# ---- design 1 ----
==> design_1/pins.png <==
Pins as bars across the die edge, other pins in gray.
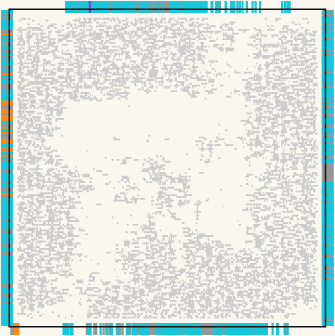

[src/rtl/cache_fill_pkg.sv]
`default_nettype none
// ============================================================================
// Module   : cache_fill_pkg
// Purpose  : Shared types and helpers for the cache line fill unit.
//            Holds the fill FSM state encoding, the beat count for the
//            default geometry (64-byte line, 32-bit memory bus), and
//            line_align(), which clears the byte-offset bits of an address.
// Revision : 1.0 - initial release
// ============================================================================
package cache_fill_pkg;

  typedef enum logic [2:0] {
    ST_IDLE      = 3'd0,
    ST_WB_REQ    = 3'd1,
    ST_FILL_REQ  = 3'd2,
    ST_FILL_WAIT = 3'd3,
    ST_RESP      = 3'd4
  } fill_state_e;

  localparam int LINE_SIZE_BYTES_DEF = 64;
  localparam int MEM_DATA_WIDTH_DEF  = 32;
  localparam int BEATS               = (8 * LINE_SIZE_BYTES_DEF) / MEM_DATA_WIDTH_DEF;
  localparam int BEAT_IDX_W          = $clog2(BEATS);

  // Widest address line_align() accepts; callers zero-extend into it.
  localparam int ADDR_MAX_W = 64;

  function automatic logic [ADDR_MAX_W-1:0] line_align(
    input logic [ADDR_MAX_W-1:0] addr,
    input int unsigned           off_bits
  );
    return addr & ~((64'd1 << off_bits) - 64'd1);
  endfunction

endpackage
`default_nettype wire

[src/rtl/cache_line_beat_buf.sv]
`default_nettype none
// ============================================================================
// Module   : cache_line_beat_buf
// Purpose  : One cache line of storage.
//            It is loaded whole with the victim line, read a beat at a time
//            during writeback, and then overwritten beat by beat during the
//            fill. o_line_next shows the value that will be registered on the
//            coming edge, so the top can capture a completed line on the same
//            edge that stores its final beat.
// Ports    : clk, rst       - clock, asynchronous active-high reset
//            i_load/_data   - load the whole line (takes priority over i_wr)
//            i_wr/_idx/_data- write one beat at index i_wr_idx
//            i_rd_idx       - beat index for o_rd_data
//            o_rd_data      - beat selected by i_rd_idx
//            o_line_next    - next-state value of the line register
// Revision : 1.0 - initial release
// ============================================================================
module cache_line_beat_buf #(
  parameter int LINE_BITS = 512,
  parameter int BEAT_BITS = 32,
  parameter int IDX_W     = 4
) (
  input  logic                 clk,
  input  logic                 rst,
  input  logic                 i_load,
  input  logic [LINE_BITS-1:0] i_load_data,
  input  logic                 i_wr,
  input  logic [IDX_W-1:0]     i_wr_idx,
  input  logic [BEAT_BITS-1:0] i_wr_data,
  input  logic [IDX_W-1:0]     i_rd_idx,
  output logic [BEAT_BITS-1:0] o_rd_data,
  output logic [LINE_BITS-1:0] o_line_next
);

  logic [LINE_BITS-1:0] line_q;
  logic [LINE_BITS-1:0] line_d;

  always_comb begin
    line_d = line_q;
    if (i_load) begin
      line_d = i_load_data;
    end else if (i_wr) begin
      line_d[i_wr_idx*BEAT_BITS +: BEAT_BITS] = i_wr_data;
    end
  end

  always_ff @(posedge clk or posedge rst) begin
    if (rst) begin
      line_q <= '0;
    end else begin
      line_q <= line_d;
    end
  end

  assign o_rd_data   = line_q[i_rd_idx*BEAT_BITS +: BEAT_BITS];
  assign o_line_next = line_d;

endmodule
`default_nettype wire

[src/rtl/cache_line_fill_unit.sv]
`default_nettype none
// ============================================================================
// Module   : cache_line_fill_unit
// Purpose  : Memory-side refill/writeback engine behind the 4-way cache.
//            On a miss it writes back the dirty victim (if any) one beat at a
//            time, then issues one line read and assembles the returned beats
//            into a line that is handed back with a one-cycle response pulse.
// Config   : CACHE_FILL_TIMEOUT_EN - when defined, a watchdog aborts a
//            transaction after TIMEOUT_CYCLES cycles without progress and
//            returns a zero line with o_mem_error. Otherwise o_mem_error is 0
//            and the engine waits indefinitely.
// Ports    : clk, rst            - clock, asynchronous active-high reset
//            i_miss_req/_addr    - fill request and missing address
//            i_evict/_addr/_data - dirty victim to write back first
//            o_busy              - engine not idle
//            o_memory_line       - last completed line (held)
//            o_memory_response   - one-cycle fill-complete pulse
//            o_mem_req/_we/_addr/_wdata, i_mem_ready - memory request channel
//            i_mem_rvalid/_rdata - memory read-beat channel
//            o_mem_error         - timeout pulse, coincident with response
// Revision : 1.0 - initial release
// ============================================================================
module cache_line_fill_unit
  import cache_fill_pkg::*;
#(
  parameter int ADDRESS_WIDTH   = 32,
  parameter int LINE_SIZE_BYTES = 64,
  parameter int MEM_DATA_WIDTH  = 32,
  parameter int TIMEOUT_CYCLES  = 256
) (
  input  logic                         clk,
  input  logic                         rst,
  input  logic                         i_miss_req,
  input  logic [ADDRESS_WIDTH-1:0]     i_miss_addr,
  input  logic                         i_evict,
  input  logic [ADDRESS_WIDTH-1:0]     i_evict_addr,
  input  logic [8*LINE_SIZE_BYTES-1:0] i_evict_data,
  output logic                         o_busy,
  output logic [8*LINE_SIZE_BYTES-1:0] o_memory_line,
  output logic                         o_memory_response,
  output logic                         o_mem_req,
  output logic                         o_mem_we,
  output logic [ADDRESS_WIDTH-1:0]     o_mem_addr,
  output logic [MEM_DATA_WIDTH-1:0]    o_mem_wdata,
  input  logic                         i_mem_ready,
  input  logic                         i_mem_rvalid,
  input  logic [MEM_DATA_WIDTH-1:0]    i_mem_rdata,
  output logic                         o_mem_error
);

  localparam int LINE_BITS  = 8 * LINE_SIZE_BYTES;
  localparam int LINE_BEATS = LINE_BITS / MEM_DATA_WIDTH;
  localparam int IDX_W      = $clog2(LINE_BEATS);
  localparam int OFF_BITS   = $clog2(LINE_SIZE_BYTES);
  localparam int BEAT_SHIFT = $clog2(MEM_DATA_WIDTH / 8);
  localparam logic [IDX_W-1:0] LAST_BEAT = IDX_W'(LINE_BEATS - 1);

  fill_state_e              state_q, state_d;
  logic [IDX_W-1:0]         cnt_q, cnt_d;
  logic [ADDRESS_WIDTH-1:0] miss_line_q, miss_line_d;
  logic [ADDRESS_WIDTH-1:0] evict_line_q, evict_line_d;
  logic [LINE_BITS-1:0]     line_q, line_d;

  logic                      w_handshake;
  logic                      w_last;
  logic                      w_buf_load;
  logic                      w_buf_wr;
  logic [MEM_DATA_WIDTH-1:0] w_buf_rd;
  logic [LINE_BITS-1:0]      w_buf_next;
  logic [ADDRESS_WIDTH-1:0]  w_miss_line;
  logic [ADDRESS_WIDTH-1:0]  w_evict_line;

`ifdef CACHE_FILL_TIMEOUT_EN
  localparam int WD_W = $clog2(TIMEOUT_CYCLES + 1);
  logic [WD_W-1:0] wd_q, wd_d;
  logic            err_q, err_d;
  logic            w_progress;
`endif

  assign w_miss_line  = ADDRESS_WIDTH'(line_align(ADDR_MAX_W'(i_miss_addr), OFF_BITS));
  assign w_evict_line = ADDRESS_WIDTH'(line_align(ADDR_MAX_W'(i_evict_addr), OFF_BITS));

  assign w_handshake = o_mem_req & i_mem_ready;
  assign w_last      = (cnt_q == LAST_BEAT);

  // The victim line and the incoming fill share one buffer: writeback always
  // finishes before the first fill beat can arrive.
  cache_line_beat_buf #(
    .LINE_BITS (LINE_BITS),
    .BEAT_BITS (MEM_DATA_WIDTH),
    .IDX_W     (IDX_W)
  ) u_beat_buf (
    .clk         (clk),
    .rst         (rst),
    .i_load      (w_buf_load),
    .i_load_data (i_evict_data),
    .i_wr        (w_buf_wr),
    .i_wr_idx    (cnt_q),
    .i_wr_data   (i_mem_rdata),
    .i_rd_idx    (cnt_q),
    .o_rd_data   (w_buf_rd),
    .o_line_next (w_buf_next)
  );

  always_comb begin
    state_d      = state_q;
    cnt_d        = cnt_q;
    miss_line_d  = miss_line_q;
    evict_line_d = evict_line_q;
    line_d       = line_q;
    w_buf_load   = 1'b0;
    w_buf_wr     = 1'b0;
`ifdef CACHE_FILL_TIMEOUT_EN
    wd_d         = '0;
    err_d        = err_q;
`endif

    case (state_q)
      ST_IDLE: begin
        if (i_miss_req) begin
          miss_line_d  = w_miss_line;
          evict_line_d = w_evict_line;
          w_buf_load   = 1'b1;
          cnt_d        = '0;
          state_d      = i_evict ? ST_WB_REQ : ST_FILL_REQ;
        end
      end
      ST_WB_REQ: begin
        if (w_handshake) begin
          // Wraps to zero after the last beat, ready for the fill.
          cnt_d = cnt_q + 1'b1;
          if (w_last) begin
            state_d = ST_FILL_REQ;
          end
        end
      end
      ST_FILL_REQ: begin
        if (w_handshake) begin
          cnt_d   = '0;
          state_d = ST_FILL_WAIT;
        end
      end
      ST_FILL_WAIT: begin
        if (i_mem_rvalid) begin
          w_buf_wr = 1'b1;
          cnt_d    = cnt_q + 1'b1;
          if (w_last) begin
            line_d  = w_buf_next;
            state_d = ST_RESP;
          end
        end
      end
      ST_RESP: begin
        state_d = ST_IDLE;
`ifdef CACHE_FILL_TIMEOUT_EN
        err_d   = 1'b0;
`endif
      end
      default: begin
        state_d = ST_IDLE;
      end
    endcase

`ifdef CACHE_FILL_TIMEOUT_EN
    // Counts consecutive cycles without a handshake or read beat while the
    // engine is waiting on memory; any progress restarts the count.
    if ((state_q == ST_WB_REQ) || (state_q == ST_FILL_REQ) ||
        (state_q == ST_FILL_WAIT)) begin
      if (!w_progress) begin
        if (wd_q == WD_W'(TIMEOUT_CYCLES - 1)) begin
          state_d = ST_RESP;
          line_d  = '0;
          err_d   = 1'b1;
          cnt_d   = '0;
        end else begin
          wd_d = wd_q + 1'b1;
        end
      end
    end
`endif
  end

`ifdef CACHE_FILL_TIMEOUT_EN
  assign w_progress = w_handshake | ((state_q == ST_FILL_WAIT) & i_mem_rvalid);

  always_ff @(posedge clk or posedge rst) begin
    if (rst) begin
      wd_q  <= '0;
      err_q <= 1'b0;
    end else begin
      wd_q  <= wd_d;
      err_q <= err_d;
    end
  end

  assign o_mem_error = err_q;
`else
  assign o_mem_error = 1'b0;
`endif

  always_ff @(posedge clk or posedge rst) begin
    if (rst) begin
      state_q      <= ST_IDLE;
      cnt_q        <= '0;
      miss_line_q  <= '0;
      evict_line_q <= '0;
      line_q       <= '0;
    end else begin
      state_q      <= state_d;
      cnt_q        <= cnt_d;
      miss_line_q  <= miss_line_d;
      evict_line_q <= evict_line_d;
      line_q       <= line_d;
    end
  end

  always_comb begin
    o_mem_addr = '0;
    if (state_q == ST_WB_REQ) begin
      o_mem_addr = evict_line_q + (ADDRESS_WIDTH'(cnt_q) << BEAT_SHIFT);
    end else if (state_q == ST_FILL_REQ) begin
      o_mem_addr = miss_line_q;
    end
  end

  assign o_busy            = (state_q != ST_IDLE);
  assign o_mem_req         = (state_q == ST_WB_REQ) || (state_q == ST_FILL_REQ);
  assign o_mem_we          = (state_q == ST_WB_REQ);
  assign o_mem_wdata       = o_mem_we ? w_buf_rd : '0;
  assign o_memory_response = (state_q == ST_RESP);
  assign o_memory_line     = line_q;

endmodule
`default_nettype wire

[config.mk]
export PLATFORM = sky130hd
export DESIGN_NAME = cache_line_fill_unit
export DESIGN_NICKNAME = d
export VERILOG_FILES = /design/src/rtl/cache_fill_pkg.sv /design/src/rtl/cache_line_beat_buf.sv /design/src/rtl/cache_line_fill_unit.sv
export SDC_FILE = /design/constraint.sdc
export NUM_CORES = 2
export LEC_CHECK = 0
export CAP_MARGIN = 10
export CORE_AREA = 10 10 451 453
export CTS_CLUSTER_SIZE = 30
export DETAILED_ROUTE_END_ITERATION = 6
export DIE_AREA = 0 0 461 463
export PLACE_DENSITY = 0.53
export SYNTH_ARGS = -nofsm -noshare
export SYNTH_HDL_FRONTEND = slang
export SYNTH_SLANG_ARGS = --single-unit
[constraint.sdc]
create_clock -name clk -period 31.3 [get_ports clk]
set_clock_uncertainty 0.2 [all_clocks]
set_input_delay 3.13 -clock clk [delete_from_list [all_inputs] [get_ports clk]]
set_output_delay 3.13 -clock clk [all_outputs]
set_load 0.02 [all_outputs]
# ---- design 2 ----
$ cat src/rtl/packed_lane_fifo_if.sv
// Handshake bundle for packed_lane_fifo: producer push side, consumer pop side and status.
// "slave" is the FIFO's view of the bundle; "master" is the view of the block driving it.
interface packed_lane_fifo_if #(
   parameter int LANES  = 2,
   parameter int DATA_W = 1,
   parameter int DEPTH  = 4
);
   localparam int EW = LANES * (DATA_W + 1);

   logic                         in_valid;
   logic                         in_ready;
   logic [EW-1:0]                in_data;
   logic                         out_valid;
   logic                         out_ready;
   logic [EW-1:0]                out_data;
   logic [$clog2(LANES+1)-1:0]   out_lane_cnt;
   logic [$clog2(DEPTH+1)-1:0]   count;

   modport master (
      output in_valid, in_data, out_ready,
      input  in_ready, out_valid, out_data, out_lane_cnt, count
   );

   modport slave (
      input  in_valid, in_data, out_ready,
      output in_ready, out_valid, out_data, out_lane_cnt, count
   );
endinterface

$ cat src/rtl/packed_lane_fifo.sv
// First-word-fall-through FIFO of packed lane-struct entries {vld, data}, with data masking
// on invalid lanes, optional dropping of all-invalid entries and a head active-lane count.
module packed_lane_fifo #(
   parameter int LANES      = 2,
   parameter int DATA_W     = 1,
   parameter int DEPTH      = 4,
   parameter int DROP_EMPTY = 0
) (
   input  logic                clk,
   input  logic                rst,
   packed_lane_fifo_if.slave   bus
);
   localparam int LW = DATA_W + 1;
   localparam int EW = LANES * LW;
   localparam int PW = $clog2(DEPTH);
   localparam int CW = $clog2(DEPTH + 1);
   localparam int NW = $clog2(LANES + 1);

   logic [EW-1:0]    mem_q [DEPTH];
   logic [PW-1:0]    wr_ptr_q, wr_ptr_d;
   logic [PW-1:0]    rd_ptr_q, rd_ptr_d;
   logic [CW-1:0]    count_q, count_d;
   logic [EW-1:0]    wr_entry;
   logic [EW-1:0]    head;
   logic [LANES-1:0] in_vld;
   logic [LANES-1:0] out_vld;
   logic [NW-1:0]    lane_cnt;
   logic             in_ready;
   logic             out_valid;
   logic             push;
   logic             pop;
   logic             store;

   generate
      for (genvar gi = 0; gi < LANES; gi++) begin : g_lane
         assign in_vld[gi]              = bus.in_data[gi*LW + DATA_W];
         // Invalid lanes are stored with a zero data field so stale bits never reach the consumer.
         assign wr_entry[gi*LW +: LW]   = in_vld[gi] ? bus.in_data[gi*LW +: LW] : '0;
         assign out_vld[gi]             = head[gi*LW + DATA_W];
      end
   endgenerate

   assign in_ready  = (count_q != CW'(DEPTH));
   assign out_valid = (count_q != '0);
   assign head      = out_valid ? mem_q[rd_ptr_q] : '0;

   assign push  = bus.in_valid && in_ready;
   assign pop   = out_valid && bus.out_ready;
   // A dropped entry completes its handshake but behaves as no push for pointers and count.
   assign store = push && ((DROP_EMPTY == 0) || (|in_vld));

   always_comb begin
      lane_cnt = '0;
      for (int k = 0; k < LANES; k++) begin
         lane_cnt = lane_cnt + NW'(out_vld[k]);
      end
   end

   always_comb begin
      wr_ptr_d = wr_ptr_q;
      rd_ptr_d = rd_ptr_q;
      count_d  = count_q;
      if (store) begin
         wr_ptr_d = wr_ptr_q + PW'(1);
      end
      if (pop) begin
         rd_ptr_d = rd_ptr_q + PW'(1);
      end
      case ({store, pop})
         2'b10:   count_d = count_q + CW'(1);
         2'b01:   count_d = count_q - CW'(1);
         default: count_d = count_q;
      endcase
   end

   always_ff @(posedge clk) begin
      if (rst) begin
         wr_ptr_q <= '0;
         rd_ptr_q <= '0;
         count_q  <= '0;
      end else begin
         wr_ptr_q <= wr_ptr_d;
         rd_ptr_q <= rd_ptr_d;
         count_q  <= count_d;
      end
   end

   always_ff @(posedge clk) begin
      if (store && !rst) begin
         mem_q[wr_ptr_q] <= wr_entry;
      end
   end

   assign bus.in_ready     = in_ready;
   assign bus.out_valid    = out_valid;
   assign bus.out_data     = head;
   assign bus.out_lane_cnt = lane_cnt;
   assign bus.count        = count_q;
endmodule

$ cat src/flat_wrapper.sv
// flat-port wrapper written by rule: the top's interface ports become plain ports
module packed_lane_fifo_flat 
#(
   parameter int LANES      = 2,
   parameter int DATA_W     = 1,
   parameter int DEPTH      = 4,
   parameter int DROP_EMPTY = 0
)
  (clk, rst, bus_in_valid, bus_in_data, bus_out_ready, bus_in_ready, bus_out_valid, bus_out_data, bus_out_lane_cnt, bus_count);
  packed_lane_fifo_if #(.LANES(LANES), .DATA_W(DATA_W), .DEPTH(DEPTH)) bus_i ();
  input  logic clk;
  input  logic rst;
  input wire logic [$bits(bus_i.in_valid)-1:0] bus_in_valid;
  input wire logic [$bits(bus_i.in_data)-1:0] bus_in_data;
  input wire logic [$bits(bus_i.out_ready)-1:0] bus_out_ready;
  output wire logic [$bits(bus_i.in_ready)-1:0] bus_in_ready;
  output wire logic [$bits(bus_i.out_valid)-1:0] bus_out_valid;
  output wire logic [$bits(bus_i.out_data)-1:0] bus_out_data;
  output wire logic [$bits(bus_i.out_lane_cnt)-1:0] bus_out_lane_cnt;
  output wire logic [$bits(bus_i.count)-1:0] bus_count;
  assign bus_i.in_valid = bus_in_valid;
  assign bus_i.in_data = bus_in_data;
  assign bus_i.out_ready = bus_out_ready;
  assign bus_in_ready = bus_i.in_ready;
  assign bus_out_valid = bus_i.out_valid;
  assign bus_out_data = bus_i.out_data;
  assign bus_out_lane_cnt = bus_i.out_lane_cnt;
  assign bus_count = bus_i.count;
  packed_lane_fifo #(.LANES(LANES), .DATA_W(DATA_W), .DEPTH(DEPTH), .DROP_EMPTY(DROP_EMPTY)) u_core (.clk(clk), .rst(rst), .bus(bus_i));
endmodule
$ cat config.mk
export PLATFORM = sky130hd
export DESIGN_NAME = packed_lane_fifo_flat
export DESIGN_NICKNAME = d
export VERILOG_FILES = /design/src/rtl/packed_lane_fifo_if.sv /design/src/rtl/packed_lane_fifo.sv /design/src/flat_wrapper.sv
export SDC_FILE = /design/constraint.sdc
export NUM_CORES = 1
export LEC_CHECK = 0
export CAP_MARGIN = 20
export CORE_ASPECT_RATIO = 0.9
export CORE_MARGIN = 1.5
export CORE_UTILIZATION = 54
export CTS_CLUSTER_SIZE = 10
export DETAILED_ROUTE_END_ITERATION = 10
export GPL_ROUTABILITY_DRIVEN = 1
export GPL_TIMING_DRIVEN = 0
export PLACE_DENSITY_LB_ADDON = 0.25
export SLEW_MARGIN = 20
export SYNTH_ARGS = -nofsm -noshare
export SYNTH_HDL_FRONTEND = slang
export SYNTH_SLANG_ARGS = --single-unit
$ cat constraint.sdc
create_clock -name clk -period 4.6 [get_ports clk]
set_input_delay 0.92 -clock clk [delete_from_list [all_inputs] [get_ports clk]]
set_output_delay 0.92 -clock clk [all_outputs]
set_load 0.02 [all_outputs]
# ---- design 3 ----
File: src/rtl/uart_tx_arbiter.sv
// ---------------------------------------------------------------------------
// uart_tx_arbiter
//
// Shares one UART transmitter between N_REQ byte-stream requesters. A
// requester keeps the grant for a whole message, up to and including the
// byte flagged "last". Grants rotate round-robin, starting after the
// requester that was granted most recently. A free-running baud divider
// supplies the transmitter's bit-rate pulse.
//
// If a granted requester stops presenting bytes in the middle of a message
// for HOLD_TO cycles, its grant is taken away. Cycles where the requester
// is presenting a byte but the transmitter is not ready do not count toward
// that limit.
//
// Parameters
//   N_REQ    : number of requester channels (2..8)
//   BAUD_DIV : clock cycles per baud pulse (>= 2)
//   HOLD_TO  : idle cycles tolerated mid-message before forced release (>= 1)
//
// Ports
//   i_clk        : clock, rising edge
//   i_rst        : asynchronous active-low reset
//   i_req_data   : per-requester byte, requester k on [8k+7:8k]
//   i_req_valid  : per-requester byte valid
//   i_req_last   : per-requester "this byte ends the message"
//   o_req_ready  : per-requester accept (only the granted bit can be high)
//   o_data       : byte to the transmitter
//   o_valid      : byte valid to the transmitter
//   i_ready      : transmitter ready
//   o_txpulse    : one-cycle baud pulse, period BAUD_DIV
//   o_grant      : index of the requester currently (or last) granted
//   o_busy       : high while a requester holds the grant
//   o_timeout    : one-cycle pulse when a grant is force-released
// ---------------------------------------------------------------------------
module uart_tx_arbiter #(
    parameter int N_REQ    = 4,
    parameter int BAUD_DIV = 434,
    parameter int HOLD_TO  = 1023
) (
    input  logic               i_clk,
    input  logic               i_rst,
    input  logic [N_REQ*8-1:0] i_req_data,
    input  logic [N_REQ-1:0]   i_req_valid,
    input  logic [N_REQ-1:0]   i_req_last,
    output logic [N_REQ-1:0]   o_req_ready,
    output logic [7:0]         o_data,
    output logic               o_valid,
    input  logic               i_ready,
    output logic               o_txpulse,
    output logic [2:0]         o_grant,
    output logic               o_busy,
    output logic               o_timeout
);

    localparam int BW = (BAUD_DIV > 1) ? $clog2(BAUD_DIV) : 1;
    localparam int HW = $clog2(HOLD_TO + 1);

    localparam logic [BW-1:0] BAUD_LAST = BW'(BAUD_DIV - 1);
    localparam logic [HW-1:0] HOLD_LAST = HW'(HOLD_TO - 1);
    localparam logic [2:0]    PTR_INIT  = 3'(N_REQ - 1);

    typedef enum logic [1:0] {
        S_ARB  = 2'd0,
        S_PASS = 2'd1
    } state_t;

    // -----------------------------------------------------------------------
    // Registers
    // -----------------------------------------------------------------------
    state_t         state_reg,   state_next;
    logic [2:0]     ptr_reg,     ptr_next;
    logic [2:0]     grant_reg,   grant_next;
    logic           busy_reg,    busy_next;
    logic           timeout_reg, timeout_next;
    logic [HW-1:0]  hold_reg,    hold_next;
    logic [BW-1:0]  baud_reg,    baud_next;
    logic           pulse_reg,   pulse_next;

    // -----------------------------------------------------------------------
    // Requester inputs padded out to the full 3-bit index space, so that a
    // 3-bit grant/candidate index can select them directly for any N_REQ.
    // Unused slots read as "not valid".
    // -----------------------------------------------------------------------
    logic [7:0] req_byte [8];
    logic [7:0] valid_pad;
    logic [7:0] last_pad;

    for (genvar gi = 0; gi < 8; gi++) begin : g_pad
        if (gi < N_REQ) begin : g_live
            assign req_byte[gi]  = i_req_data[gi*8 +: 8];
            assign valid_pad[gi] = i_req_valid[gi];
            assign last_pad[gi]  = i_req_last[gi];
        end else begin : g_tie
            assign req_byte[gi]  = 8'h00;
            assign valid_pad[gi] = 1'b0;
            assign last_pad[gi]  = 1'b0;
        end
    end

    // -----------------------------------------------------------------------
    // Round-robin candidates: candidate gi is the requester (gi+1) places
    // after the pointer, wrapped into 0..N_REQ-1. The pointer is always a
    // legal index, so one conditional subtraction is enough for the wrap.
    // -----------------------------------------------------------------------
    logic [3:0]       cand_sum [N_REQ];
    logic [2:0]       cand_idx [N_REQ];
    logic [N_REQ-1:0] cand_hit;

    for (genvar gi = 0; gi < N_REQ; gi++) begin : g_cand
        assign cand_sum[gi] = {1'b0, ptr_reg} + 4'(gi + 1);
        assign cand_idx[gi] = (cand_sum[gi] >= 4'(N_REQ))
                            ? 3'(cand_sum[gi] - 4'(N_REQ))
                            : cand_sum[gi][2:0];
        assign cand_hit[gi] = valid_pad[cand_idx[gi]];
    end

    logic       arb_found;
    logic [2:0] arb_idx;

    // The nearest candidate after the pointer wins: scan from the farthest
    // so the closest hit is the last assignment.
    always_comb begin
        arb_found = |cand_hit;
        arb_idx   = 3'd0;
        for (int i = N_REQ - 1; i >= 0; i--) begin
            if (cand_hit[i]) begin
                arb_idx = cand_idx[i];
            end
        end
    end

    // -----------------------------------------------------------------------
    // Pass-through path (combinational while a grant is held)
    // -----------------------------------------------------------------------
    logic pass;
    logic xfer;

    assign pass    = (state_reg == S_PASS);
    assign o_data  = pass ? req_byte[grant_reg] : 8'h00;
    assign o_valid = pass && valid_pad[grant_reg];
    assign xfer    = o_valid && i_ready;

    for (genvar gi = 0; gi < N_REQ; gi++) begin : g_ready
        assign o_req_ready[gi] = pass && i_ready && (grant_reg == 3'(gi));
    end

    assign o_grant   = grant_reg;
    assign o_busy    = busy_reg;
    assign o_timeout = timeout_reg;
    assign o_txpulse = pulse_reg;

    // -----------------------------------------------------------------------
    // Next-state logic
    // -----------------------------------------------------------------------
    always_comb begin
        state_next   = state_reg;
        ptr_next     = ptr_reg;
        grant_next   = grant_reg;
        busy_next    = busy_reg;
        hold_next    = hold_reg;
        timeout_next = 1'b0;

        // Free-running baud divider; the pulse is registered on the wrap.
        if (baud_reg == BAUD_LAST) begin
            baud_next  = '0;
            pulse_next = 1'b1;
        end else begin
            baud_next  = baud_reg + BW'(1);
            pulse_next = 1'b0;
        end

        case (state_reg)
            S_ARB: begin
                busy_next = 1'b0;
                if (arb_found) begin
                    grant_next = arb_idx;
                    busy_next  = 1'b1;
                    hold_next  = '0;
                    state_next = S_PASS;
                end
            end

            S_PASS: begin
                if (xfer) begin
                    hold_next = '0;
                    if (last_pad[grant_reg]) begin
                        ptr_next   = grant_reg;
                        busy_next  = 1'b0;
                        state_next = S_ARB;
                    end
                end else if (!valid_pad[grant_reg]) begin
                    // Only a silent requester ages the grant; a byte held
                    // off by transmitter backpressure does not.
                    if (hold_reg == HOLD_LAST) begin
                        timeout_next = 1'b1;
                        ptr_next     = grant_reg;
                        busy_next    = 1'b0;
                        hold_next    = '0;
                        state_next   = S_ARB;
                    end else begin
                        hold_next = hold_reg + HW'(1);
                    end
                end
            end

            default: begin
                state_next = S_ARB;
                busy_next  = 1'b0;
                hold_next  = '0;
            end
        endcase
    end

    // -----------------------------------------------------------------------
    // State register
    // -----------------------------------------------------------------------
    always_ff @(posedge i_clk or negedge i_rst) begin
        if (!i_rst) begin
            state_reg   <= S_ARB;
            ptr_reg     <= PTR_INIT;
            grant_reg   <= 3'd0;
            busy_reg    <= 1'b0;
            timeout_reg <= 1'b0;
            hold_reg    <= '0;
            baud_reg    <= '0;
            pulse_reg   <= 1'b0;
        end else begin
            state_reg   <= state_next;
            ptr_reg     <= ptr_next;
            grant_reg   <= grant_next;
            busy_reg    <= busy_next;
            timeout_reg <= timeout_next;
            hold_reg    <= hold_next;
            baud_reg    <= baud_next;
            pulse_reg   <= pulse_next;
        end
    end

endmodule

File: config.mk
export PLATFORM = sky130hd
export DESIGN_NAME = uart_tx_arbiter
export DESIGN_NICKNAME = d
export VERILOG_FILES = /design/src/rtl/uart_tx_arbiter.sv
export SDC_FILE = /design/constraint.sdc
export NUM_CORES = 1
export LEC_CHECK = 0
export CORE_ASPECT_RATIO = 0.9
export CORE_MARGIN = 1
export CORE_UTILIZATION = 48
export DETAILED_ROUTE_END_ITERATION = 8
export PLACE_DENSITY = 0.8
export SETUP_SLACK_MARGIN = 0.1
export SYNTH_ARGS = -nofsm -noshare
export SYNTH_HDL_FRONTEND = slang
export SYNTH_SLANG_ARGS = --single-unit
File: constraint.sdc
create_clock -name i_clk -period 4.15 [get_ports i_clk]
set_input_delay 1.0375 -clock i_clk [delete_from_list [all_inputs] [get_ports i_clk]]
set_output_delay 1.0375 -clock i_clk [all_outputs]
set_load 0.01 [all_outputs]
==> design_1/final_congestion.png <==
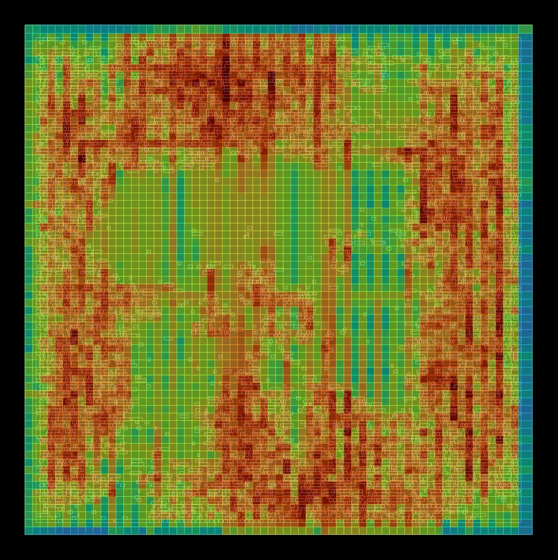
met2 usage in global routing: 0.483
all-layer global routing usage: 0.308
GR Layer Usage met1: 0.361
routed len/inst: 38.8 um

Notes on design_1/pins.png above:
legend:
  cyan:
    port: o_memory_line
    pins: 512
    direction: output
    edge: 160 right, 120 top, 119 left, 113 bottom
  purple:
    port: o_busy
    pins: 1
    direction: output
    edge: top
  orange:
    port: i_miss_addr
    pins: 32
    direction: input
    edge: 26 left, 6 bottom
all pins by edge: 339 left, 339 right, 267 bottom, 250 top
# port buffers: 1179
chip height: 463 um
horizontal die size: 461 um

==> flow.log, design 1 <==
[flow] collecting metrics
[metrics] setup repair after global routing missed its margin: no
[metrics] Seq area share: 0.388
[metrics] Final ANT Viol Nets: 0
[metrics] Met2 Wirelength: 156000 um
[metrics] fillcell total: 19711
[metrics] layout buffer count excluding clock buffers: 1306
[metrics] yosys warns: 0
[metrics] arrival time at the worst endpoint: 5.42 ns
[metrics] P per Cell Area: 112 mW/mm^2
[metrics] I/O pin cnt: 1195
[metrics] outcome: finished clean
[metrics] Simple-Gate Fraction of Synth Area: 0.179
[metrics] Seq pwr share: 0.319
[metrics] number of enable-type register cells in the synthesized netlist: 0
[metrics] logic depth of the worst setup path including buffers: 6
[metrics] power attributed to the clock group: 1.66 mW
[metrics] first-pass GRT wire length: 452000 um
[metrics] length in cells of the worst reg-to-reg path: 10
[metrics] Slowest cell on crit path: sky130_fd_sc_hd__a22oi_1
[metrics] launching element of the worst setup path: cnt_q[0]$_DFFE_PP0P_
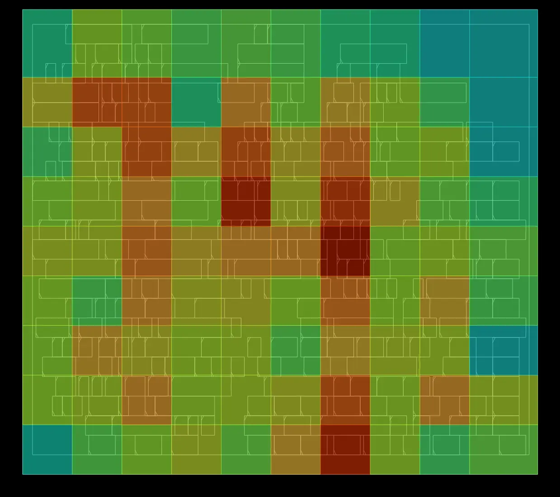
(design_3/final_congestion.png)
all-layer global routing usage: 0.213
GR Layer Usage met1: 0.280

==> design_3/met3.png <==
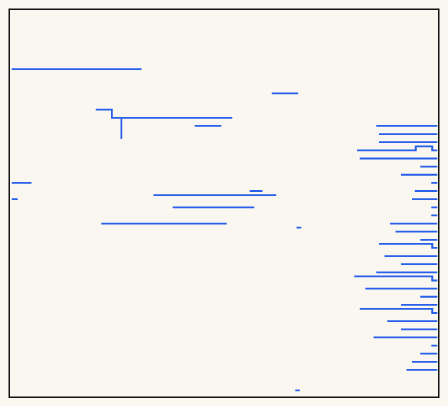
main direction: horizontal
longest straight run: 21.4 um
nets with wire on the layer: 42
total via count in the routed design: 1816
total length of routed wires: 4690 um
GR Layer Usage met3: 0.0513

==> flow.log, design 3 <==
[flow] collecting metrics
[metrics] Slew @ Worst Pin: 0.706 ns
[metrics] # port buffers: 61
[metrics] Mapped Cells: 213
[metrics] required time at the endpoint of the critical path: 3.11 ns
[metrics] post-CTS sizing: 0
[metrics] CTS hold repair buffers: 0
[metrics] final worst-path setup slack: 0.295 ns
[metrics] combinational share of cell area: 0.449
[metrics] outcome: finished clean
[metrics] clock tree from TritonCTS: done
[metrics] TAP cells: 48
[metrics] logic depth of the worst setup path including buffers: 4
[metrics] global route overflow: 0
[metrics] number of standard cells reported by yosys: 213
[metrics] yosys warns: 0
[metrics] arrival time at the worst endpoint: 2.82 ns
[metrics] CTS sink count: 29
[metrics] setup repair after global routing missed its margin: no
[metrics] buffers and inverters on the worst path: 2
[metrics] area fraction in full adders, half adders and majority gates: 0.0359
[metrics] IR Drop Worst-Case VDD: 0.000355 V
[metrics] Final Wtd Congestion: 0.834
==> design_2/registers.png <==
Other sequential cells in the stronger gray, the rest of the logic in the fainter gray.
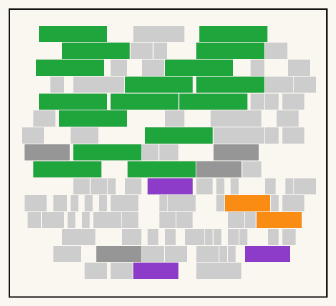
legend:
  orange:
    netlist_name: u_core.rd_ptr_q
    flops: 2
  purple:
    netlist_name: u_core.bus.count
    flops: 3
  green:
    netlist_name: u_core.mem_q
    flops: 16
Seq area share: 0.489
area taken by flip-flops and latches: 661 um^2
sequential logic power: 308 uW
Final Util: 0.699

==> flow.log, design 2 <==
[flow] collecting metrics
[metrics] outcome: finished clean
[metrics] TAP cells: 25
[metrics] final total negative setup slack: 0 ns
[metrics] ordered list of cells on the worst path: mux4_2 -> nor2b_1 -> ha_1 -> clkdlybuf4s50_1
[metrics] first-pass GRT wire length: 2850 um
[metrics] number of nets at the end of the flow: 119
[metrics] Sw Ratio: 0.368
[metrics] most common library cells after synthesis: sky130_fd_sc_hd__edfxtp_1, sky130_fd_sc_hd__dfxtp_1, sky130_fd_sc_hd__inv_1
[metrics] count of unique library cells instantiated by Yosys: 24
[metrics] insertion delay to the later sink of the worst-skew pair: 0.32 ns
[metrics] Clock buffer cells: 3
[metrics] Top Layout Cells: sky130_fd_sc_hd__clkdlybuf4s50_1, sky130_fd_sc_hd__edfxtp_1, sky130_fd_sc_hd__dfxtp_1
[metrics] number of flip-flops and latches in the synthesized netlist: 25
[metrics] Biggest register: u_core.mem_q
[metrics] overall power after layout: 759 uW

==> notes/layouts.md <==
Pictures saved along the way, in no particular order.

Signal wires by layer.
Two of the layers only.
shot_01.png
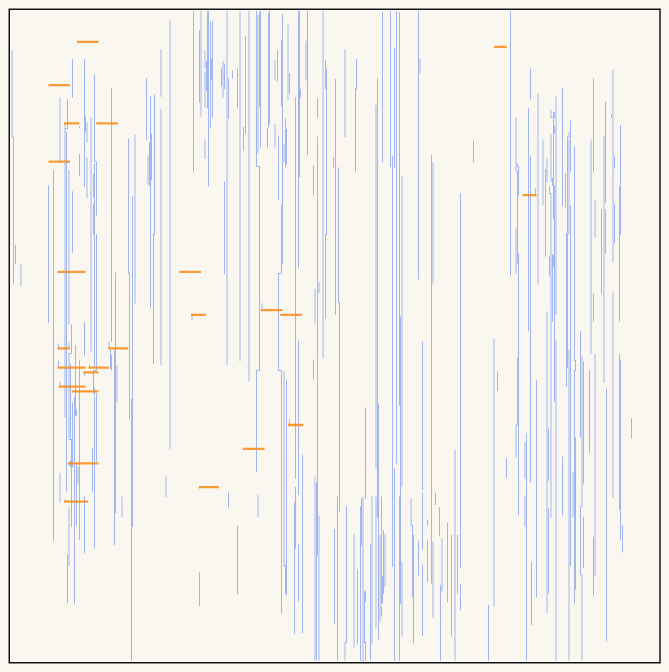
shot_02.png
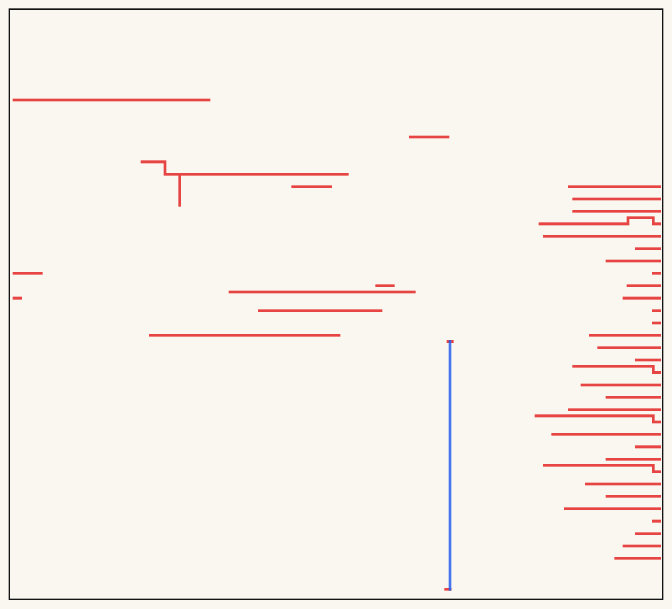
shot_03.png
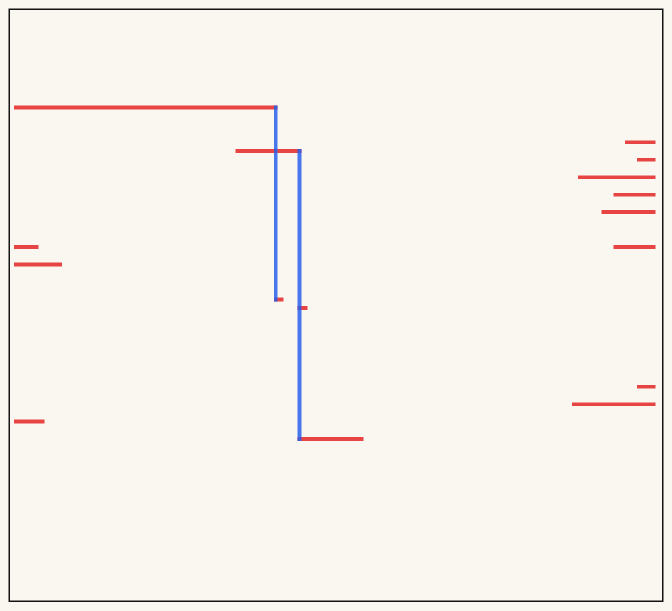
shot_01.png comes from design 1.
shot_02.png comes from design 3.
shot_03.png comes from design 2.
Of these, least wire: shot_03.png
Of these, most wire: shot_01.png


# ---- design 4 ----
==> design_4/pins.png <==
Pins as bars across the die edge, other pins in gray.
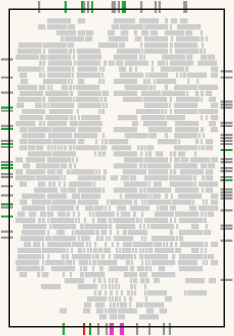

<file path="src/rtl/pu_operand_feeder.sv">
// Operand feeder for the PU MAC element: two independent operand FIFOs,
// pairwise issue to the PU, and dot-product framing (acc_clr / vec_last).
module pu_operand_feeder #(
   parameter int unsigned DATA_WIDTH = 16,
   parameter int unsigned FIFO_DEPTH = 4,
   parameter int unsigned VEC_LEN    = 8
) (
   input  logic                           clk,
   input  logic                           reset,
   input  logic                           flush,
   input  logic [DATA_WIDTH-1:0]          a_in,
   input  logic                           a_valid,
   output logic                           a_ready,
   input  logic [DATA_WIDTH-1:0]          b_in,
   input  logic                           b_valid,
   output logic                           b_ready,
   output logic                           en,
   output logic [DATA_WIDTH-1:0]          a,
   output logic [DATA_WIDTH-1:0]          b,
   output logic                           acc_clr,
   output logic                           vec_last,
   output logic [$clog2(VEC_LEN+1)-1:0]   elem_idx
);

   localparam int unsigned PW    = $clog2(FIFO_DEPTH);
   localparam int unsigned PTR_W = PW + 1;
   localparam int unsigned IW    = $clog2(VEC_LEN + 1);

   typedef enum logic {
      ST_IDLE   = 1'b0,
      ST_ACTIVE = 1'b1
   } state_e;

   logic [DATA_WIDTH-1:0] a_mem_q [FIFO_DEPTH];
   logic [DATA_WIDTH-1:0] b_mem_q [FIFO_DEPTH];

   logic [PTR_W-1:0] a_wr_q, a_wr_d, a_rd_q, a_rd_d;
   logic [PTR_W-1:0] b_wr_q, b_wr_d, b_rd_q, b_rd_d;

   logic a_full, a_empty, b_full, b_empty;
   logic a_push, b_push, issue;

   state_e                state_q;
   logic [IW-1:0]         elem_idx_q;
   logic                  en_q, acc_clr_q, vec_last_q;
   logic [DATA_WIDTH-1:0] a_q, b_q;

   // Full uses the extra pointer bit; empty is plain pointer equality.
   assign a_full  = (a_wr_q[PW] != a_rd_q[PW]) && (a_wr_q[PW-1:0] == a_rd_q[PW-1:0]);
   assign b_full  = (b_wr_q[PW] != b_rd_q[PW]) && (b_wr_q[PW-1:0] == b_rd_q[PW-1:0]);
   assign a_empty = (a_wr_q == a_rd_q);
   assign b_empty = (b_wr_q == b_rd_q);

   // Ready follows registered occupancy and is forced low while in reset.
   assign a_ready = !reset && !a_full;
   assign b_ready = !reset && !b_full;

   // Flush drops same-cycle pushes and suppresses issue.
   assign a_push = a_valid && a_ready && !flush;
   assign b_push = b_valid && b_ready && !flush;
   assign issue  = !a_empty && !b_empty && !flush;

   // Next-state pointers for both FIFOs.
   always_comb begin
      a_wr_d = a_wr_q + PTR_W'(a_push);
      b_wr_d = b_wr_q + PTR_W'(b_push);
      a_rd_d = a_rd_q + PTR_W'(issue);
      b_rd_d = b_rd_q + PTR_W'(issue);
      if (flush) begin
         a_wr_d = '0;
         b_wr_d = '0;
         a_rd_d = '0;
         b_rd_d = '0;
      end
   end

   // FIFO pointer registers.
   always_ff @(posedge clk or posedge reset) begin
      if (reset) begin
         a_wr_q <= '0;
         a_rd_q <= '0;
         b_wr_q <= '0;
         b_rd_q <= '0;
      end else begin
         a_wr_q <= a_wr_d;
         a_rd_q <= a_rd_d;
         b_wr_q <= b_wr_d;
         b_rd_q <= b_rd_d;
      end
   end

   // FIFO storage; contents are don't-care while empty so no reset is needed.
   always_ff @(posedge clk) begin
      if (a_push) a_mem_q[a_wr_q[PW-1:0]] <= a_in;
      if (b_push) b_mem_q[b_wr_q[PW-1:0]] <= b_in;
   end

   // Vector framing FSM with registered PU-side outputs.
   always_ff @(posedge clk or posedge reset) begin
      if (reset) begin
         state_q    <= ST_IDLE;
         elem_idx_q <= '0;
         en_q       <= 1'b0;
         acc_clr_q  <= 1'b0;
         vec_last_q <= 1'b0;
         a_q        <= '0;
         b_q        <= '0;
      end else begin
         en_q       <= 1'b0;
         acc_clr_q  <= 1'b0;
         vec_last_q <= 1'b0;
         a_q        <= '0;
         b_q        <= '0;
         if (flush) begin
            state_q    <= ST_IDLE;
            elem_idx_q <= '0;
         end else if (issue) begin
            en_q <= 1'b1;
            a_q  <= a_mem_q[a_rd_q[PW-1:0]];
            b_q  <= b_mem_q[b_rd_q[PW-1:0]];
            case (state_q)
               ST_IDLE: begin
                  acc_clr_q <= 1'b1;
                  if (VEC_LEN == 1) begin
                     vec_last_q <= 1'b1;
                     elem_idx_q <= '0;
                  end else begin
                     elem_idx_q <= IW'(1);
                     state_q    <= ST_ACTIVE;
                  end
               end
               ST_ACTIVE: begin
                  if (elem_idx_q == IW'(VEC_LEN - 1)) begin
                     vec_last_q <= 1'b1;
                     elem_idx_q <= '0;
                     state_q    <= ST_IDLE;
                  end else begin
                     elem_idx_q <= elem_idx_q + IW'(1);
                  end
               end
               default: begin
                  state_q    <= ST_IDLE;
                  elem_idx_q <= '0;
               end
            endcase
         end
      end
   end

   assign en       = en_q;
   assign a        = a_q;
   assign b        = b_q;
   assign acc_clr  = acc_clr_q;
   assign vec_last = vec_last_q;
   assign elem_idx = elem_idx_q;

endmodule
</file>
<file path="config.mk">
export PLATFORM = sky130hd
export DESIGN_NAME = pu_operand_feeder
export DESIGN_NICKNAME = d
export VERILOG_FILES = /design/src/rtl/pu_operand_feeder.sv
export SDC_FILE = /design/constraint.sdc
export NUM_CORES = 1
export LEC_CHECK = 0
export ABC_AREA = 1
export CAP_MARGIN = 20
export CORE_ASPECT_RATIO = 1.5
export CORE_MARGIN = 2
export CORE_UTILIZATION = 55
export DETAILED_ROUTE_END_ITERATION = 10
export GPL_TIMING_DRIVEN = 0
export PLACE_DENSITY = 0.78
export REMOVE_ABC_BUFFERS = 1
export SLEW_MARGIN = 25
export SYNTH_ARGS = -nofsm -noshare
export SYNTH_HDL_FRONTEND = slang
export SYNTH_SLANG_ARGS = --single-unit
export TNS_END_PERCENT = 1
</file>
<file path="constraint.sdc">
create_clock -name clk -period 2.9 [get_ports clk]
set_input_delay 0.58 -clock clk [delete_from_list [all_inputs] [get_ports clk]]
set_output_delay 0.58 -clock clk [all_outputs]
set_load 0.02 [all_outputs]
</file>
# ---- design 5 ----
## config.mk

```make
export PLATFORM = sky130hd
export DESIGN_NAME = inmem_port_b_loader_flat
export DESIGN_NICKNAME = d
export VERILOG_FILES = /design/src/rtl/inmem_port_b_loader_pkg.sv /design/src/rtl/inmem_port_b_loader_if.sv /design/src/rtl/inmem_port_b_loader_crc8.sv /design/src/rtl/inmem_port_b_loader.sv /design/src/flat_wrapper.sv
export SDC_FILE = /design/constraint.sdc
export NUM_CORES = 1
export LEC_CHECK = 0
export CORE_ASPECT_RATIO = 1.75
export CORE_MARGIN = 10
export CORE_UTILIZATION = 35
export DETAILED_ROUTE_END_ITERATION = 12
export GPL_ROUTABILITY_DRIVEN = 0
export GPL_TIMING_DRIVEN = 0
export PLACE_DENSITY = 0.71
export SLEW_MARGIN = 20
export SYNTH_ARGS = -nofsm -noshare
export SYNTH_HDL_FRONTEND = slang
export SYNTH_SLANG_ARGS = --single-unit
export TNS_END_PERCENT = 100
```

## constraint.sdc

```tcl
create_clock -name clk -period 9.2 [get_ports clk]
set_input_delay 1.38 -clock clk [delete_from_list [all_inputs] [get_ports clk]]
set_output_delay 1.38 -clock clk [all_outputs]
set_load 0.03 [all_outputs]
```

## src/rtl/inmem_port_b_loader_pkg.sv

```systemverilog
`default_nettype none
// +--------------------------------------------------------------------------+
// | Module  : pp_loader_pkg                                                  |
// | Brief   : Shared FSM state type and CRC8 helpers for the port-B loader.  |
// | Rev     : 1.0  initial release                                           |
// +--------------------------------------------------------------------------+
package pp_loader_pkg;

    localparam logic [7:0] CRC8_POLY = 8'h07;

    typedef enum logic [2:0] {
        IDLE   = 3'd0,
        WRITE  = 3'd1,
        READ   = 3'd2,
        RDRAIN = 3'd3,
        DONE   = 3'd4
    } loader_state_t;

    // MSB-first, no reflection, no final XOR
    function automatic logic [7:0] crc8_byte(input logic [7:0] crc,
                                             input logic [7:0] data,
                                             input logic [7:0] poly);
        logic [7:0] c;
        c = crc ^ data;
        for (int i = 0; i < 8; i++) begin
            c = c[7] ? ((c << 1) ^ poly) : (c << 1);
        end
        return c;
    endfunction

    function automatic logic [7:0] crc8_word(input logic [7:0]  crc,
                                             input logic [31:0] data,
                                             input logic [3:0]  be,
                                             input logic [7:0]  poly);
        logic [7:0] c;
        c = crc;
        for (int lane = 3; lane >= 0; lane--) begin
            if (be[lane]) begin
                c = crc8_byte(c, data[8*lane +: 8], poly);
            end
        end
        return c;
    endfunction

endpackage
`default_nettype wire

```

## src/rtl/inmem_port_b_loader_if.sv

```systemverilog
`default_nettype none
// +--------------------------------------------------------------------------+
// | Module  : inmem_port_b_loader_if                                         |
// | Brief   : Word stream plus inmem port-B bus seen from the loader.        |
// | Rev     : 1.0  initial release                                           |
// +--------------------------------------------------------------------------+
interface inmem_port_b_loader_if #(
    parameter int ADDR_W = 14,
    parameter int DATA_W = 32
);
    logic [DATA_W-1:0] s_data_i;
    logic              s_valid_i;
    logic              s_ready_o;
    logic              mem_en_o;
    logic [ADDR_W-1:0] mem_addr_o;
    logic [3:0]        mem_we_o;
    logic [DATA_W-1:0] mem_data_o;
    logic [DATA_W-1:0] mem_data_i;

    modport master (
        input  s_data_i, s_valid_i, mem_data_i,
        output s_ready_o, mem_en_o, mem_addr_o, mem_we_o, mem_data_o
    );

    modport slave (
        output s_data_i, s_valid_i, mem_data_i,
        input  s_ready_o, mem_en_o, mem_addr_o, mem_we_o, mem_data_o
    );
endinterface
`default_nettype wire

```

## src/rtl/inmem_port_b_loader_crc8.sv

```systemverilog
`default_nettype none
// +--------------------------------------------------------------------------+
// | Module  : crc8_word_acc                                                  |
// | Brief   : Registered CRC8 accumulator over byte-enabled 32-bit words.    |
// | Rev     : 1.0  initial release                                           |
// +--------------------------------------------------------------------------+
module crc8_word_acc
    import pp_loader_pkg::*;
#(
    parameter logic [7:0] POLY = CRC8_POLY
) (
    input  wire logic        clk,
    input  wire logic        reset,
    input  wire logic        clear_i,
    input  wire logic        en_i,
    input  wire logic [31:0] data_i,
    input  wire logic [3:0]  be_i,
    output logic      [7:0]  crc_o
);
    logic [7:0] crc_q;
    logic [7:0] crc_d;

    always_comb begin
        crc_d = crc_q;
        if (clear_i) begin
            crc_d = 8'h00;
        end else if (en_i) begin
            crc_d = crc8_word(crc_q, data_i, be_i, POLY);
        end
    end

    always_ff @(posedge clk) begin
        if (!reset) begin
            crc_q <= 8'h00;
        end else begin
            crc_q <= crc_d;
        end
    end

    assign crc_o = crc_q;
endmodule
`default_nettype wire

```

## src/rtl/inmem_port_b_loader.sv

```systemverilog
`default_nettype none
// +--------------------------------------------------------------------------+
// | Module  : inmem_port_b_loader                                            |
// | Brief   : Streams words into inmem port B with CRC8; optional readback   |
// |           verification enabled by INMEM_READBACK_CHECK_EN.               |
// | Rev     : 1.0  initial release                                           |
// +--------------------------------------------------------------------------+
module inmem_port_b_loader
    import pp_loader_pkg::*;
#(
    parameter int         ADDR_W   = 14,
    parameter int         DATA_W   = 32,
    parameter int         CNT_W    = 12,
    parameter logic [7:0] CRC_POLY = CRC8_POLY
) (
    input  wire logic              clk,
    input  wire logic              reset,
    input  wire logic              start_i,
    input  wire logic [ADDR_W-1:0] base_addr_i,
    input  wire logic [CNT_W-1:0]  word_cnt_i,
    input  wire logic [3:0]        last_we_i,
    inmem_port_b_loader_if.master  bus,
    output logic                   busy_o,
    output logic                   done_o,
    output logic      [7:0]        crc_o,
    output logic                   err_o
);
    loader_state_t     state_q;
    logic [ADDR_W-1:0] base_q;
    logic [ADDR_W-1:0] addr_q;
    logic [CNT_W-1:0]  cnt_q;
    logic [CNT_W-1:0]  idx_q;
    logic [3:0]        last_be_q;
    logic              mem_en_q;
    logic [ADDR_W-1:0] mem_addr_q;
    logic [3:0]        mem_we_q;
    logic [DATA_W-1:0] mem_data_q;
    logic              busy_q;
    logic              done_q;

    logic              w_start;
    logic              w_ready;
    logic              w_hs;
    logic              w_last;
    logic [3:0]        w_wr_be;
    logic [7:0]        w_wcrc;
    logic [1:0]        w_unused_base_lsb;

    assign w_start           = (state_q == IDLE) && start_i;
    assign w_ready           = (state_q == WRITE);
    assign w_hs              = bus.s_valid_i && w_ready;
    assign w_last            = (idx_q == cnt_q - CNT_W'(1));
    assign w_wr_be           = w_last ? last_be_q : 4'hF;
    assign w_unused_base_lsb = base_addr_i[1:0];

    crc8_word_acc #(.POLY(CRC_POLY)) u_wr_crc (
        .clk     (clk),
        .reset   (reset),
        .clear_i (w_start),
        .en_i    (w_hs),
        .data_i  (bus.s_data_i),
        .be_i    (w_wr_be),
        .crc_o   (w_wcrc)
    );

`ifdef INMEM_READBACK_CHECK_EN
    logic       mem_last_q;
    logic       rd_vld_q;
    logic       rd_last_q;
    logic       err_q;
    logic [3:0] w_rd_be;
    logic [7:0] w_rcrc;
    logic [7:0] w_rcrc_final;

    assign w_rd_be = rd_last_q ? last_be_q : 4'hF;

    crc8_word_acc #(.POLY(CRC_POLY)) u_rd_crc (
        .clk     (clk),
        .reset   (reset),
        .clear_i (w_start),
        .en_i    (rd_vld_q),
        .data_i  (bus.mem_data_i),
        .be_i    (w_rd_be),
        .crc_o   (w_rcrc)
    );

    // The last read word lands during DONE, so fold it in combinationally for the compare
    assign w_rcrc_final = rd_vld_q ? crc8_word(w_rcrc, bus.mem_data_i, w_rd_be, CRC_POLY)
                                   : w_rcrc;
    assign err_o = err_q;
`else
    logic w_unused_rdata;
    assign w_unused_rdata = ^bus.mem_data_i;
    assign err_o          = 1'b0;
`endif

    always_ff @(posedge clk) begin
        if (!reset) begin
            state_q    <= IDLE;
            base_q     <= '0;
            addr_q     <= '0;
            cnt_q      <= '0;
            idx_q      <= '0;
            last_be_q  <= 4'h0;
            mem_en_q   <= 1'b0;
            mem_addr_q <= '0;
            mem_we_q   <= 4'h0;
            mem_data_q <= '0;
            busy_q     <= 1'b0;
            done_q     <= 1'b0;
`ifdef INMEM_READBACK_CHECK_EN
            mem_last_q <= 1'b0;
            rd_vld_q   <= 1'b0;
            rd_last_q  <= 1'b0;
            err_q      <= 1'b0;
`endif
        end else begin
            mem_en_q <= 1'b0;
            mem_we_q <= 4'h0;
            done_q   <= 1'b0;
`ifdef INMEM_READBACK_CHECK_EN
            rd_vld_q  <= mem_en_q && (mem_we_q == 4'h0);
            rd_last_q <= mem_last_q;
`endif
            case (state_q)
                IDLE: begin
                    if (start_i) begin
                        base_q    <= {base_addr_i[ADDR_W-1:2], 2'b00};
                        addr_q    <= {base_addr_i[ADDR_W-1:2], 2'b00};
                        cnt_q     <= word_cnt_i;
                        idx_q     <= '0;
                        last_be_q <= (last_we_i == 4'h0) ? 4'hF : last_we_i;
                        busy_q    <= 1'b1;
                        state_q   <= (word_cnt_i == '0) ? DONE : WRITE;
`ifdef INMEM_READBACK_CHECK_EN
                        err_q     <= 1'b0;
`endif
                    end
                end
                WRITE: begin
                    if (w_hs) begin
                        mem_en_q   <= 1'b1;
                        mem_we_q   <= w_wr_be;
                        mem_addr_q <= addr_q;
                        mem_data_q <= bus.s_data_i;
`ifdef INMEM_READBACK_CHECK_EN
                        mem_last_q <= w_last;
`endif
                        if (w_last) begin
                            idx_q  <= '0;
                            addr_q <= base_q;
`ifdef INMEM_READBACK_CHECK_EN
                            state_q <= READ;
`else
                            state_q <= DONE;
`endif
                        end else begin
                            idx_q  <= idx_q + CNT_W'(1);
                            addr_q <= addr_q + ADDR_W'(4);
                        end
                    end
                end
`ifdef INMEM_READBACK_CHECK_EN
                READ: begin
                    mem_en_q   <= 1'b1;
                    mem_addr_q <= addr_q;
                    mem_last_q <= w_last;
                    addr_q     <= addr_q + ADDR_W'(4);
                    idx_q      <= idx_q + CNT_W'(1);
                    if (w_last) begin
                        state_q <= RDRAIN;
                    end
                end
                RDRAIN: begin
                    state_q <= DONE;
                end
`endif
                DONE: begin
                    done_q  <= 1'b1;
                    busy_q  <= 1'b0;
                    state_q <= IDLE;
`ifdef INMEM_READBACK_CHECK_EN
                    err_q   <= (w_rcrc_final != w_wcrc);
`endif
                end
                default: begin
                    state_q <= IDLE;
                end
            endcase
        end
    end

    assign bus.s_ready_o  = w_ready;
    assign bus.mem_en_o   = mem_en_q;
    assign bus.mem_addr_o = mem_addr_q;
    assign bus.mem_we_o   = mem_we_q;
    assign bus.mem_data_o = mem_data_q;
    assign busy_o         = busy_q;
    assign done_o         = done_q;
    assign crc_o          = w_wcrc;
endmodule
`default_nettype wire

```

## src/flat_wrapper.sv

```systemverilog
// flat-port wrapper written by rule: the top's interface ports become plain ports
module inmem_port_b_loader_flat import pp_loader_pkg::*;
#(
    parameter int         ADDR_W   = 14,
    parameter int         DATA_W   = 32,
    parameter int         CNT_W    = 12,
    parameter logic [7:0] CRC_POLY = CRC8_POLY
)
  (clk, reset, start_i, base_addr_i, word_cnt_i, last_we_i, busy_o, done_o, crc_o, err_o, bus_s_data_i, bus_s_valid_i, bus_mem_data_i, bus_s_ready_o, bus_mem_en_o, bus_mem_addr_o, bus_mem_we_o, bus_mem_data_o);
  inmem_port_b_loader_if #(.ADDR_W(ADDR_W), .DATA_W(DATA_W)) bus_i ();
  input  wire logic clk;
  input  wire logic reset;
  input  wire logic start_i;
  input  wire logic [ADDR_W-1:0] base_addr_i;
  input  wire logic [CNT_W-1:0] word_cnt_i;
  input  wire logic [3:0] last_we_i;
  output logic busy_o;
  output logic done_o;
  output logic      [7:0] crc_o;
  output logic err_o;
  input wire logic [$bits(bus_i.s_data_i)-1:0] bus_s_data_i;
  input wire logic [$bits(bus_i.s_valid_i)-1:0] bus_s_valid_i;
  input wire logic [$bits(bus_i.mem_data_i)-1:0] bus_mem_data_i;
  output wire logic [$bits(bus_i.s_ready_o)-1:0] bus_s_ready_o;
  output wire logic [$bits(bus_i.mem_en_o)-1:0] bus_mem_en_o;
  output wire logic [$bits(bus_i.mem_addr_o)-1:0] bus_mem_addr_o;
  output wire logic [$bits(bus_i.mem_we_o)-1:0] bus_mem_we_o;
  output wire logic [$bits(bus_i.mem_data_o)-1:0] bus_mem_data_o;
  assign bus_i.s_data_i = bus_s_data_i;
  assign bus_i.s_valid_i = bus_s_valid_i;
  assign bus_i.mem_data_i = bus_mem_data_i;
  assign bus_s_ready_o = bus_i.s_ready_o;
  assign bus_mem_en_o = bus_i.mem_en_o;
  assign bus_mem_addr_o = bus_i.mem_addr_o;
  assign bus_mem_we_o = bus_i.mem_we_o;
  assign bus_mem_data_o = bus_i.mem_data_o;
  inmem_port_b_loader #(.ADDR_W(ADDR_W), .DATA_W(DATA_W), .CNT_W(CNT_W), .CRC_POLY(CRC_POLY)) u_core (.clk(clk), .reset(reset), .start_i(start_i), .base_addr_i(base_addr_i), .word_cnt_i(word_cnt_i), .last_we_i(last_we_i), .bus(bus_i), .busy_o(busy_o), .done_o(done_o), .crc_o(crc_o), .err_o(err_o));
endmodule
```

# ---- design 6 ----
[src/rtl/fifo_rd_fwft_stage.sv]
// fifo_rd_fwft_stage: first-word-fall-through output stage with a 2-entry buffer for the async FIFO read side
module fifo_rd_fwft_stage #(
    parameter int DATA_SIZE = 8,
    parameter int WCNT_SIZE = 16
) (
    input  logic                 rd_clk,
    input  logic                 rd_rst,
    input  logic                 rd_empty,
    input  logic [DATA_SIZE-1:0] mem_rdata,
    output logic                 rd_ena,
    output logic [DATA_SIZE-1:0] dout,
    output logic                 dout_valid,
    input  logic                 dout_ready,
    output logic [1:0]           buf_level,
    output logic [WCNT_SIZE-1:0] word_cnt
);
    typedef enum logic [1:0] {EMPTY = 2'd0, ONE = 2'd1, TWO = 2'd2} state_t;

    state_t               state, state_nxt;
    logic [DATA_SIZE-1:0] slot0, slot1, slot0_nxt, slot1_nxt;
    logic                 pop, fetch;

    // The state encoding is the occupancy, so it drives buf_level directly.
    assign buf_level  = state;
    assign dout_valid = (state != EMPTY);
    assign dout       = slot0;
    assign pop        = dout_valid & dout_ready;
    // Fetch looks only at registered state, so dout_ready never reaches rd_ena combinationally.
    assign fetch      = !rd_rst & !rd_empty & (state != TWO);
    assign rd_ena     = fetch;

    // State and slot registers; reset discards anything buffered.
    always_ff @(posedge rd_clk or posedge rd_rst) begin
        if (rd_rst) begin
            state <= EMPTY;
            slot0 <= '0;
            slot1 <= '0;
        end else begin
            state <= state_nxt;
            slot0 <= slot0_nxt;
            slot1 <= slot1_nxt;
        end
    end

    // Next occupancy and slot contents: fetched data lands at index (level - pop).
    always_comb begin
        state_nxt = state;
        slot0_nxt = slot0;
        slot1_nxt = slot1;
        case (state)
            EMPTY: begin
                if (fetch) begin
                    state_nxt = ONE;
                    slot0_nxt = mem_rdata;
                end
            end
            ONE: begin
                if (fetch && pop) begin
                    slot0_nxt = mem_rdata;
                end else if (fetch) begin
                    state_nxt = TWO;
                    slot1_nxt = mem_rdata;
                end else if (pop) begin
                    state_nxt = EMPTY;
                end
            end
            TWO: begin
                if (pop) begin
                    state_nxt = ONE;
                    slot0_nxt = slot1;
                end
            end
            default: state_nxt = EMPTY;
        endcase
    end

    // Saturating count of words the consumer has taken.
    always_ff @(posedge rd_clk or posedge rd_rst) begin
        if (rd_rst) word_cnt <= '0;
        else if (pop && word_cnt != {WCNT_SIZE{1'b1}}) word_cnt <= word_cnt + {{(WCNT_SIZE-1){1'b0}}, 1'b1};
    end
endmodule

[config.mk]
export PLATFORM = sky130hd
export DESIGN_NAME = fifo_rd_fwft_stage
export DESIGN_NICKNAME = d
export VERILOG_FILES = /design/src/rtl/fifo_rd_fwft_stage.sv
export SDC_FILE = /design/constraint.sdc
export NUM_CORES = 1
export LEC_CHECK = 0
export CORE_MARGIN = 2
export CORE_UTILIZATION = 54
export CTS_BUF_LIST = sky130_fd_sc_hd__clkbuf_8
export DETAILED_ROUTE_END_ITERATION = 10
export GPL_ROUTABILITY_DRIVEN = 0
export PLACE_DENSITY = 0.89
export SYNTH_ARGS = -nofsm -noshare
export SYNTH_HDL_FRONTEND = slang
export SYNTH_SLANG_ARGS = --single-unit
[constraint.sdc]
create_clock -name rd_clk -period 4.5 [get_ports rd_clk]
set_input_delay 0.45 -clock rd_clk [delete_from_list [all_inputs] [get_ports rd_clk]]
set_output_delay 0.45 -clock rd_clk [all_outputs]
set_load 0.05 [all_outputs]
# ---- design 7 ----
$ cat config.mk
export PLATFORM = sky130hd
export DESIGN_NAME = fp_wb_arbiter
export DESIGN_NICKNAME = d
export VERILOG_FILES = /design/src/rtl/fp_wb_arbiter_pkg.sv /design/src/rtl/fp_wb_arbiter_rr.sv /design/src/rtl/fp_wb_arbiter.sv
export SDC_FILE = /design/constraint.sdc
export NUM_CORES = 1
export LEC_CHECK = 0
export CORE_MARGIN = 4
export CORE_UTILIZATION = 57
export DETAILED_ROUTE_END_ITERATION = 10
export PLACE_DENSITY_LB_ADDON = 0.2
export SLEW_MARGIN = 20
export SYNTH_ARGS = -nofsm -noshare
export SYNTH_HDL_FRONTEND = slang
export SYNTH_SLANG_ARGS = --single-unit
$ cat constraint.sdc
create_clock -name clk -period 7 [get_ports clk]
set_clock_uncertainty 0.05 [all_clocks]
set_input_delay 0.7 -clock clk [delete_from_list [all_inputs] [get_ports clk]]
set_output_delay 0.7 -clock clk [all_outputs]
set_load 0.005 [all_outputs]
$ cat src/rtl/fp_wb_arbiter_pkg.sv
// Shared FP writeback types: fflags bit positions and the writeback entry
// carried by per-port holding registers and the output slot.
package fp_wb_arbiter_pkg;

  localparam int FFLAGS_W = 5;
  localparam int FFLAG_NX = 0;
  localparam int FFLAG_UF = 1;
  localparam int FFLAG_OF = 2;
  localparam int FFLAG_DZ = 3;
  localparam int FFLAG_NV = 4;

  // rd is stored at a fixed maximum width; the top zero-extends ADDR_WIDTH into it.
  localparam int FP_WB_RD_W = 8;

  typedef struct packed {
    logic [31:0]           result;
    logic [FP_WB_RD_W-1:0] rd;
    logic                  fp_wr;
    logic [FFLAGS_W-1:0]   fflags;
  } fp_wb_entry_t;

endpackage

$ cat src/rtl/fp_wb_arbiter_rr.sv
// Round-robin arbiter: first requester at or after ptr wins, one-hot grant plus index.
module rr_arbiter #(
  parameter int NUM_PORTS = 4,
  parameter int PTR_W     = 2
) (
  input  logic [NUM_PORTS-1:0] req,
  input  logic [PTR_W-1:0]     ptr,
  output logic [NUM_PORTS-1:0] grant,
  output logic [PTR_W-1:0]     grant_idx,
  output logic                 any
);

  logic [PTR_W-1:0] idx;

  always_comb begin
    grant     = '0;
    grant_idx = '0;
    any       = 1'b0;
    idx       = '0;
    for (int k = 0; k < NUM_PORTS; k++) begin
      idx = PTR_W'((int'(ptr) + k) % NUM_PORTS);
      if (!any && req[idx]) begin
        any        = 1'b1;
        grant[idx] = 1'b1;
        grant_idx  = idx;
      end
    end
  end

endmodule

$ cat src/rtl/fp_wb_arbiter.sv
// FP result writeback arbiter: per-port holding registers feeding one registered
// writeback slot. Optional sticky fflags accumulator under FP_WB_STICKY_FFLAGS_EN.
module fp_wb_arbiter
  import fp_wb_arbiter_pkg::*;
#(
  parameter int NUM_PORTS  = 4,
  parameter int ADDR_WIDTH = 5,
  localparam int PTR_W     = (NUM_PORTS > 1) ? $clog2(NUM_PORTS) : 1
) (
  input  logic                                 clk,
  input  logic                                 rst,
  input  logic                                 flush,
  input  logic [NUM_PORTS-1:0]                 in_valid,
  input  logic [NUM_PORTS-1:0][31:0]           in_result,
  input  logic [NUM_PORTS-1:0][ADDR_WIDTH-1:0] in_rd,
  input  logic [NUM_PORTS-1:0]                 in_fp_wr,
  input  logic [NUM_PORTS-1:0][4:0]            in_fflags,
  output logic [NUM_PORTS-1:0]                 stall_o,
  input  logic                                 wb_ready,
  output logic                                 out_valid,
  output logic [31:0]                          out_result,
  output logic [ADDR_WIDTH-1:0]                out_rd,
  output logic                                 out_fp_wr,
  output logic [4:0]                           out_fflags,
  output logic [PTR_W-1:0]                     out_port,
  input  logic                                 fflags_clr,
  output logic [4:0]                           fflags_o
);

  fp_wb_entry_t           hold_q [NUM_PORTS];
  fp_wb_entry_t           live   [NUM_PORTS];
  fp_wb_entry_t           cand   [NUM_PORTS];
  logic [NUM_PORTS-1:0]   hold_full;
  logic [NUM_PORTS-1:0]   cand_valid;
  logic [NUM_PORTS-1:0]   grant;
  logic [PTR_W-1:0]       grant_idx;
  logic [PTR_W-1:0]       rr_ptr;
  logic [PTR_W-1:0]       rr_next;
  logic                   grant_any;
  logic                   slot_free;
  logic                   grant_en;
  fp_wb_entry_t           out_q;
  logic                   out_valid_q;
  logic [PTR_W-1:0]       out_port_q;
  logic                   unused_ok;

  // A held result always outranks the live inputs of the same port.
  always_comb begin
    for (int i = 0; i < NUM_PORTS; i++) begin
      live[i] = '{result: in_result[i], rd: FP_WB_RD_W'(in_rd[i]),
                  fp_wr: in_fp_wr[i], fflags: in_fflags[i]};
      cand[i] = hold_full[i] ? hold_q[i] : live[i];
    end
  end

  assign cand_valid = hold_full | in_valid;
  assign slot_free  = !out_valid_q || wb_ready;
  assign grant_en   = slot_free && grant_any;
  assign rr_next    = (int'(grant_idx) == NUM_PORTS - 1) ? '0 : grant_idx + 1'b1;

  rr_arbiter #(
    .NUM_PORTS (NUM_PORTS),
    .PTR_W     (PTR_W)
  ) u_rr (
    .req       (cand_valid),
    .ptr       (rr_ptr),
    .grant     (grant),
    .grant_idx (grant_idx),
    .any       (grant_any)
  );

  always_ff @(posedge clk or negedge rst) begin
    if (!rst) begin
      hold_full   <= '0;
      for (int i = 0; i < NUM_PORTS; i++) hold_q[i] <= '0;
      out_q       <= '0;
      out_valid_q <= 1'b0;
      out_port_q  <= '0;
      rr_ptr      <= '0;
    end else if (flush) begin
      hold_full   <= '0;
      out_q       <= '0;
      out_valid_q <= 1'b0;
      out_port_q  <= '0;
    end else begin
      for (int i = 0; i < NUM_PORTS; i++) begin
        if (grant_en && grant[i]) begin
          hold_full[i] <= 1'b0;
        end else if (in_valid[i] && !hold_full[i]) begin
          hold_full[i] <= 1'b1;
          hold_q[i]    <= live[i];
        end
      end
      if (grant_en) begin
        out_valid_q <= 1'b1;
        out_q       <= cand[grant_idx];
        out_port_q  <= grant_idx;
        rr_ptr      <= rr_next;
      end else if (slot_free) begin
        out_valid_q <= 1'b0;
      end
    end
  end

  assign stall_o    = hold_full;
  assign out_valid  = out_valid_q;
  assign out_result = out_q.result;
  assign out_rd     = out_q.rd[ADDR_WIDTH-1:0];
  assign out_fp_wr  = out_q.fp_wr;
  assign out_fflags = out_q.fflags;
  assign out_port   = out_port_q;

`ifdef FP_WB_STICKY_FFLAGS_EN
  logic [4:0] sticky_q;
  logic       accept;

  assign accept = out_valid_q && wb_ready;

  // A clear on the same edge as an accepted writeback keeps only the new flags.
  always_ff @(posedge clk or negedge rst) begin
    if (!rst)            sticky_q <= '0;
    else if (fflags_clr) sticky_q <= accept ? out_q.fflags : 5'b0;
    else if (accept)     sticky_q <= sticky_q | out_q.fflags;
  end

  assign fflags_o  = sticky_q;
  assign unused_ok = ^out_q.rd;
`else
  assign fflags_o  = '0;
  assign unused_ok = ^{out_q.rd, fflags_clr};
`endif

  // A unit must not present a new result while its holding register is occupied.
  assert property (@(posedge clk) disable iff (!rst) (in_valid & hold_full) == '0);

endmodule


==> notes/layouts.md <==
Pictures saved along the way, in no particular order.

Routing congestion map.
image #1
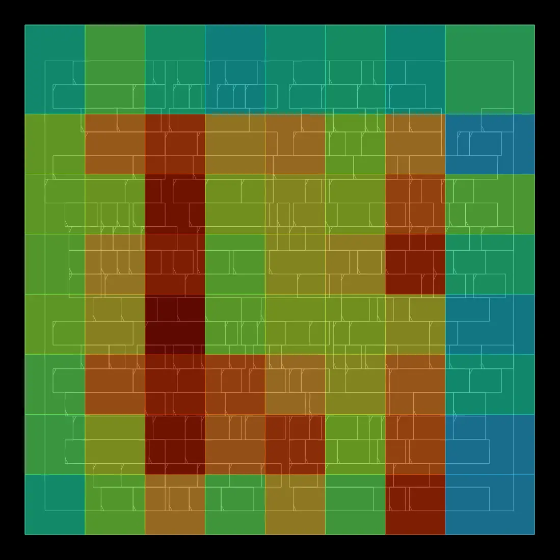
image #2
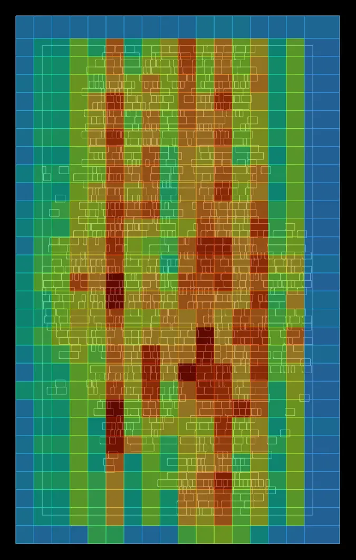
image #3
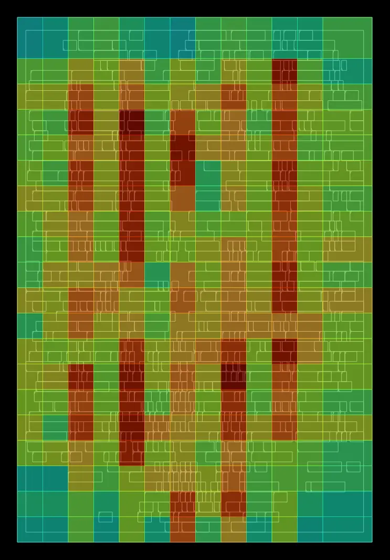
image #4
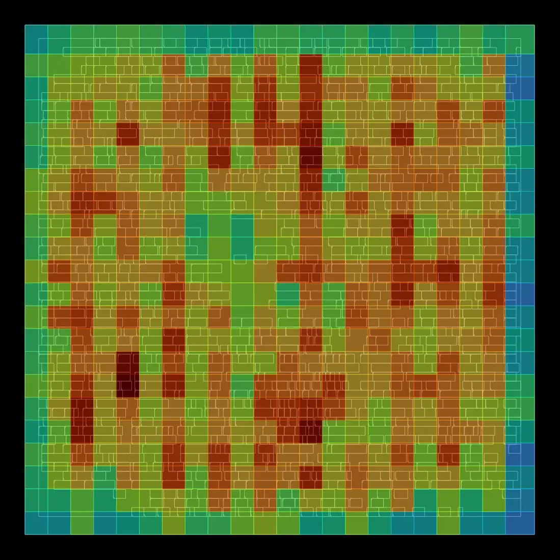
- most wire per cell: image #4
- lowest track usage: image #2
- image #1 = design 6
- image #3 = design 4
- image #2 = design 5
- image #4 = design 7

==> design_6/pins.png <==
Pins as bars across the die edge, other pins in gray.
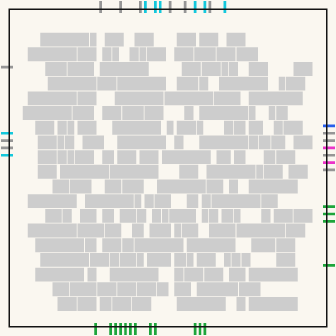
legend:
  green:
    port: word_cnt
    pins: 16
    direction: output
    edge: 12 bottom, 4 right
  magenta:
    port: buf_level
    pins: 2
    direction: output
    edge: right
  blue:
    port: rd_ena
    pins: 1
    direction: output
    edge: right
  cyan:
    port: dout
    pins: 8
    direction: output
    edge: 6 top, 2 left
all pins by edge: 12 top, 12 bottom, 11 right, 5 left
# port buffers: 39
chip height: 58.5 um
horizontal die size: 58.5 um

==> design_6/metal_stack.png <==
Two of the layers only.
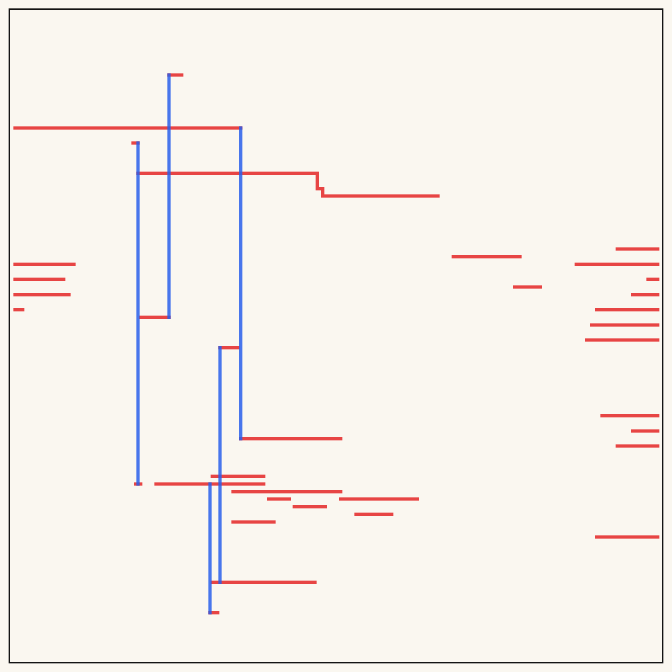
legend:
  blue:
    layer: met4
    wire_length: 113 um
  red:
    layer: met3
    wire_length: 188 um
total length of routed wires: 3670 um
routed len/inst: 17.1 um
all-layer global routing usage: 0.238

==> flow.log, design 6 <==
[flow] collecting metrics
[metrics] outcome: finished clean
[metrics] number of flip-flops and latches: 34
[metrics] number of nets at the end of the flow: 196
[metrics] met2 usage in global routing: 0.396
[metrics] yosys warns: 0
[metrics] Hold Worst Slack: 0.506 ns
[metrics] relative area of non-clock buffer cells in the final design: 0.188
[metrics] largest delay contributor family on the critical path: buffers and inverters
[metrics] Cell Count, Final, Fillers Out: 215
[metrics] CTS H-tree depth: 2
[metrics] arrival time at the worst endpoint: 2.29 ns
[metrics] grt peak-use layer: met2
[metrics] Mapped Area: 0.00161 mm^2
[metrics] setup repair after global routing missed its margin: no
[metrics] Final Hold Vio Count: 0
==> design_7/registers.png <==
Other sequential cells in the stronger gray, the rest of the logic in the fainter gray.
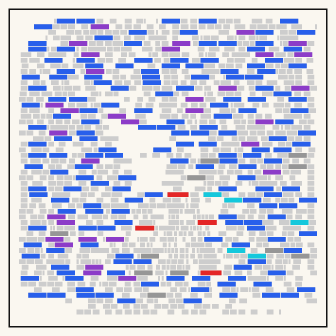
legend:
  red:
    netlist_name: stall_o
    flops: 4
  cyan:
    netlist_name: out_fflags
    flops: 5
  blue:
    netlist_name: hold_q
    flops: 172
    where: spread over the die
  purple:
    netlist_name: out_result
    flops: 32
    where: spread over the die
not colored: 11
area taken by flip-flops and latches: 0.00562 mm^2
Seq area share: 0.367
Final Util: 0.731

==> flow.log, design 7 <==
[flow] collecting metrics
[metrics] chip height: 154 um
[metrics] CTS H-tree depth: 1
[metrics] horizontal die size: 154 um
[metrics] grt peak-use layer: met2
[metrics] slack of the worst reg-to-reg path: 2.61 ns
[metrics] Post-Route M1 WL: 13800 um
[metrics] number of flip-flops and latches: 224
[metrics] post-synthesis cell type with the largest instance count: sky130_fd_sc_hd__dfrtp_1
[metrics] Clock buffer cells: 38
[metrics] TAP cells: 275
[metrics] pin count of the biggest net entering global routing: 123
[metrics] routed len/inst: 23.6 um
[metrics] AND-OR/OR-AND share of the synthesized area: 0.111
[metrics] chip area estimate from yosys synthesis: 0.0121 mm^2
[metrics] post-route cell area: 0.0153 mm^2
[metrics] Critical Path Sink: out_result[23]$_DFFE_PN0P_
[metrics] final total negative setup slack: 0 ns
[metrics] Final Hold Vio Count: 0
[metrics] outcome: finished clean
[metrics] yosys warns: 0
[metrics] CTS Root Buffer Type: sky130_fd_sc_hd__clkbuf_16
[metrics] worst flop-to-flop path startpoint: rr_ptr[0]$_DFFE_PN0P_
[metrics] sequential area share after synthesis: 0.464
[metrics] logic depth of the worst setup path including buffers: 8
[metrics] count of unique library cells instantiated by Yosys: 47
[metrics] Detailed Routing Iterations Pass 1: 5
[metrics] mean cell area of the mapped netlist: 13.1 um^2
[metrics] crit-path max cell delay: 0.94 ns
==> design_5/registers.png <==
Other sequential cells in the stronger gray, the rest of the logic in the fainter gray.
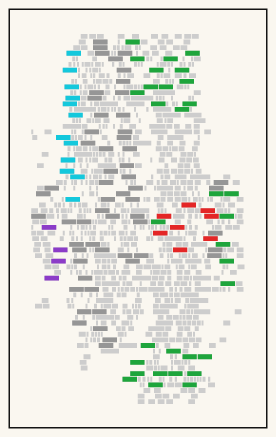
legend:
  purple:
    netlist_name: u_core.last_be_q
    flops: 4
    where: middle left
  cyan:
    netlist_name: u_core.base_q
    flops: 12
  green:
    netlist_name: u_core.bus.mem_data_o
    flops: 32
  red:
    netlist_name: u_core.u_wr_crc.crc_o
    flops: 8
Seq area share: 0.258
Final Util: 0.473
area taken by flip-flops and latches: 0.00226 mm^2

==> flow.log, design 5 <==
[flow] collecting metrics
[metrics] total length of routed wires: 20000 um
[metrics] outcome: finished clean
[metrics] CTS Root Buffer Type: sky130_fd_sc_hd__clkbuf_16
[metrics] Layout clock area frac: 0.0721
[metrics] arrival time at the worst endpoint: 5.74 ns
[metrics] count of unique library cells instantiated by Yosys: 77
[metrics] TAP cells: 238
[metrics] total via count in the routed design: 5903
[metrics] post-synthesis cell type with the largest instance count: sky130_fd_sc_hd__nand2_1
[metrics] Placement Setup Slack: 3.31 ns
[metrics] Cell area leaders: sky130_fd_sc_hd__dfxtp_1, sky130_fd_sc_hd__nand2_1, sky130_fd_sc_hd__xnor2_1
[metrics] OpenROAD warning count: 60
[metrics] mux contribution to synthesized area: 0.0131
[metrics] ordered list of cells on the worst path: clkdlybuf4s50_1 -> xnor3_1 -> xnor2_1 -> xnor2_1 -> a31oi_2 -> xnor2_2 -> xor3_2 -> mux2i_4 -> xnor2_4 -> xnor2_1 -> and2_4 -> xnor3_2 -> xor2_1 -> xor2_1 -> and3_1 -> o31ai_2
[metrics] crit-path max cell delay: 0.57 ns
[metrics] combinational gate area: 0.00412 mm^2
[metrics] layout buffer count excluding clock buffers: 168
[metrics] worst slew margin relative to its limit: 0.569
[metrics] number of flip-flops and latches in the synthesized netlist: 113
[metrics] top_reg_cell synth: sky130_fd_sc_hd__dfxtp_1
[metrics] I/O pin cnt: 161
[metrics] CP most frequent cell: sky130_fd_sc_hd__xnor2_1
[metrics] all-layer global routing usage: 0.160
[metrics] pin count of the biggest net entering global routing: 17
[metrics] number of inverters outside the clock class in the layout: 13
==> design_4/registers.png <==
Other sequential cells in the stronger gray, the rest of the logic in the fainter gray.
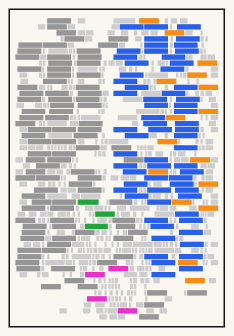
legend:
  green:
    netlist_name: a_rd_q
    flops: 3
  blue:
    netlist_name: b_mem_q
    flops: 64
  magenta:
    netlist_name: elem_idx
    flops: 4
    where: bottom center
  orange:
    netlist_name: b
    flops: 16
not colored: 93
area taken by flip-flops and latches: 0.00516 mm^2
Final Util: 0.693
Seq area share: 0.598

## Picture notes: design_4/pins.png
legend:
  magenta:
    port: elem_idx
    pins: 4
    direction: output
    edge: bottom
  red:
    port: flush
    pins: 1
    direction: input
    edge: bottom
  green:
    port: a
    pins: 16
    direction: output
    edge: 7 left, 5 top, 2 right, 2 bottom
horizontal die size: 96.2 um
chip height: 142 um
# port buffers: 77

==> flow.log, design 4 <==
[flow] collecting metrics
[metrics] Post-Route M1 WL: 5570 um
[metrics] via density per instance: 5.52
[metrics] Slew @ Worst Pin: 0.696 ns
[metrics] outcome: finished clean
[metrics] CTS hold repair buffers: 0
[metrics] met2 usage in global routing: 0.365
[metrics] Mapped Area: 0.00701 mm^2
[metrics] area fraction in full adders, half adders and majority gates: 0.0161
[metrics] Cell area leaders: sky130_fd_sc_hd__edfxtp_1, sky130_fd_sc_hd__dfrtp_1, sky130_fd_sc_hd__nor2_1
[metrics] Top Layout Cells: sky130_fd_sc_hd__nor2_1, sky130_fd_sc_hd__edfxtp_1, sky130_fd_sc_hd__clkdlybuf4s50_1
[metrics] synthesis-to-layout area growth: 23.1%
[metrics] insertion delay to the later sink of the worst-skew pair: 0.42 ns
[metrics] Simple-Gate Fraction of Synth Area: 0.122
[metrics] buffers and inverters on the worst path: 3
[metrics] drt initial violations: 349
[metrics] fillcell total: 836
[metrics] total half-perimeter wirelength after legalization and detailed placement: 8390 um
[metrics] final total negative setup slack: 0 ns
[metrics] AND-OR/OR-AND share of the synthesized area: 0.0896
[metrics] number of placement rows: 50
[metrics] ratio of final minimum period to clock period: 0.961
[metrics] chip area estimate from yosys synthesis: 0.00701 mm^2
[metrics] Clock buffer cells: 18
[metrics] CTS Root Buffer Type: sky130_fd_sc_hd__clkbuf_16
[metrics] number of inverters outside the clock class in the layout: 32

# ---- design 8 ----
==> design_8/pins.png <==
Pins as bars across the die edge, other pins in gray.
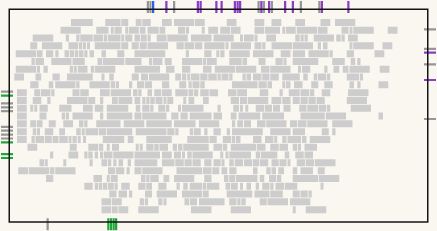

`config.mk`:
```
export PLATFORM = sky130hd
export DESIGN_NAME = mult_ctrl
export DESIGN_NICKNAME = d
export VERILOG_FILES = /design/src/rtl/picomips_pkg.sv /design/src/rtl/mult_ctrl.sv
export SDC_FILE = /design/constraint.sdc
export NUM_CORES = 1
export LEC_CHECK = 0
export CORE_ASPECT_RATIO = 0.5
export CORE_MARGIN = 1
export CORE_UTILIZATION = 40
export DETAILED_ROUTE_END_ITERATION = 10
export PLACE_DENSITY_LB_ADDON = 0.3
export SETUP_SLACK_MARGIN = 0.5
export SLEW_MARGIN = 5
export SYNTH_ARGS = -nofsm -noshare
export SYNTH_HDL_FRONTEND = slang
export SYNTH_SLANG_ARGS = --single-unit
export TNS_END_PERCENT = 30
```
`constraint.sdc`:
```
create_clock -name clk -period 2.4 [get_ports clk]
set_input_delay 0.6 -clock clk [delete_from_list [all_inputs] [get_ports clk]]
set_output_delay 0.6 -clock clk [all_outputs]
set_load 0.01 [all_outputs]
```
`src/rtl/picomips_pkg.sv`:
```
// picomips_pkg: shared types and width constants for the picoMIPS datapath blocks.
`default_nettype none

package picomips_pkg;

  localparam int N = 8;

  typedef enum logic [1:0] {
    IDLE = 2'd0,
    RUN  = 2'd1,
    FIX  = 2'd2,
    DONE = 2'd3
  } mult_state_t;

endpackage : picomips_pkg

`default_nettype wire

```
`src/rtl/mult_ctrl.sv`:
```
// mult_ctrl: sequential signed multiplier (sign-magnitude shift-add) with PC stall
// handshake and Q1.7 saturated fractional result.  Rev 1.0
`default_nettype none

module mult_ctrl
  import picomips_pkg::*;
#(
  parameter int n = N
) (
  input  logic              clk,
  input  logic              reset,
  input  logic              start,
  input  logic [n-1:0]      a,
  input  logic [n-1:0]      b,
  output logic              stall,
  output logic              busy,
  output logic              done,
  output logic [2*n-1:0]    prod,
  output logic [n-1:0]      result
);

  localparam int CW = $clog2(n) + 1;
  localparam int PW = 2 * n;

  mult_state_t   r_state;
  mult_state_t   w_state_nxt;

  logic [CW-1:0] r_count;
  logic [PW-1:0] r_acc;
  logic [PW-1:0] r_mcand;
  logic [n:0]    r_mplier;
  logic          r_sign;
  logic [PW-1:0] r_prod;
  logic [n-1:0]  r_result;

  logic [n:0]    w_ext_a;
  logic [n:0]    w_ext_b;
  logic [n:0]    w_mag_a;
  logic [n:0]    w_mag_b;
  logic [PW-1:0] w_signed_prod;
  logic          w_sat;
  logic [n-1:0]  w_result;

  // One extra magnitude bit so that -2^(n-1) survives negation.
  assign w_ext_a = {a[n-1], a};
  assign w_ext_b = {b[n-1], b};
  assign w_mag_a = w_ext_a[n] ? (~w_ext_a + (n+1)'(1)) : w_ext_a;
  assign w_mag_b = w_ext_b[n] ? (~w_ext_b + (n+1)'(1)) : w_ext_b;

  assign w_signed_prod = r_sign ? (~r_acc + PW'(1)) : r_acc;
  // Only +2^(2n-2) has top bits 01; it cannot be expressed in Q1.7.
  assign w_sat    = (w_signed_prod[PW-1 -: 2] == 2'b01);
  assign w_result = w_sat ? {1'b0, {(n-1){1'b1}}} : w_signed_prod[PW-2:n-1];

  always_ff @(posedge clk) begin
    if (reset) begin
      r_state <= IDLE;
    end else begin
      r_state <= w_state_nxt;
    end
  end

  always_comb begin
    w_state_nxt = r_state;
    case (r_state)
      IDLE: if (start) w_state_nxt = RUN;
      RUN:  if (r_count == CW'(1)) w_state_nxt = FIX;
      FIX:  w_state_nxt = DONE;
      DONE: w_state_nxt = IDLE;
      default: w_state_nxt = IDLE;
    endcase
  end

  always_ff @(posedge clk) begin
    if (reset) begin
      r_count  <= '0;
      r_acc    <= '0;
      r_mcand  <= '0;
      r_mplier <= '0;
      r_sign   <= 1'b0;
      r_prod   <= '0;
      r_result <= '0;
    end else begin
      case (r_state)
        IDLE: begin
          if (start) begin
            r_acc    <= '0;
            r_mcand  <= {{(PW-n-1){1'b0}}, w_mag_a};
            r_mplier <= w_mag_b;
            r_sign   <= a[n-1] ^ b[n-1];
            r_count  <= CW'(n);
          end
        end
        RUN: begin
          if (r_mplier[0]) begin
            r_acc <= r_acc + r_mcand;
          end
          r_mcand  <= r_mcand << 1;
          r_mplier <= r_mplier >> 1;
          r_count  <= r_count - CW'(1);
        end
        FIX: begin
          r_prod   <= w_signed_prod;
          r_result <= w_result;
        end
        default: ;
      endcase
    end
  end

  // Handshake outputs are forced low during reset, before the state register clears.
  assign busy   = !reset && (r_state != IDLE);
  assign done   = !reset && (r_state == DONE);
  assign stall  = !reset && (((r_state == IDLE) && start) || (r_state == RUN) || (r_state == FIX));
  assign prod   = r_prod;
  assign result = r_result;

endmodule : mult_ctrl

`default_nettype wire

```
# ---- design 9 ----
<file path="src/rtl/fifo_wr_gen_pkg.sv">
// Shared constants for the FIFO write-side traffic generator.
package fifo_wr_gen_pkg;

  // Controller states
  typedef logic [1:0] wr_state_t;
  localparam wr_state_t ST_IDLE   = 2'd0;
  localparam wr_state_t ST_SETTLE = 2'd1;
  localparam wr_state_t ST_WRITE  = 2'd2;

  // Data pattern select; 2'd3 falls back to increment
  localparam logic [1:0] MODE_INC   = 2'd0;
  localparam logic [1:0] MODE_LFSR  = 2'd1;
  localparam logic [1:0] MODE_CONST = 2'd2;

  // Maximal-length Galois (right-shift) tap masks for the supported widths
  function automatic logic [31:0] lfsr_taps(input int unsigned width);
    case (width)
      8:       return 32'h0000_00B8;
      16:      return 32'h0000_B400;
      default: return 32'h8020_0003;
    endcase
  endfunction

endpackage

</file>
<file path="src/rtl/fifo_write_gen_if.sv">
// FIFO write-port bundle: status flags in, write strobe and data out of the generator.
interface fifo_write_gen_if #(
  parameter int unsigned DATA_W = 8
) ();

  logic              almost_empty;
  logic              almost_full;
  logic              full;
  logic              fifo_wr_en;
  logic [DATA_W-1:0] fifo_wdata;

  modport master (
    input  almost_empty,
    input  almost_full,
    input  full,
    output fifo_wr_en,
    output fifo_wdata
  );

  modport slave (
    output almost_empty,
    output almost_full,
    output full,
    input  fifo_wr_en,
    input  fifo_wdata
  );

endinterface

</file>
<file path="src/rtl/fifo_write_gen_pattern_gen.sv">
// Write-data register with increment / Galois LFSR / constant patterns.
// The pattern mode is captured on load so mid-burst mode changes are ignored.
module fifo_pattern_gen
  import fifo_wr_gen_pkg::*;
#(
  parameter int unsigned DATA_W = 8
) (
  input  logic              clk_i,
  input  logic              rst_ni,
  input  logic              load_i,
  input  logic              clear_i,
  input  logic              advance_i,
  input  logic [1:0]        mode_i,
  input  logic [DATA_W-1:0] seed_i,
  output logic [DATA_W-1:0] data_o
);

  localparam logic [DATA_W-1:0] Taps = DATA_W'(lfsr_taps(DATA_W));

  logic [DATA_W-1:0] data_q, data_d, next_val, load_val;
  logic [1:0]        mode_q, mode_d;

  // Next pattern value from the current word and the latched mode
  always_comb begin
    next_val = data_q;
    case (mode_q)
      MODE_LFSR:  next_val = (data_q >> 1) ^ (data_q[0] ? Taps : '0);
      MODE_CONST: next_val = data_q;
      default:    next_val = data_q + DATA_W'(1);
    endcase
  end

  // Zero is the LFSR lock-up state, so a zero seed starts from 1 instead
  always_comb begin
    load_val = seed_i;
    if ((mode_i == MODE_LFSR) && (seed_i == '0)) begin
      load_val = DATA_W'(1);
    end
  end

  // Clear beats load beats advance
  always_comb begin
    data_d = data_q;
    mode_d = mode_q;
    if (clear_i) begin
      data_d = '0;
    end else if (load_i) begin
      data_d = load_val;
      mode_d = mode_i;
    end else if (advance_i) begin
      data_d = next_val;
    end
  end

  // Data and mode registers
  always_ff @(posedge clk_i or negedge rst_ni) begin
    if (!rst_ni) begin
      data_q <= '0;
      mode_q <= MODE_INC;
    end else begin
      data_q <= data_d;
      mode_q <= mode_d;
    end
  end

  assign data_o = data_q;

endmodule

</file>
<file path="src/rtl/fifo_write_gen.sv">
// FIFO write-side traffic generator: on a rising almost_empty edge, settle for
// SETTLE_CYC cycles, then write a generated burst until almost_full, full,
// disable or the burst limit. Reports per-burst word count and a burst counter.
module fifo_write_gen
  import fifo_wr_gen_pkg::*;
#(
  parameter int unsigned DATA_W     = 8,
  parameter int unsigned SETTLE_CYC = 10,
  parameter int unsigned BURST_MAX  = 0,
  parameter int unsigned CNT_W      = 16
) (
  input  logic              sys_clk,
  input  logic              sys_rst_n,
  input  logic              enable_i,
  input  logic [1:0]        mode_i,
  input  logic [DATA_W-1:0] seed_i,
  fifo_write_gen_if.master  fifo_if,
  output logic              busy_o,
  output logic              burst_done_o,
  output logic [CNT_W-1:0]  burst_words_o,
  output logic [CNT_W-1:0]  burst_count_o
);

  localparam logic [7:0]       SettleLast = 8'(SETTLE_CYC - 1);
  localparam logic [CNT_W-1:0] BurstLimit = CNT_W'(BURST_MAX);

  // Trigger path
  logic       s0_q, s1_q, s2_q;
  logic [1:0] sync_vld_q;
  logic       armed_q, armed_d;
  logic       trig;

  // Controller state
  wr_state_t        state_q, state_d;
  logic [7:0]       settle_q, settle_d;
  logic [CNT_W-1:0] word_q, word_d, word_inc;
  logic             wr_en_q, wr_en_d;
  logic             done_q, done_d;
  logic [CNT_W-1:0] words_q, words_d;
  logic [CNT_W-1:0] count_q, count_d;
  logic             accepted, stop;
  logic             pg_load, pg_clear, pg_adv;

  // Synchronise almost_empty and keep an edge register running in every state
  always_ff @(posedge sys_clk or negedge sys_rst_n) begin
    if (!sys_rst_n) begin
      s0_q       <= 1'b0;
      s1_q       <= 1'b0;
      s2_q       <= 1'b0;
      sync_vld_q <= 2'b00;
      armed_q    <= 1'b0;
    end else begin
      s0_q       <= fifo_if.almost_empty;
      s1_q       <= s0_q;
      s2_q       <= s1_q;
      sync_vld_q <= {sync_vld_q[0], 1'b1};
      armed_q    <= armed_d;
    end
  end

  // Edges are only honoured once a genuine low has been synchronised since
  // reset, so a level already high at reset release cannot fire a trigger.
  assign armed_d = armed_q | (sync_vld_q[1] & ~s1_q);
  assign trig    = s1_q & ~s2_q & armed_q;

  assign accepted = wr_en_q & ~fifo_if.full;
  assign word_inc = (accepted && (word_q != {CNT_W{1'b1}})) ? word_q + CNT_W'(1) : word_q;
  assign stop     = fifo_if.almost_full | fifo_if.full | ~enable_i |
                    ((BURST_MAX != 0) && (word_inc == BurstLimit));

  // Next-state and burst bookkeeping
  always_comb begin
    state_d  = state_q;
    settle_d = settle_q;
    word_d   = word_q;
    wr_en_d  = wr_en_q;
    done_d   = 1'b0;
    words_d  = words_q;
    count_d  = count_q;
    pg_load  = 1'b0;
    pg_clear = 1'b0;
    pg_adv   = 1'b0;
    case (state_q)
      ST_IDLE: begin
        if (trig && enable_i) begin
          state_d  = ST_SETTLE;
          settle_d = '0;
        end
      end
      ST_SETTLE: begin
        if (!enable_i) begin
          state_d = ST_IDLE;
        end else if (settle_q == SettleLast) begin
          state_d = ST_WRITE;
          wr_en_d = 1'b1;
          pg_load = 1'b1;
          word_d  = '0;
        end else begin
          settle_d = settle_q + 8'd1;
        end
      end
      ST_WRITE: begin
        word_d = word_inc;
        if (stop) begin
          state_d  = ST_IDLE;
          wr_en_d  = 1'b0;
          pg_clear = 1'b1;
          done_d   = 1'b1;
          words_d  = word_inc;
          count_d  = count_q + CNT_W'(1);
        end else begin
          pg_adv = accepted;
        end
      end
      default: begin
        state_d = ST_IDLE;
        wr_en_d = 1'b0;
      end
    endcase
  end

  // Controller registers
  always_ff @(posedge sys_clk or negedge sys_rst_n) begin
    if (!sys_rst_n) begin
      state_q  <= ST_IDLE;
      settle_q <= '0;
      word_q   <= '0;
      wr_en_q  <= 1'b0;
      done_q   <= 1'b0;
      words_q  <= '0;
      count_q  <= '0;
    end else begin
      state_q  <= state_d;
      settle_q <= settle_d;
      word_q   <= word_d;
      wr_en_q  <= wr_en_d;
      done_q   <= done_d;
      words_q  <= words_d;
      count_q  <= count_d;
    end
  end

  fifo_pattern_gen #(
    .DATA_W (DATA_W)
  ) u_pattern (
    .clk_i     (sys_clk),
    .rst_ni    (sys_rst_n),
    .load_i    (pg_load),
    .clear_i   (pg_clear),
    .advance_i (pg_adv),
    .mode_i    (mode_i),
    .seed_i    (seed_i),
    .data_o    (fifo_if.fifo_wdata)
  );

  assign fifo_if.fifo_wr_en = wr_en_q;
  assign busy_o             = (state_q == ST_SETTLE) || (state_q == ST_WRITE);
  assign burst_done_o       = done_q;
  assign burst_words_o      = words_q;
  assign burst_count_o      = count_q;

endmodule

</file>
<file path="src/flat_wrapper.sv">
// flat-port wrapper written by rule: the top's interface ports become plain ports
module fifo_write_gen_flat import fifo_wr_gen_pkg::*;
#(
  parameter int unsigned DATA_W     = 8,
  parameter int unsigned SETTLE_CYC = 10,
  parameter int unsigned BURST_MAX  = 0,
  parameter int unsigned CNT_W      = 16
)
  (sys_clk, sys_rst_n, enable_i, mode_i, seed_i, busy_o, burst_done_o, burst_words_o, burst_count_o, fifo_if_almost_empty, fifo_if_almost_full, fifo_if_full, fifo_if_fifo_wr_en, fifo_if_fifo_wdata);
  fifo_write_gen_if #(.DATA_W(DATA_W)) fifo_if_i ();
  input  logic sys_clk;
  input  logic sys_rst_n;
  input  logic enable_i;
  input  logic [1:0] mode_i;
  input  logic [DATA_W-1:0] seed_i;
  output logic busy_o;
  output logic burst_done_o;
  output logic [CNT_W-1:0] burst_words_o;
  output logic [CNT_W-1:0] burst_count_o;
  input wire logic [$bits(fifo_if_i.almost_empty)-1:0] fifo_if_almost_empty;
  input wire logic [$bits(fifo_if_i.almost_full)-1:0] fifo_if_almost_full;
  input wire logic [$bits(fifo_if_i.full)-1:0] fifo_if_full;
  output wire logic [$bits(fifo_if_i.fifo_wr_en)-1:0] fifo_if_fifo_wr_en;
  output wire logic [$bits(fifo_if_i.fifo_wdata)-1:0] fifo_if_fifo_wdata;
  assign fifo_if_i.almost_empty = fifo_if_almost_empty;
  assign fifo_if_i.almost_full = fifo_if_almost_full;
  assign fifo_if_i.full = fifo_if_full;
  assign fifo_if_fifo_wr_en = fifo_if_i.fifo_wr_en;
  assign fifo_if_fifo_wdata = fifo_if_i.fifo_wdata;
  fifo_write_gen #(.DATA_W(DATA_W), .SETTLE_CYC(SETTLE_CYC), .BURST_MAX(BURST_MAX), .CNT_W(CNT_W)) u_core (.sys_clk(sys_clk), .sys_rst_n(sys_rst_n), .enable_i(enable_i), .mode_i(mode_i), .seed_i(seed_i), .fifo_if(fifo_if_i), .busy_o(busy_o), .burst_done_o(burst_done_o), .burst_words_o(burst_words_o), .burst_count_o(burst_count_o));
endmodule
</file>
<file path="config.mk">
export PLATFORM = sky130hd
export DESIGN_NAME = fifo_write_gen_flat
export DESIGN_NICKNAME = d
export VERILOG_FILES = /design/src/rtl/fifo_wr_gen_pkg.sv /design/src/rtl/fifo_write_gen_if.sv /design/src/rtl/fifo_write_gen_pattern_gen.sv /design/src/rtl/fifo_write_gen.sv /design/src/flat_wrapper.sv
export SDC_FILE = /design/constraint.sdc
export NUM_CORES = 1
export LEC_CHECK = 0
export CELL_PAD_IN_SITES_DETAIL_PLACEMENT = 1
export CELL_PAD_IN_SITES_GLOBAL_PLACEMENT = 1
export CORE_ASPECT_RATIO = 2
export CORE_MARGIN = 1
export CORE_UTILIZATION = 36
export CTS_CLUSTER_DIAMETER = 200
export DETAILED_ROUTE_END_ITERATION = 8
export PLACE_DENSITY_LB_ADDON = 0.1
export SLEW_MARGIN = 15
export SYNTH_ARGS = -nofsm -noshare
export SYNTH_HDL_FRONTEND = slang
export SYNTH_SLANG_ARGS = --single-unit
</file>
<file path="constraint.sdc">
create_clock -name sys_clk -period 2.1 [get_ports sys_clk]
set_input_delay 0.42 -clock sys_clk [delete_from_list [all_inputs] [get_ports sys_clk]]
set_output_delay 0.42 -clock sys_clk [all_outputs]
set_load 0.1 [all_outputs]
</file>
# ---- design 10 ----
## config.mk

```make
export PLATFORM = sky130hd
export DESIGN_NAME = bpm_uart_reporter
export DESIGN_NICKNAME = d
export VERILOG_FILES = /design/src/rtl/bpm_uart_reporter.sv
export SDC_FILE = /design/constraint.sdc
export NUM_CORES = 1
export LEC_CHECK = 0
export ABC_CLOCK_PERIOD_IN_PS = 2120
export CAP_MARGIN = 20
export CORE_MARGIN = 3
export CORE_UTILIZATION = 30
export DETAILED_ROUTE_END_ITERATION = 12
export MAX_ROUTING_LAYER = met4
export SLEW_MARGIN = 30
export SYNTH_ARGS = -nofsm -noshare
export SYNTH_HDL_FRONTEND = slang
export SYNTH_SLANG_ARGS = --single-unit
```

## constraint.sdc

```tcl
create_clock -name i_clk -period 2.12 [get_ports i_clk]
set_input_delay 0.424 -clock i_clk [delete_from_list [all_inputs] [get_ports i_clk]]
set_output_delay 0.424 -clock i_clk [all_outputs]
set_load 0.02 [all_outputs]
```

## src/rtl/bpm_uart_reporter.sv

```systemverilog
// BPM transmit framer: snapshots the BPM period on change and emits SYNC + 4 big-endian bytes over valid/ready.
// Define BPM_REPORT_CHECKSUM_EN to append an XOR checksum byte (6-byte frames instead of 5).
module bpm_uart_reporter #(
    parameter logic [7:0] SYNC_BYTE  = 8'hA5,
    parameter int         GAP_CYCLES = 16
) (
    input  logic        i_clk,
    input  logic        i_reset,
    input  logic [33:0] i_bpm_counter,
    input  logic        i_bpm_changed,
    output logic [7:0]  o_tx_data,
    output logic        o_tx_valid,
    input  logic        i_tx_ready,
    output logic        o_busy,
    output logic        o_saturated
);
    localparam int GAP_W = (GAP_CYCLES > 1) ? $clog2(GAP_CYCLES) : 1;

    typedef enum logic [2:0] {
        S_IDLE,
        S_CAPTURE,
        S_SYNC,
        S_DATA,
        S_CHK,
        S_GAP
    } state_t;

    // With no gap configured the last byte returns straight to IDLE.
    localparam state_t S_AFTER = (GAP_CYCLES == 0) ? S_IDLE : S_GAP;

    state_t             state_q, state_d;
    logic               pending_q, pending_d;
    logic [31:0]        value_q, value_d;
    logic [1:0]         idx_q, idx_d;
    logic [GAP_W-1:0]   gap_q, gap_d;
    logic [7:0]         data_byte;
`ifdef BPM_REPORT_CHECKSUM_EN
    logic [7:0]         chk_q, chk_d;
`endif

    function automatic logic [7:0] byte_sel(input logic [31:0] v, input logic [1:0] i);
        case (i)
            2'd0:    return v[31:24];
            2'd1:    return v[23:16];
            2'd2:    return v[15:8];
            default: return v[7:0];
        endcase
    endfunction

    assign data_byte = byte_sel(value_q, idx_q);
    assign o_busy    = (state_q != S_IDLE);

    always_comb begin
        state_d     = state_q;
        pending_d   = pending_q;
        value_d     = value_q;
        idx_d       = idx_q;
        gap_d       = gap_q;
        o_tx_data   = 8'h00;
        o_tx_valid  = 1'b0;
        o_saturated = 1'b0;
`ifdef BPM_REPORT_CHECKSUM_EN
        chk_d       = chk_q;
`endif
        case (state_q)
            S_IDLE: begin
                if (pending_q) state_d = S_CAPTURE;
            end
            S_CAPTURE: begin
                pending_d = 1'b0;
                if (i_bpm_counter[33:32] != 2'b00) begin
                    value_d     = 32'hFFFF_FFFF;
                    o_saturated = 1'b1;
                end else begin
                    value_d = i_bpm_counter[31:0];
                end
`ifdef BPM_REPORT_CHECKSUM_EN
                chk_d = 8'h00;
`endif
                state_d = S_SYNC;
            end
            S_SYNC: begin
                o_tx_data  = SYNC_BYTE;
                o_tx_valid = 1'b1;
                if (i_tx_ready) begin
                    state_d = S_DATA;
                    idx_d   = 2'd0;
                end
            end
            S_DATA: begin
                o_tx_data  = data_byte;
                o_tx_valid = 1'b1;
                if (i_tx_ready) begin
                    idx_d = idx_q + 2'd1;
`ifdef BPM_REPORT_CHECKSUM_EN
                    chk_d = chk_q ^ data_byte;
`endif
                    if (idx_q == 2'd3) begin
                        gap_d = '0;
`ifdef BPM_REPORT_CHECKSUM_EN
                        state_d = S_CHK;
`else
                        state_d = S_AFTER;
`endif
                    end
                end
            end
`ifdef BPM_REPORT_CHECKSUM_EN
            S_CHK: begin
                o_tx_data  = chk_q;
                o_tx_valid = 1'b1;
                if (i_tx_ready) begin
                    gap_d   = '0;
                    state_d = S_AFTER;
                end
            end
`endif
            S_GAP: begin
                if (int'(gap_q) >= GAP_CYCLES - 1) state_d = S_IDLE;
                else                                gap_d   = gap_q + 1'b1;
            end
            default: state_d = S_IDLE;
        endcase
        // A change landing in CAPTURE must still produce a follow-up frame.
        if (i_bpm_changed) pending_d = 1'b1;
    end

    always_ff @(posedge i_clk or posedge i_reset) begin
        if (i_reset) begin
            state_q   <= S_IDLE;
            pending_q <= 1'b0;
            value_q   <= 32'h0;
            idx_q     <= 2'd0;
            gap_q     <= '0;
`ifdef BPM_REPORT_CHECKSUM_EN
            chk_q     <= 8'h00;
`endif
        end else begin
            state_q   <= state_d;
            pending_q <= pending_d;
            value_q   <= value_d;
            idx_q     <= idx_d;
            gap_q     <= gap_d;
`ifdef BPM_REPORT_CHECKSUM_EN
            chk_q     <= chk_d;
`endif
        end
    end

endmodule

```

# ---- design 11 ----
<file path="src/rtl/ser2par.sv">
// Serial-to-parallel collector: WIDTH-bit words onto a one-entry valid/ready output register, with sticky ovf/perr flags.
// Optional even-parity bit after each word is enabled by defining SER2PAR_PARITY_EN.
module ser2par #(
  parameter int WIDTH     = 8,
  parameter bit MSB_FIRST = 1'b1
) (
  input  logic                         clk,
  input  logic                         rst,
  input  logic                         sin_vld,
  input  logic                         sin,
  input  logic                         sin_clr,
  output logic [WIDTH-1:0]             dout,
  output logic                         dout_vld,
  input  logic                         dout_rdy,
  output logic [$clog2(WIDTH+1)-1:0]   bit_cnt,
  output logic                         ovf,
  output logic                         perr
);

  localparam int CW = $clog2(WIDTH+1);
  localparam logic [CW-1:0] LAST_IDX = CW'(WIDTH-1);

`ifdef SER2PAR_PARITY_EN
  typedef enum logic {ST_COLLECT, ST_PARITY} state_e;
`else
  typedef enum logic {ST_COLLECT} state_e;
`endif

  state_e           state_q, state_d;
  logic [WIDTH-1:0] sr_q, sr_d;
  logic [CW-1:0]    cnt_q, cnt_d;
  logic [WIDTH-1:0] dout_q, dout_d;
  logic             vld_q, vld_d;
  logic             ovf_q, ovf_d;
  logic [WIDTH-1:0] shift_nxt;
  logic [WIDTH-1:0] word_dat;
  logic             word_done;
`ifdef SER2PAR_PARITY_EN
  logic             perr_q, perr_d;
  logic             par_bad;
`endif

  assign shift_nxt = MSB_FIRST ? {sr_q[WIDTH-2:0], sin} : {sin, sr_q[WIDTH-1:1]};

  // State register
  always_ff @(posedge clk or negedge rst) begin
    if (!rst) state_q <= ST_COLLECT;
    else      state_q <= state_d;
  end

  // Next-state logic
  always_comb begin
    state_d = state_q;
    if (sin_clr) begin
      state_d = ST_COLLECT;
    end
`ifdef SER2PAR_PARITY_EN
    else if (sin_vld) begin
      case (state_q)
        ST_COLLECT: if (cnt_q == LAST_IDX) state_d = ST_PARITY;
        ST_PARITY:  state_d = ST_COLLECT;
        default:    state_d = ST_COLLECT;
      endcase
    end
`endif
  end

  // Collection datapath: produces a completed word strobe and its contents
  always_comb begin
    sr_d      = sr_q;
    cnt_d     = cnt_q;
    word_done = 1'b0;
    word_dat  = shift_nxt;
`ifdef SER2PAR_PARITY_EN
    par_bad   = 1'b0;
`endif
    if (sin_clr) begin
      cnt_d = '0;
    end else if (sin_vld) begin
      if (state_q == ST_COLLECT) begin
        sr_d = shift_nxt;
        if (cnt_q == LAST_IDX) begin
`ifdef SER2PAR_PARITY_EN
          cnt_d = CW'(WIDTH);
`else
          cnt_d     = '0;
          word_done = 1'b1;
`endif
        end else begin
          cnt_d = cnt_q + CW'(1);
        end
      end
`ifdef SER2PAR_PARITY_EN
      else begin
        // sr_q holds the full data word; sin is the parity bit
        cnt_d    = '0;
        word_dat = sr_q;
        if (^{sr_q, sin}) par_bad = 1'b1;
        else              word_done = 1'b1;
      end
`endif
    end
  end

  // Output register and sticky flags
  always_comb begin
    dout_d = dout_q;
    vld_d  = vld_q & ~dout_rdy;
    ovf_d  = sin_clr ? 1'b0 : ovf_q;
`ifdef SER2PAR_PARITY_EN
    perr_d = sin_clr ? 1'b0 : (perr_q | par_bad);
`endif
    if (word_done) begin
      if (!vld_q || dout_rdy) begin
        dout_d = word_dat;
        vld_d  = 1'b1;
      end else begin
        ovf_d = 1'b1;
      end
    end
  end

  always_ff @(posedge clk or negedge rst) begin
    if (!rst) begin
      sr_q   <= '0;
      cnt_q  <= '0;
      dout_q <= '0;
      vld_q  <= 1'b0;
      ovf_q  <= 1'b0;
`ifdef SER2PAR_PARITY_EN
      perr_q <= 1'b0;
`endif
    end else begin
      sr_q   <= sr_d;
      cnt_q  <= cnt_d;
      dout_q <= dout_d;
      vld_q  <= vld_d;
      ovf_q  <= ovf_d;
`ifdef SER2PAR_PARITY_EN
      perr_q <= perr_d;
`endif
    end
  end

  assign dout     = dout_q;
  assign dout_vld = vld_q;
  assign bit_cnt  = cnt_q;
  assign ovf      = ovf_q;
`ifdef SER2PAR_PARITY_EN
  assign perr     = perr_q;
`else
  assign perr     = 1'b0;
`endif

endmodule

</file>
<file path="config.mk">
export PLATFORM = sky130hd
export DESIGN_NAME = ser2par
export DESIGN_NICKNAME = d
export VERILOG_FILES = /design/src/rtl/ser2par.sv
export SDC_FILE = /design/constraint.sdc
export NUM_CORES = 1
export LEC_CHECK = 0
export ABC_AREA = 1
export CAP_MARGIN = 5
export CELL_PAD_IN_SITES_DETAIL_PLACEMENT = 1
export CELL_PAD_IN_SITES_GLOBAL_PLACEMENT = 2
export CORE_MARGIN = 5
export CORE_UTILIZATION = 28
export DETAILED_ROUTE_END_ITERATION = 6
export GPL_ROUTABILITY_DRIVEN = 0
export HOLD_SLACK_MARGIN = 0.05
export PLACE_DENSITY_LB_ADDON = 0.1
export SLEW_MARGIN = 10
export SYNTH_ARGS = -nofsm -noshare
export SYNTH_HDL_FRONTEND = slang
export SYNTH_SLANG_ARGS = --single-unit
</file>
<file path="constraint.sdc">
create_clock -name clk -period 1.4 [get_ports clk]
set_input_delay 0.28 -clock clk [delete_from_list [all_inputs] [get_ports clk]]
set_output_delay 0.28 -clock clk [all_outputs]
set_load 0.01 [all_outputs]
</file>
==> design_9/registers.png <==
Other sequential cells in the stronger gray, the rest of the logic in the fainter gray.
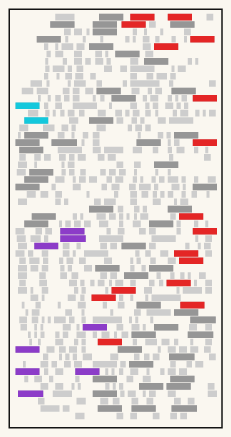
legend:
  purple:
    netlist_name: u_core.u_pattern.data_o
    flops: 8
    where: lower left
  cyan:
    netlist_name: u_core.state_q
    flops: 2
  red:
    netlist_name: u_core.burst_words_o
    flops: 16
not colored: 50
area taken by flip-flops and latches: 0.00191 mm^2
Seq area share: 0.349

==> design_9/met3.png <==
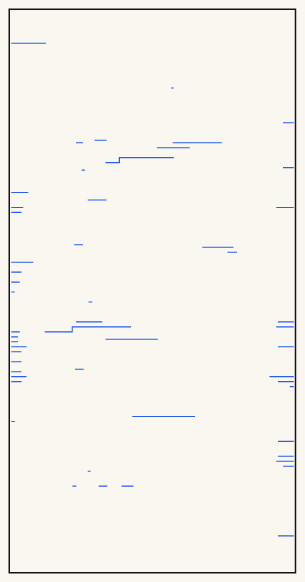
main direction: horizontal
wire length on this layer: 242 um
GR Layer Usage met3: 0.0315
total length of routed wires: 11800 um

==> flow.log, design 9 <==
[flow] collecting metrics
[metrics] Simple-Gate Fraction of Synth Area: 0.212
[metrics] heaviest power group: combinational cells
[metrics] mux contribution to synthesized area: 0.0130
[metrics] crit end category: register
[metrics] Worst Hold Endpoint: u_core.s1_q$_DFF_PN0_
[metrics] Leading cell kind: combinational gates
[metrics] total die area: 0.0119 mm^2
[metrics] outcome: finished clean
[metrics] Top Layout Cells: sky130_fd_sc_hd__buf_4, sky130_fd_sc_hd__dfrtp_1, sky130_fd_sc_hd__nand2_1
[metrics] Detailed Routing Iterations Pass 1: 4
[metrics] combinational power share: 0.451
[metrics] placed cell count: 668
[metrics] number of antenna violations at the first check in global routing: 0
[metrics] chip height: 154 um
[metrics] Critical Path Sink: u_core.word_q[9]$_DFFE_PN0P_
[metrics] first-pass GRT wire length: 20100 um
[metrics] Post-Route M1 WL: 4590 um
[metrics] number of flip-flops and latches in the synthesized netlist: 76
[metrics] max_cap viols: 0
[metrics] combinational power: 3.29 mW
[metrics] post-CTS repair timing setup buffer count: 0
[metrics] layout buffer count excluding clock buffers: 101
[metrics] ratio of final minimum period to clock period: 0.925
[metrics] Clock buffer cells: 9
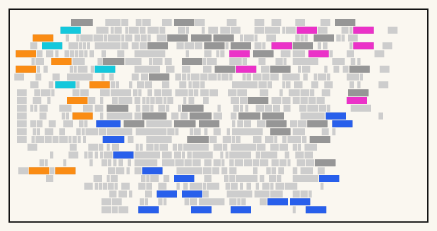
(design_8/registers.png)
Other sequential cells in the stronger gray, the rest of the logic in the fainter gray.
legend:
  blue:
    netlist_name: r_mcand
    flops: 16
  magenta:
    netlist_name: result
    flops: 8
  cyan:
    netlist_name: r_count
    flops: 4
    where: upper left
  orange:
    netlist_name: r_mplier
    flops: 9
Seq area share: 0.268
sequential logic power: 1.67 mW
Final Util: 0.562

## Picture notes: design_8/pins.png
legend:
  green:
    port: a
    pins: 8
    direction: input
    edge: 4 left, 4 bottom
  blue:
    port: stall
    pins: 1
    direction: output
    edge: top
  purple:
    port: prod
    pins: 16
    direction: output
    edge: 14 top, 2 right
all pins by edge: 23 top, 12 left, 6 right, 5 bottom
horizontal die size: 145 um
chip height: 73.7 um
# port buffers: 45

==> flow.log, design 8 <==
[flow] collecting metrics
[metrics] outcome: finished clean
[metrics] Critical Path Sink: result[4]$_SDFFE_PP0P_
[metrics] launching element of the worst setup path: r_acc[11]$_SDFFE_PP0P_
[metrics] total of endpoints with negative setup slack in the final report: 0
[metrics] number of nets at the end of the flow: 601
[metrics] Hold Path Cell Cnt: 2
[metrics] most frequent standard cell in the layout excluding fill and tap cells: sky130_fd_sc_hd__nor2_1
[metrics] area of the core: 0.00970 mm^2
[metrics] final antenna diode count: 0
[metrics] Sw Pwr: 1.82 mW
[metrics] TAP cells: 135
[metrics] number of flip-flops and latches in the synthesized netlist: 72
[metrics] CTS Root Buffer Type: sky130_fd_sc_hd__clkbuf_16
[metrics] all-layer global routing usage: 0.199
[metrics] f_max: 454 MHz
[metrics] Detailed Routing Iterations Pass 1: 4
[metrics] Seq pwr share: 0.317
[metrics] via density per instance: 5.40
[metrics] Simple-Gate Fraction of Synth Area: 0.197
[metrics] relative area of non-clock buffer cells in the final design: 0.128
[metrics] static leakage: 2.12 nW
[metrics] final worst-path setup slack: 0.199 ns
[metrics] Sw Ratio: 0.346
[metrics] Cell Count, Final, Fillers Out: 697
[metrics] worst flop-to-flop path startpoint: r_acc[11]$_SDFFE_PP0P_
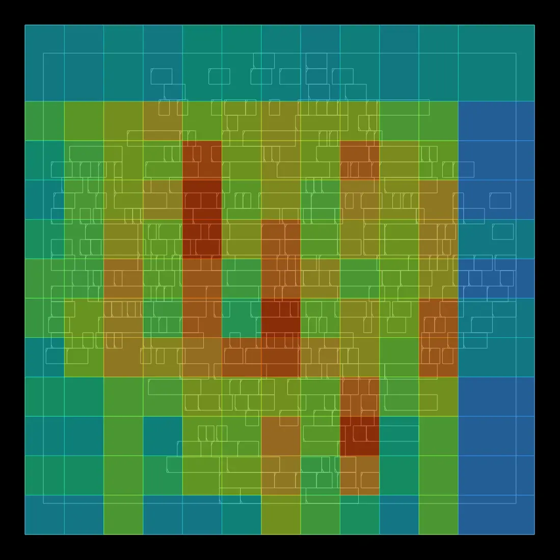
(design_10/final_congestion.png)
Final Util: 0.448
routed len/inst: 13.8 um
grt peak-use layer: met2

==> design_10/metal_stack.png <==
Two of the layers only.
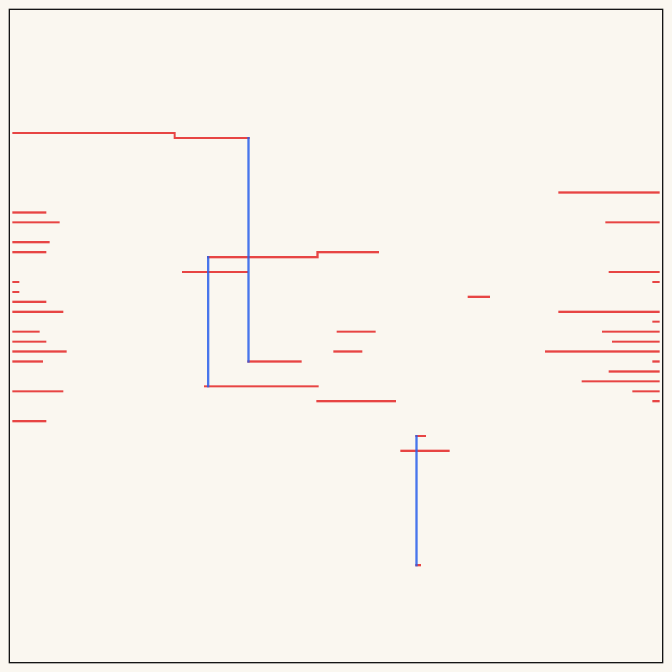
legend:
  red:
    layer: met3
    wire_length: 273 um
  blue:
    layer: met4
    wire_length: 66.0 um
all-layer global routing usage: 0.142
total length of routed wires: 5020 um

==> flow.log, design 10 <==
[flow] collecting metrics
[metrics] outcome: finished with violations
[metrics] violated checks: negative setup slack
[metrics] logic depth of the worst setup path including buffers: 6
[metrics] combinational power: 2.76 mW
[metrics] largest delay contributor family on the critical path: AND-OR/OR-AND gates
[metrics] final worst-path setup slack: -0.108 ns
[metrics] type of the setup path with the least slack: reg2out
[metrics] post-CTS sizing: 64
[metrics] pin count of the biggest net entering global routing: 37
[metrics] I/O pin cnt: 49
[metrics] final worst clock skew: 0.0109 ns
[metrics] Critical Path Sink: o_tx_data[6]
[metrics] heaviest power group: combinational cells
[metrics] Critical Path Start Type: register
[metrics] worst slew margin relative to its limit: 0.715
[metrics] P per Cell Area: 1640 mW/mm^2
[metrics] total of endpoints with negative setup slack in the final report: 8
[metrics] effective utilization at floorplan: 0.318
==> design_11/final_congestion.png <==
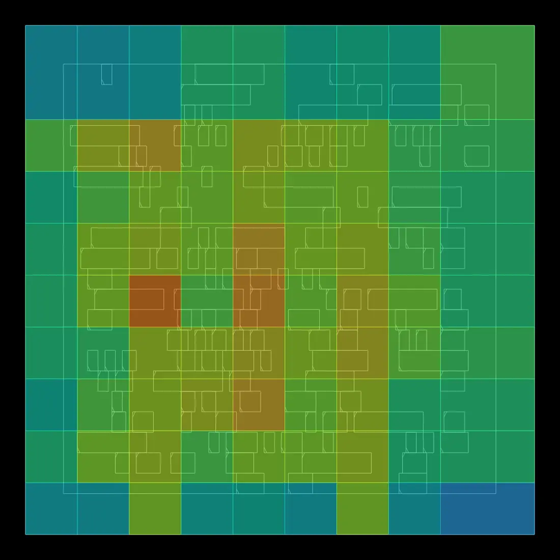
Final Util: 0.401
all-layer global routing usage: 0.115

==> design_11/registers.png <==
Other sequential cells in the stronger gray, the rest of the logic in the fainter gray.
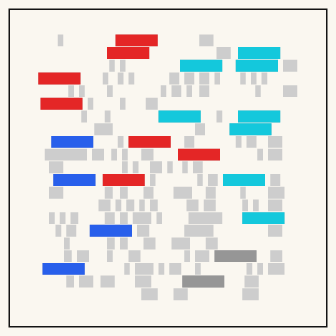
legend:
  red:
    netlist_name: sr_q
    flops: 7
  cyan:
    netlist_name: dout
    flops: 8
  blue:
    netlist_name: bit_cnt
    flops: 4
not colored: 2
sequential logic power: 685 uW
Seq area share: 0.399
area taken by flip-flops and latches: 526 um^2

==> flow.log, design 11 <==
[flow] collecting metrics
[metrics] Placement Setup Slack: -0.0503 ns
[metrics] count of final max-slew check failures: 0
[metrics] setup repair after global routing missed its margin: no
[metrics] Top Layout Cells: sky130_fd_sc_hd__nand2_1, sky130_fd_sc_hd__dfrtp_1, sky130_fd_sc_hd__dlygate4sd2_1
[metrics] most frequent standard cell in the layout excluding fill and tap cells: sky130_fd_sc_hd__nand2_1
[metrics] mux contribution to synthesized area: 0
[metrics] number of placement rows: 21
[metrics] minimum clock period: 1.31 ns
[metrics] count of unique library cells instantiated by Yosys: 19
[metrics] final antenna diode count: 0
[metrics] internal power of the cells: 823 uW
[metrics] chip area estimate from yosys synthesis: 932 um^2
[metrics] type of the setup path with the least slack: reg2reg
[metrics] pin count of the biggest net entering global routing: 22
[metrics] outcome: finished clean


## Gallery

Sequential cells grouped by signal name.
Other sequential cells in the stronger gray, the rest of the logic in the fainter gray.
(a)
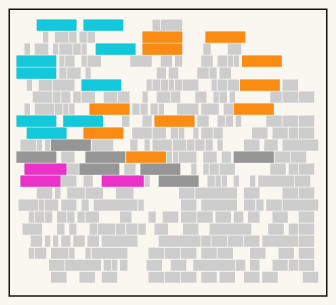
(b)
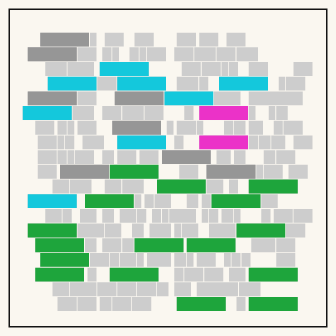
(c)
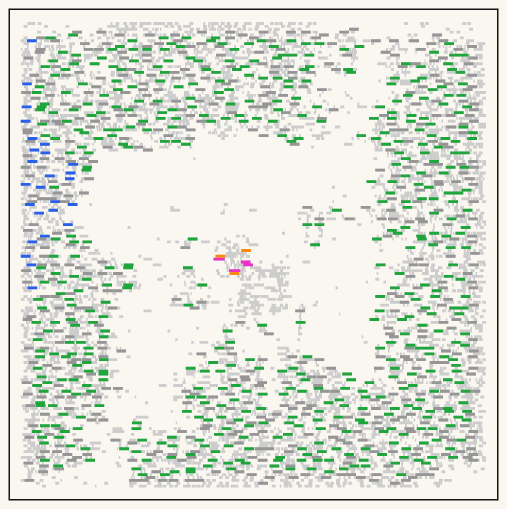
(d)
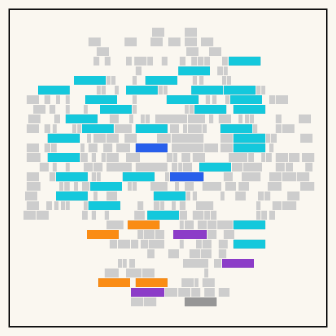
- design 1 = (c)
- design 6 = (b)
- design 3 = (a)
- design 10 = (d)
- most sequential cells: (c)
- most cells: (c)


==> notes/layouts.md <==
Pictures saved along the way, in no particular order.

Metal 3.
panel A
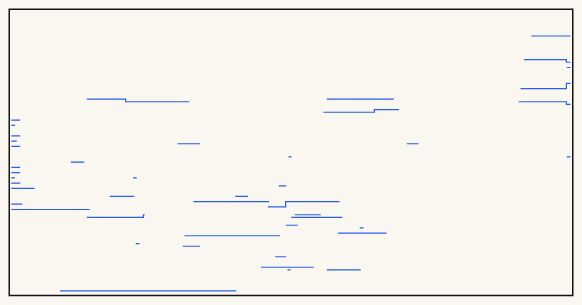
panel B
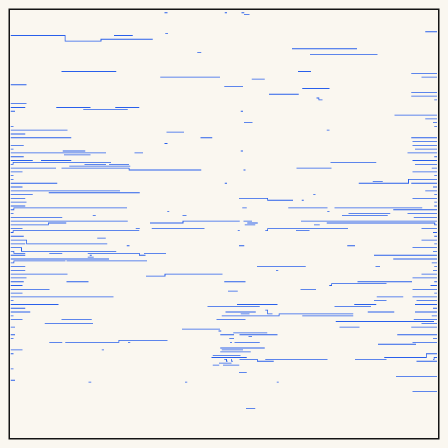
panel C
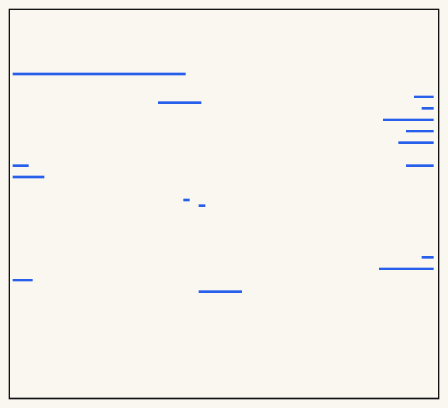
panel D
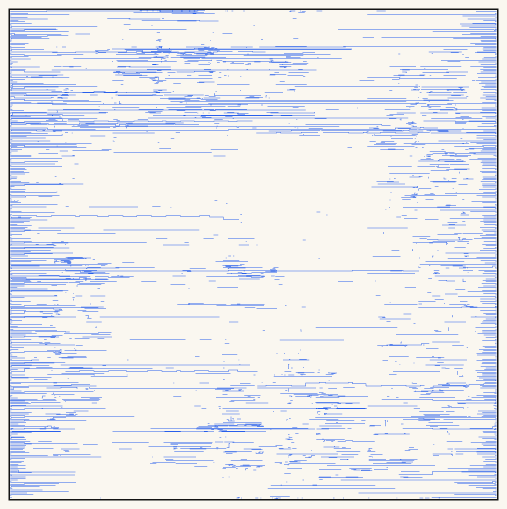
panel E
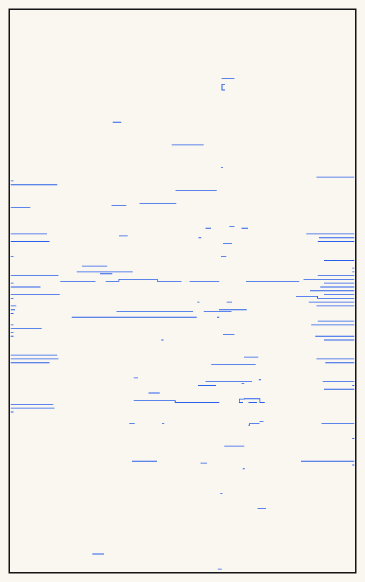
panel F
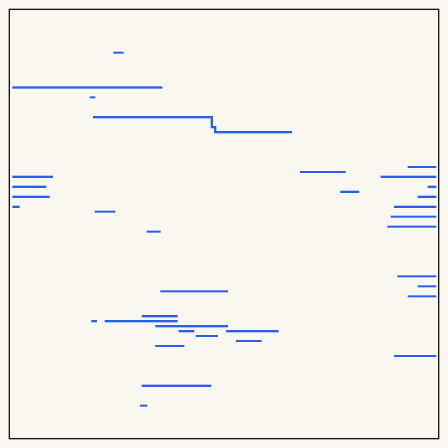
| picture | from |
|---|---|
| panel B | design 7 |
| panel D | design 1 |
| panel A | design 8 |
| panel F | design 6 |
| panel E | design 5 |
| panel C | design 2 |

No activity file was given, so power comes from the tool's default toggle rates.
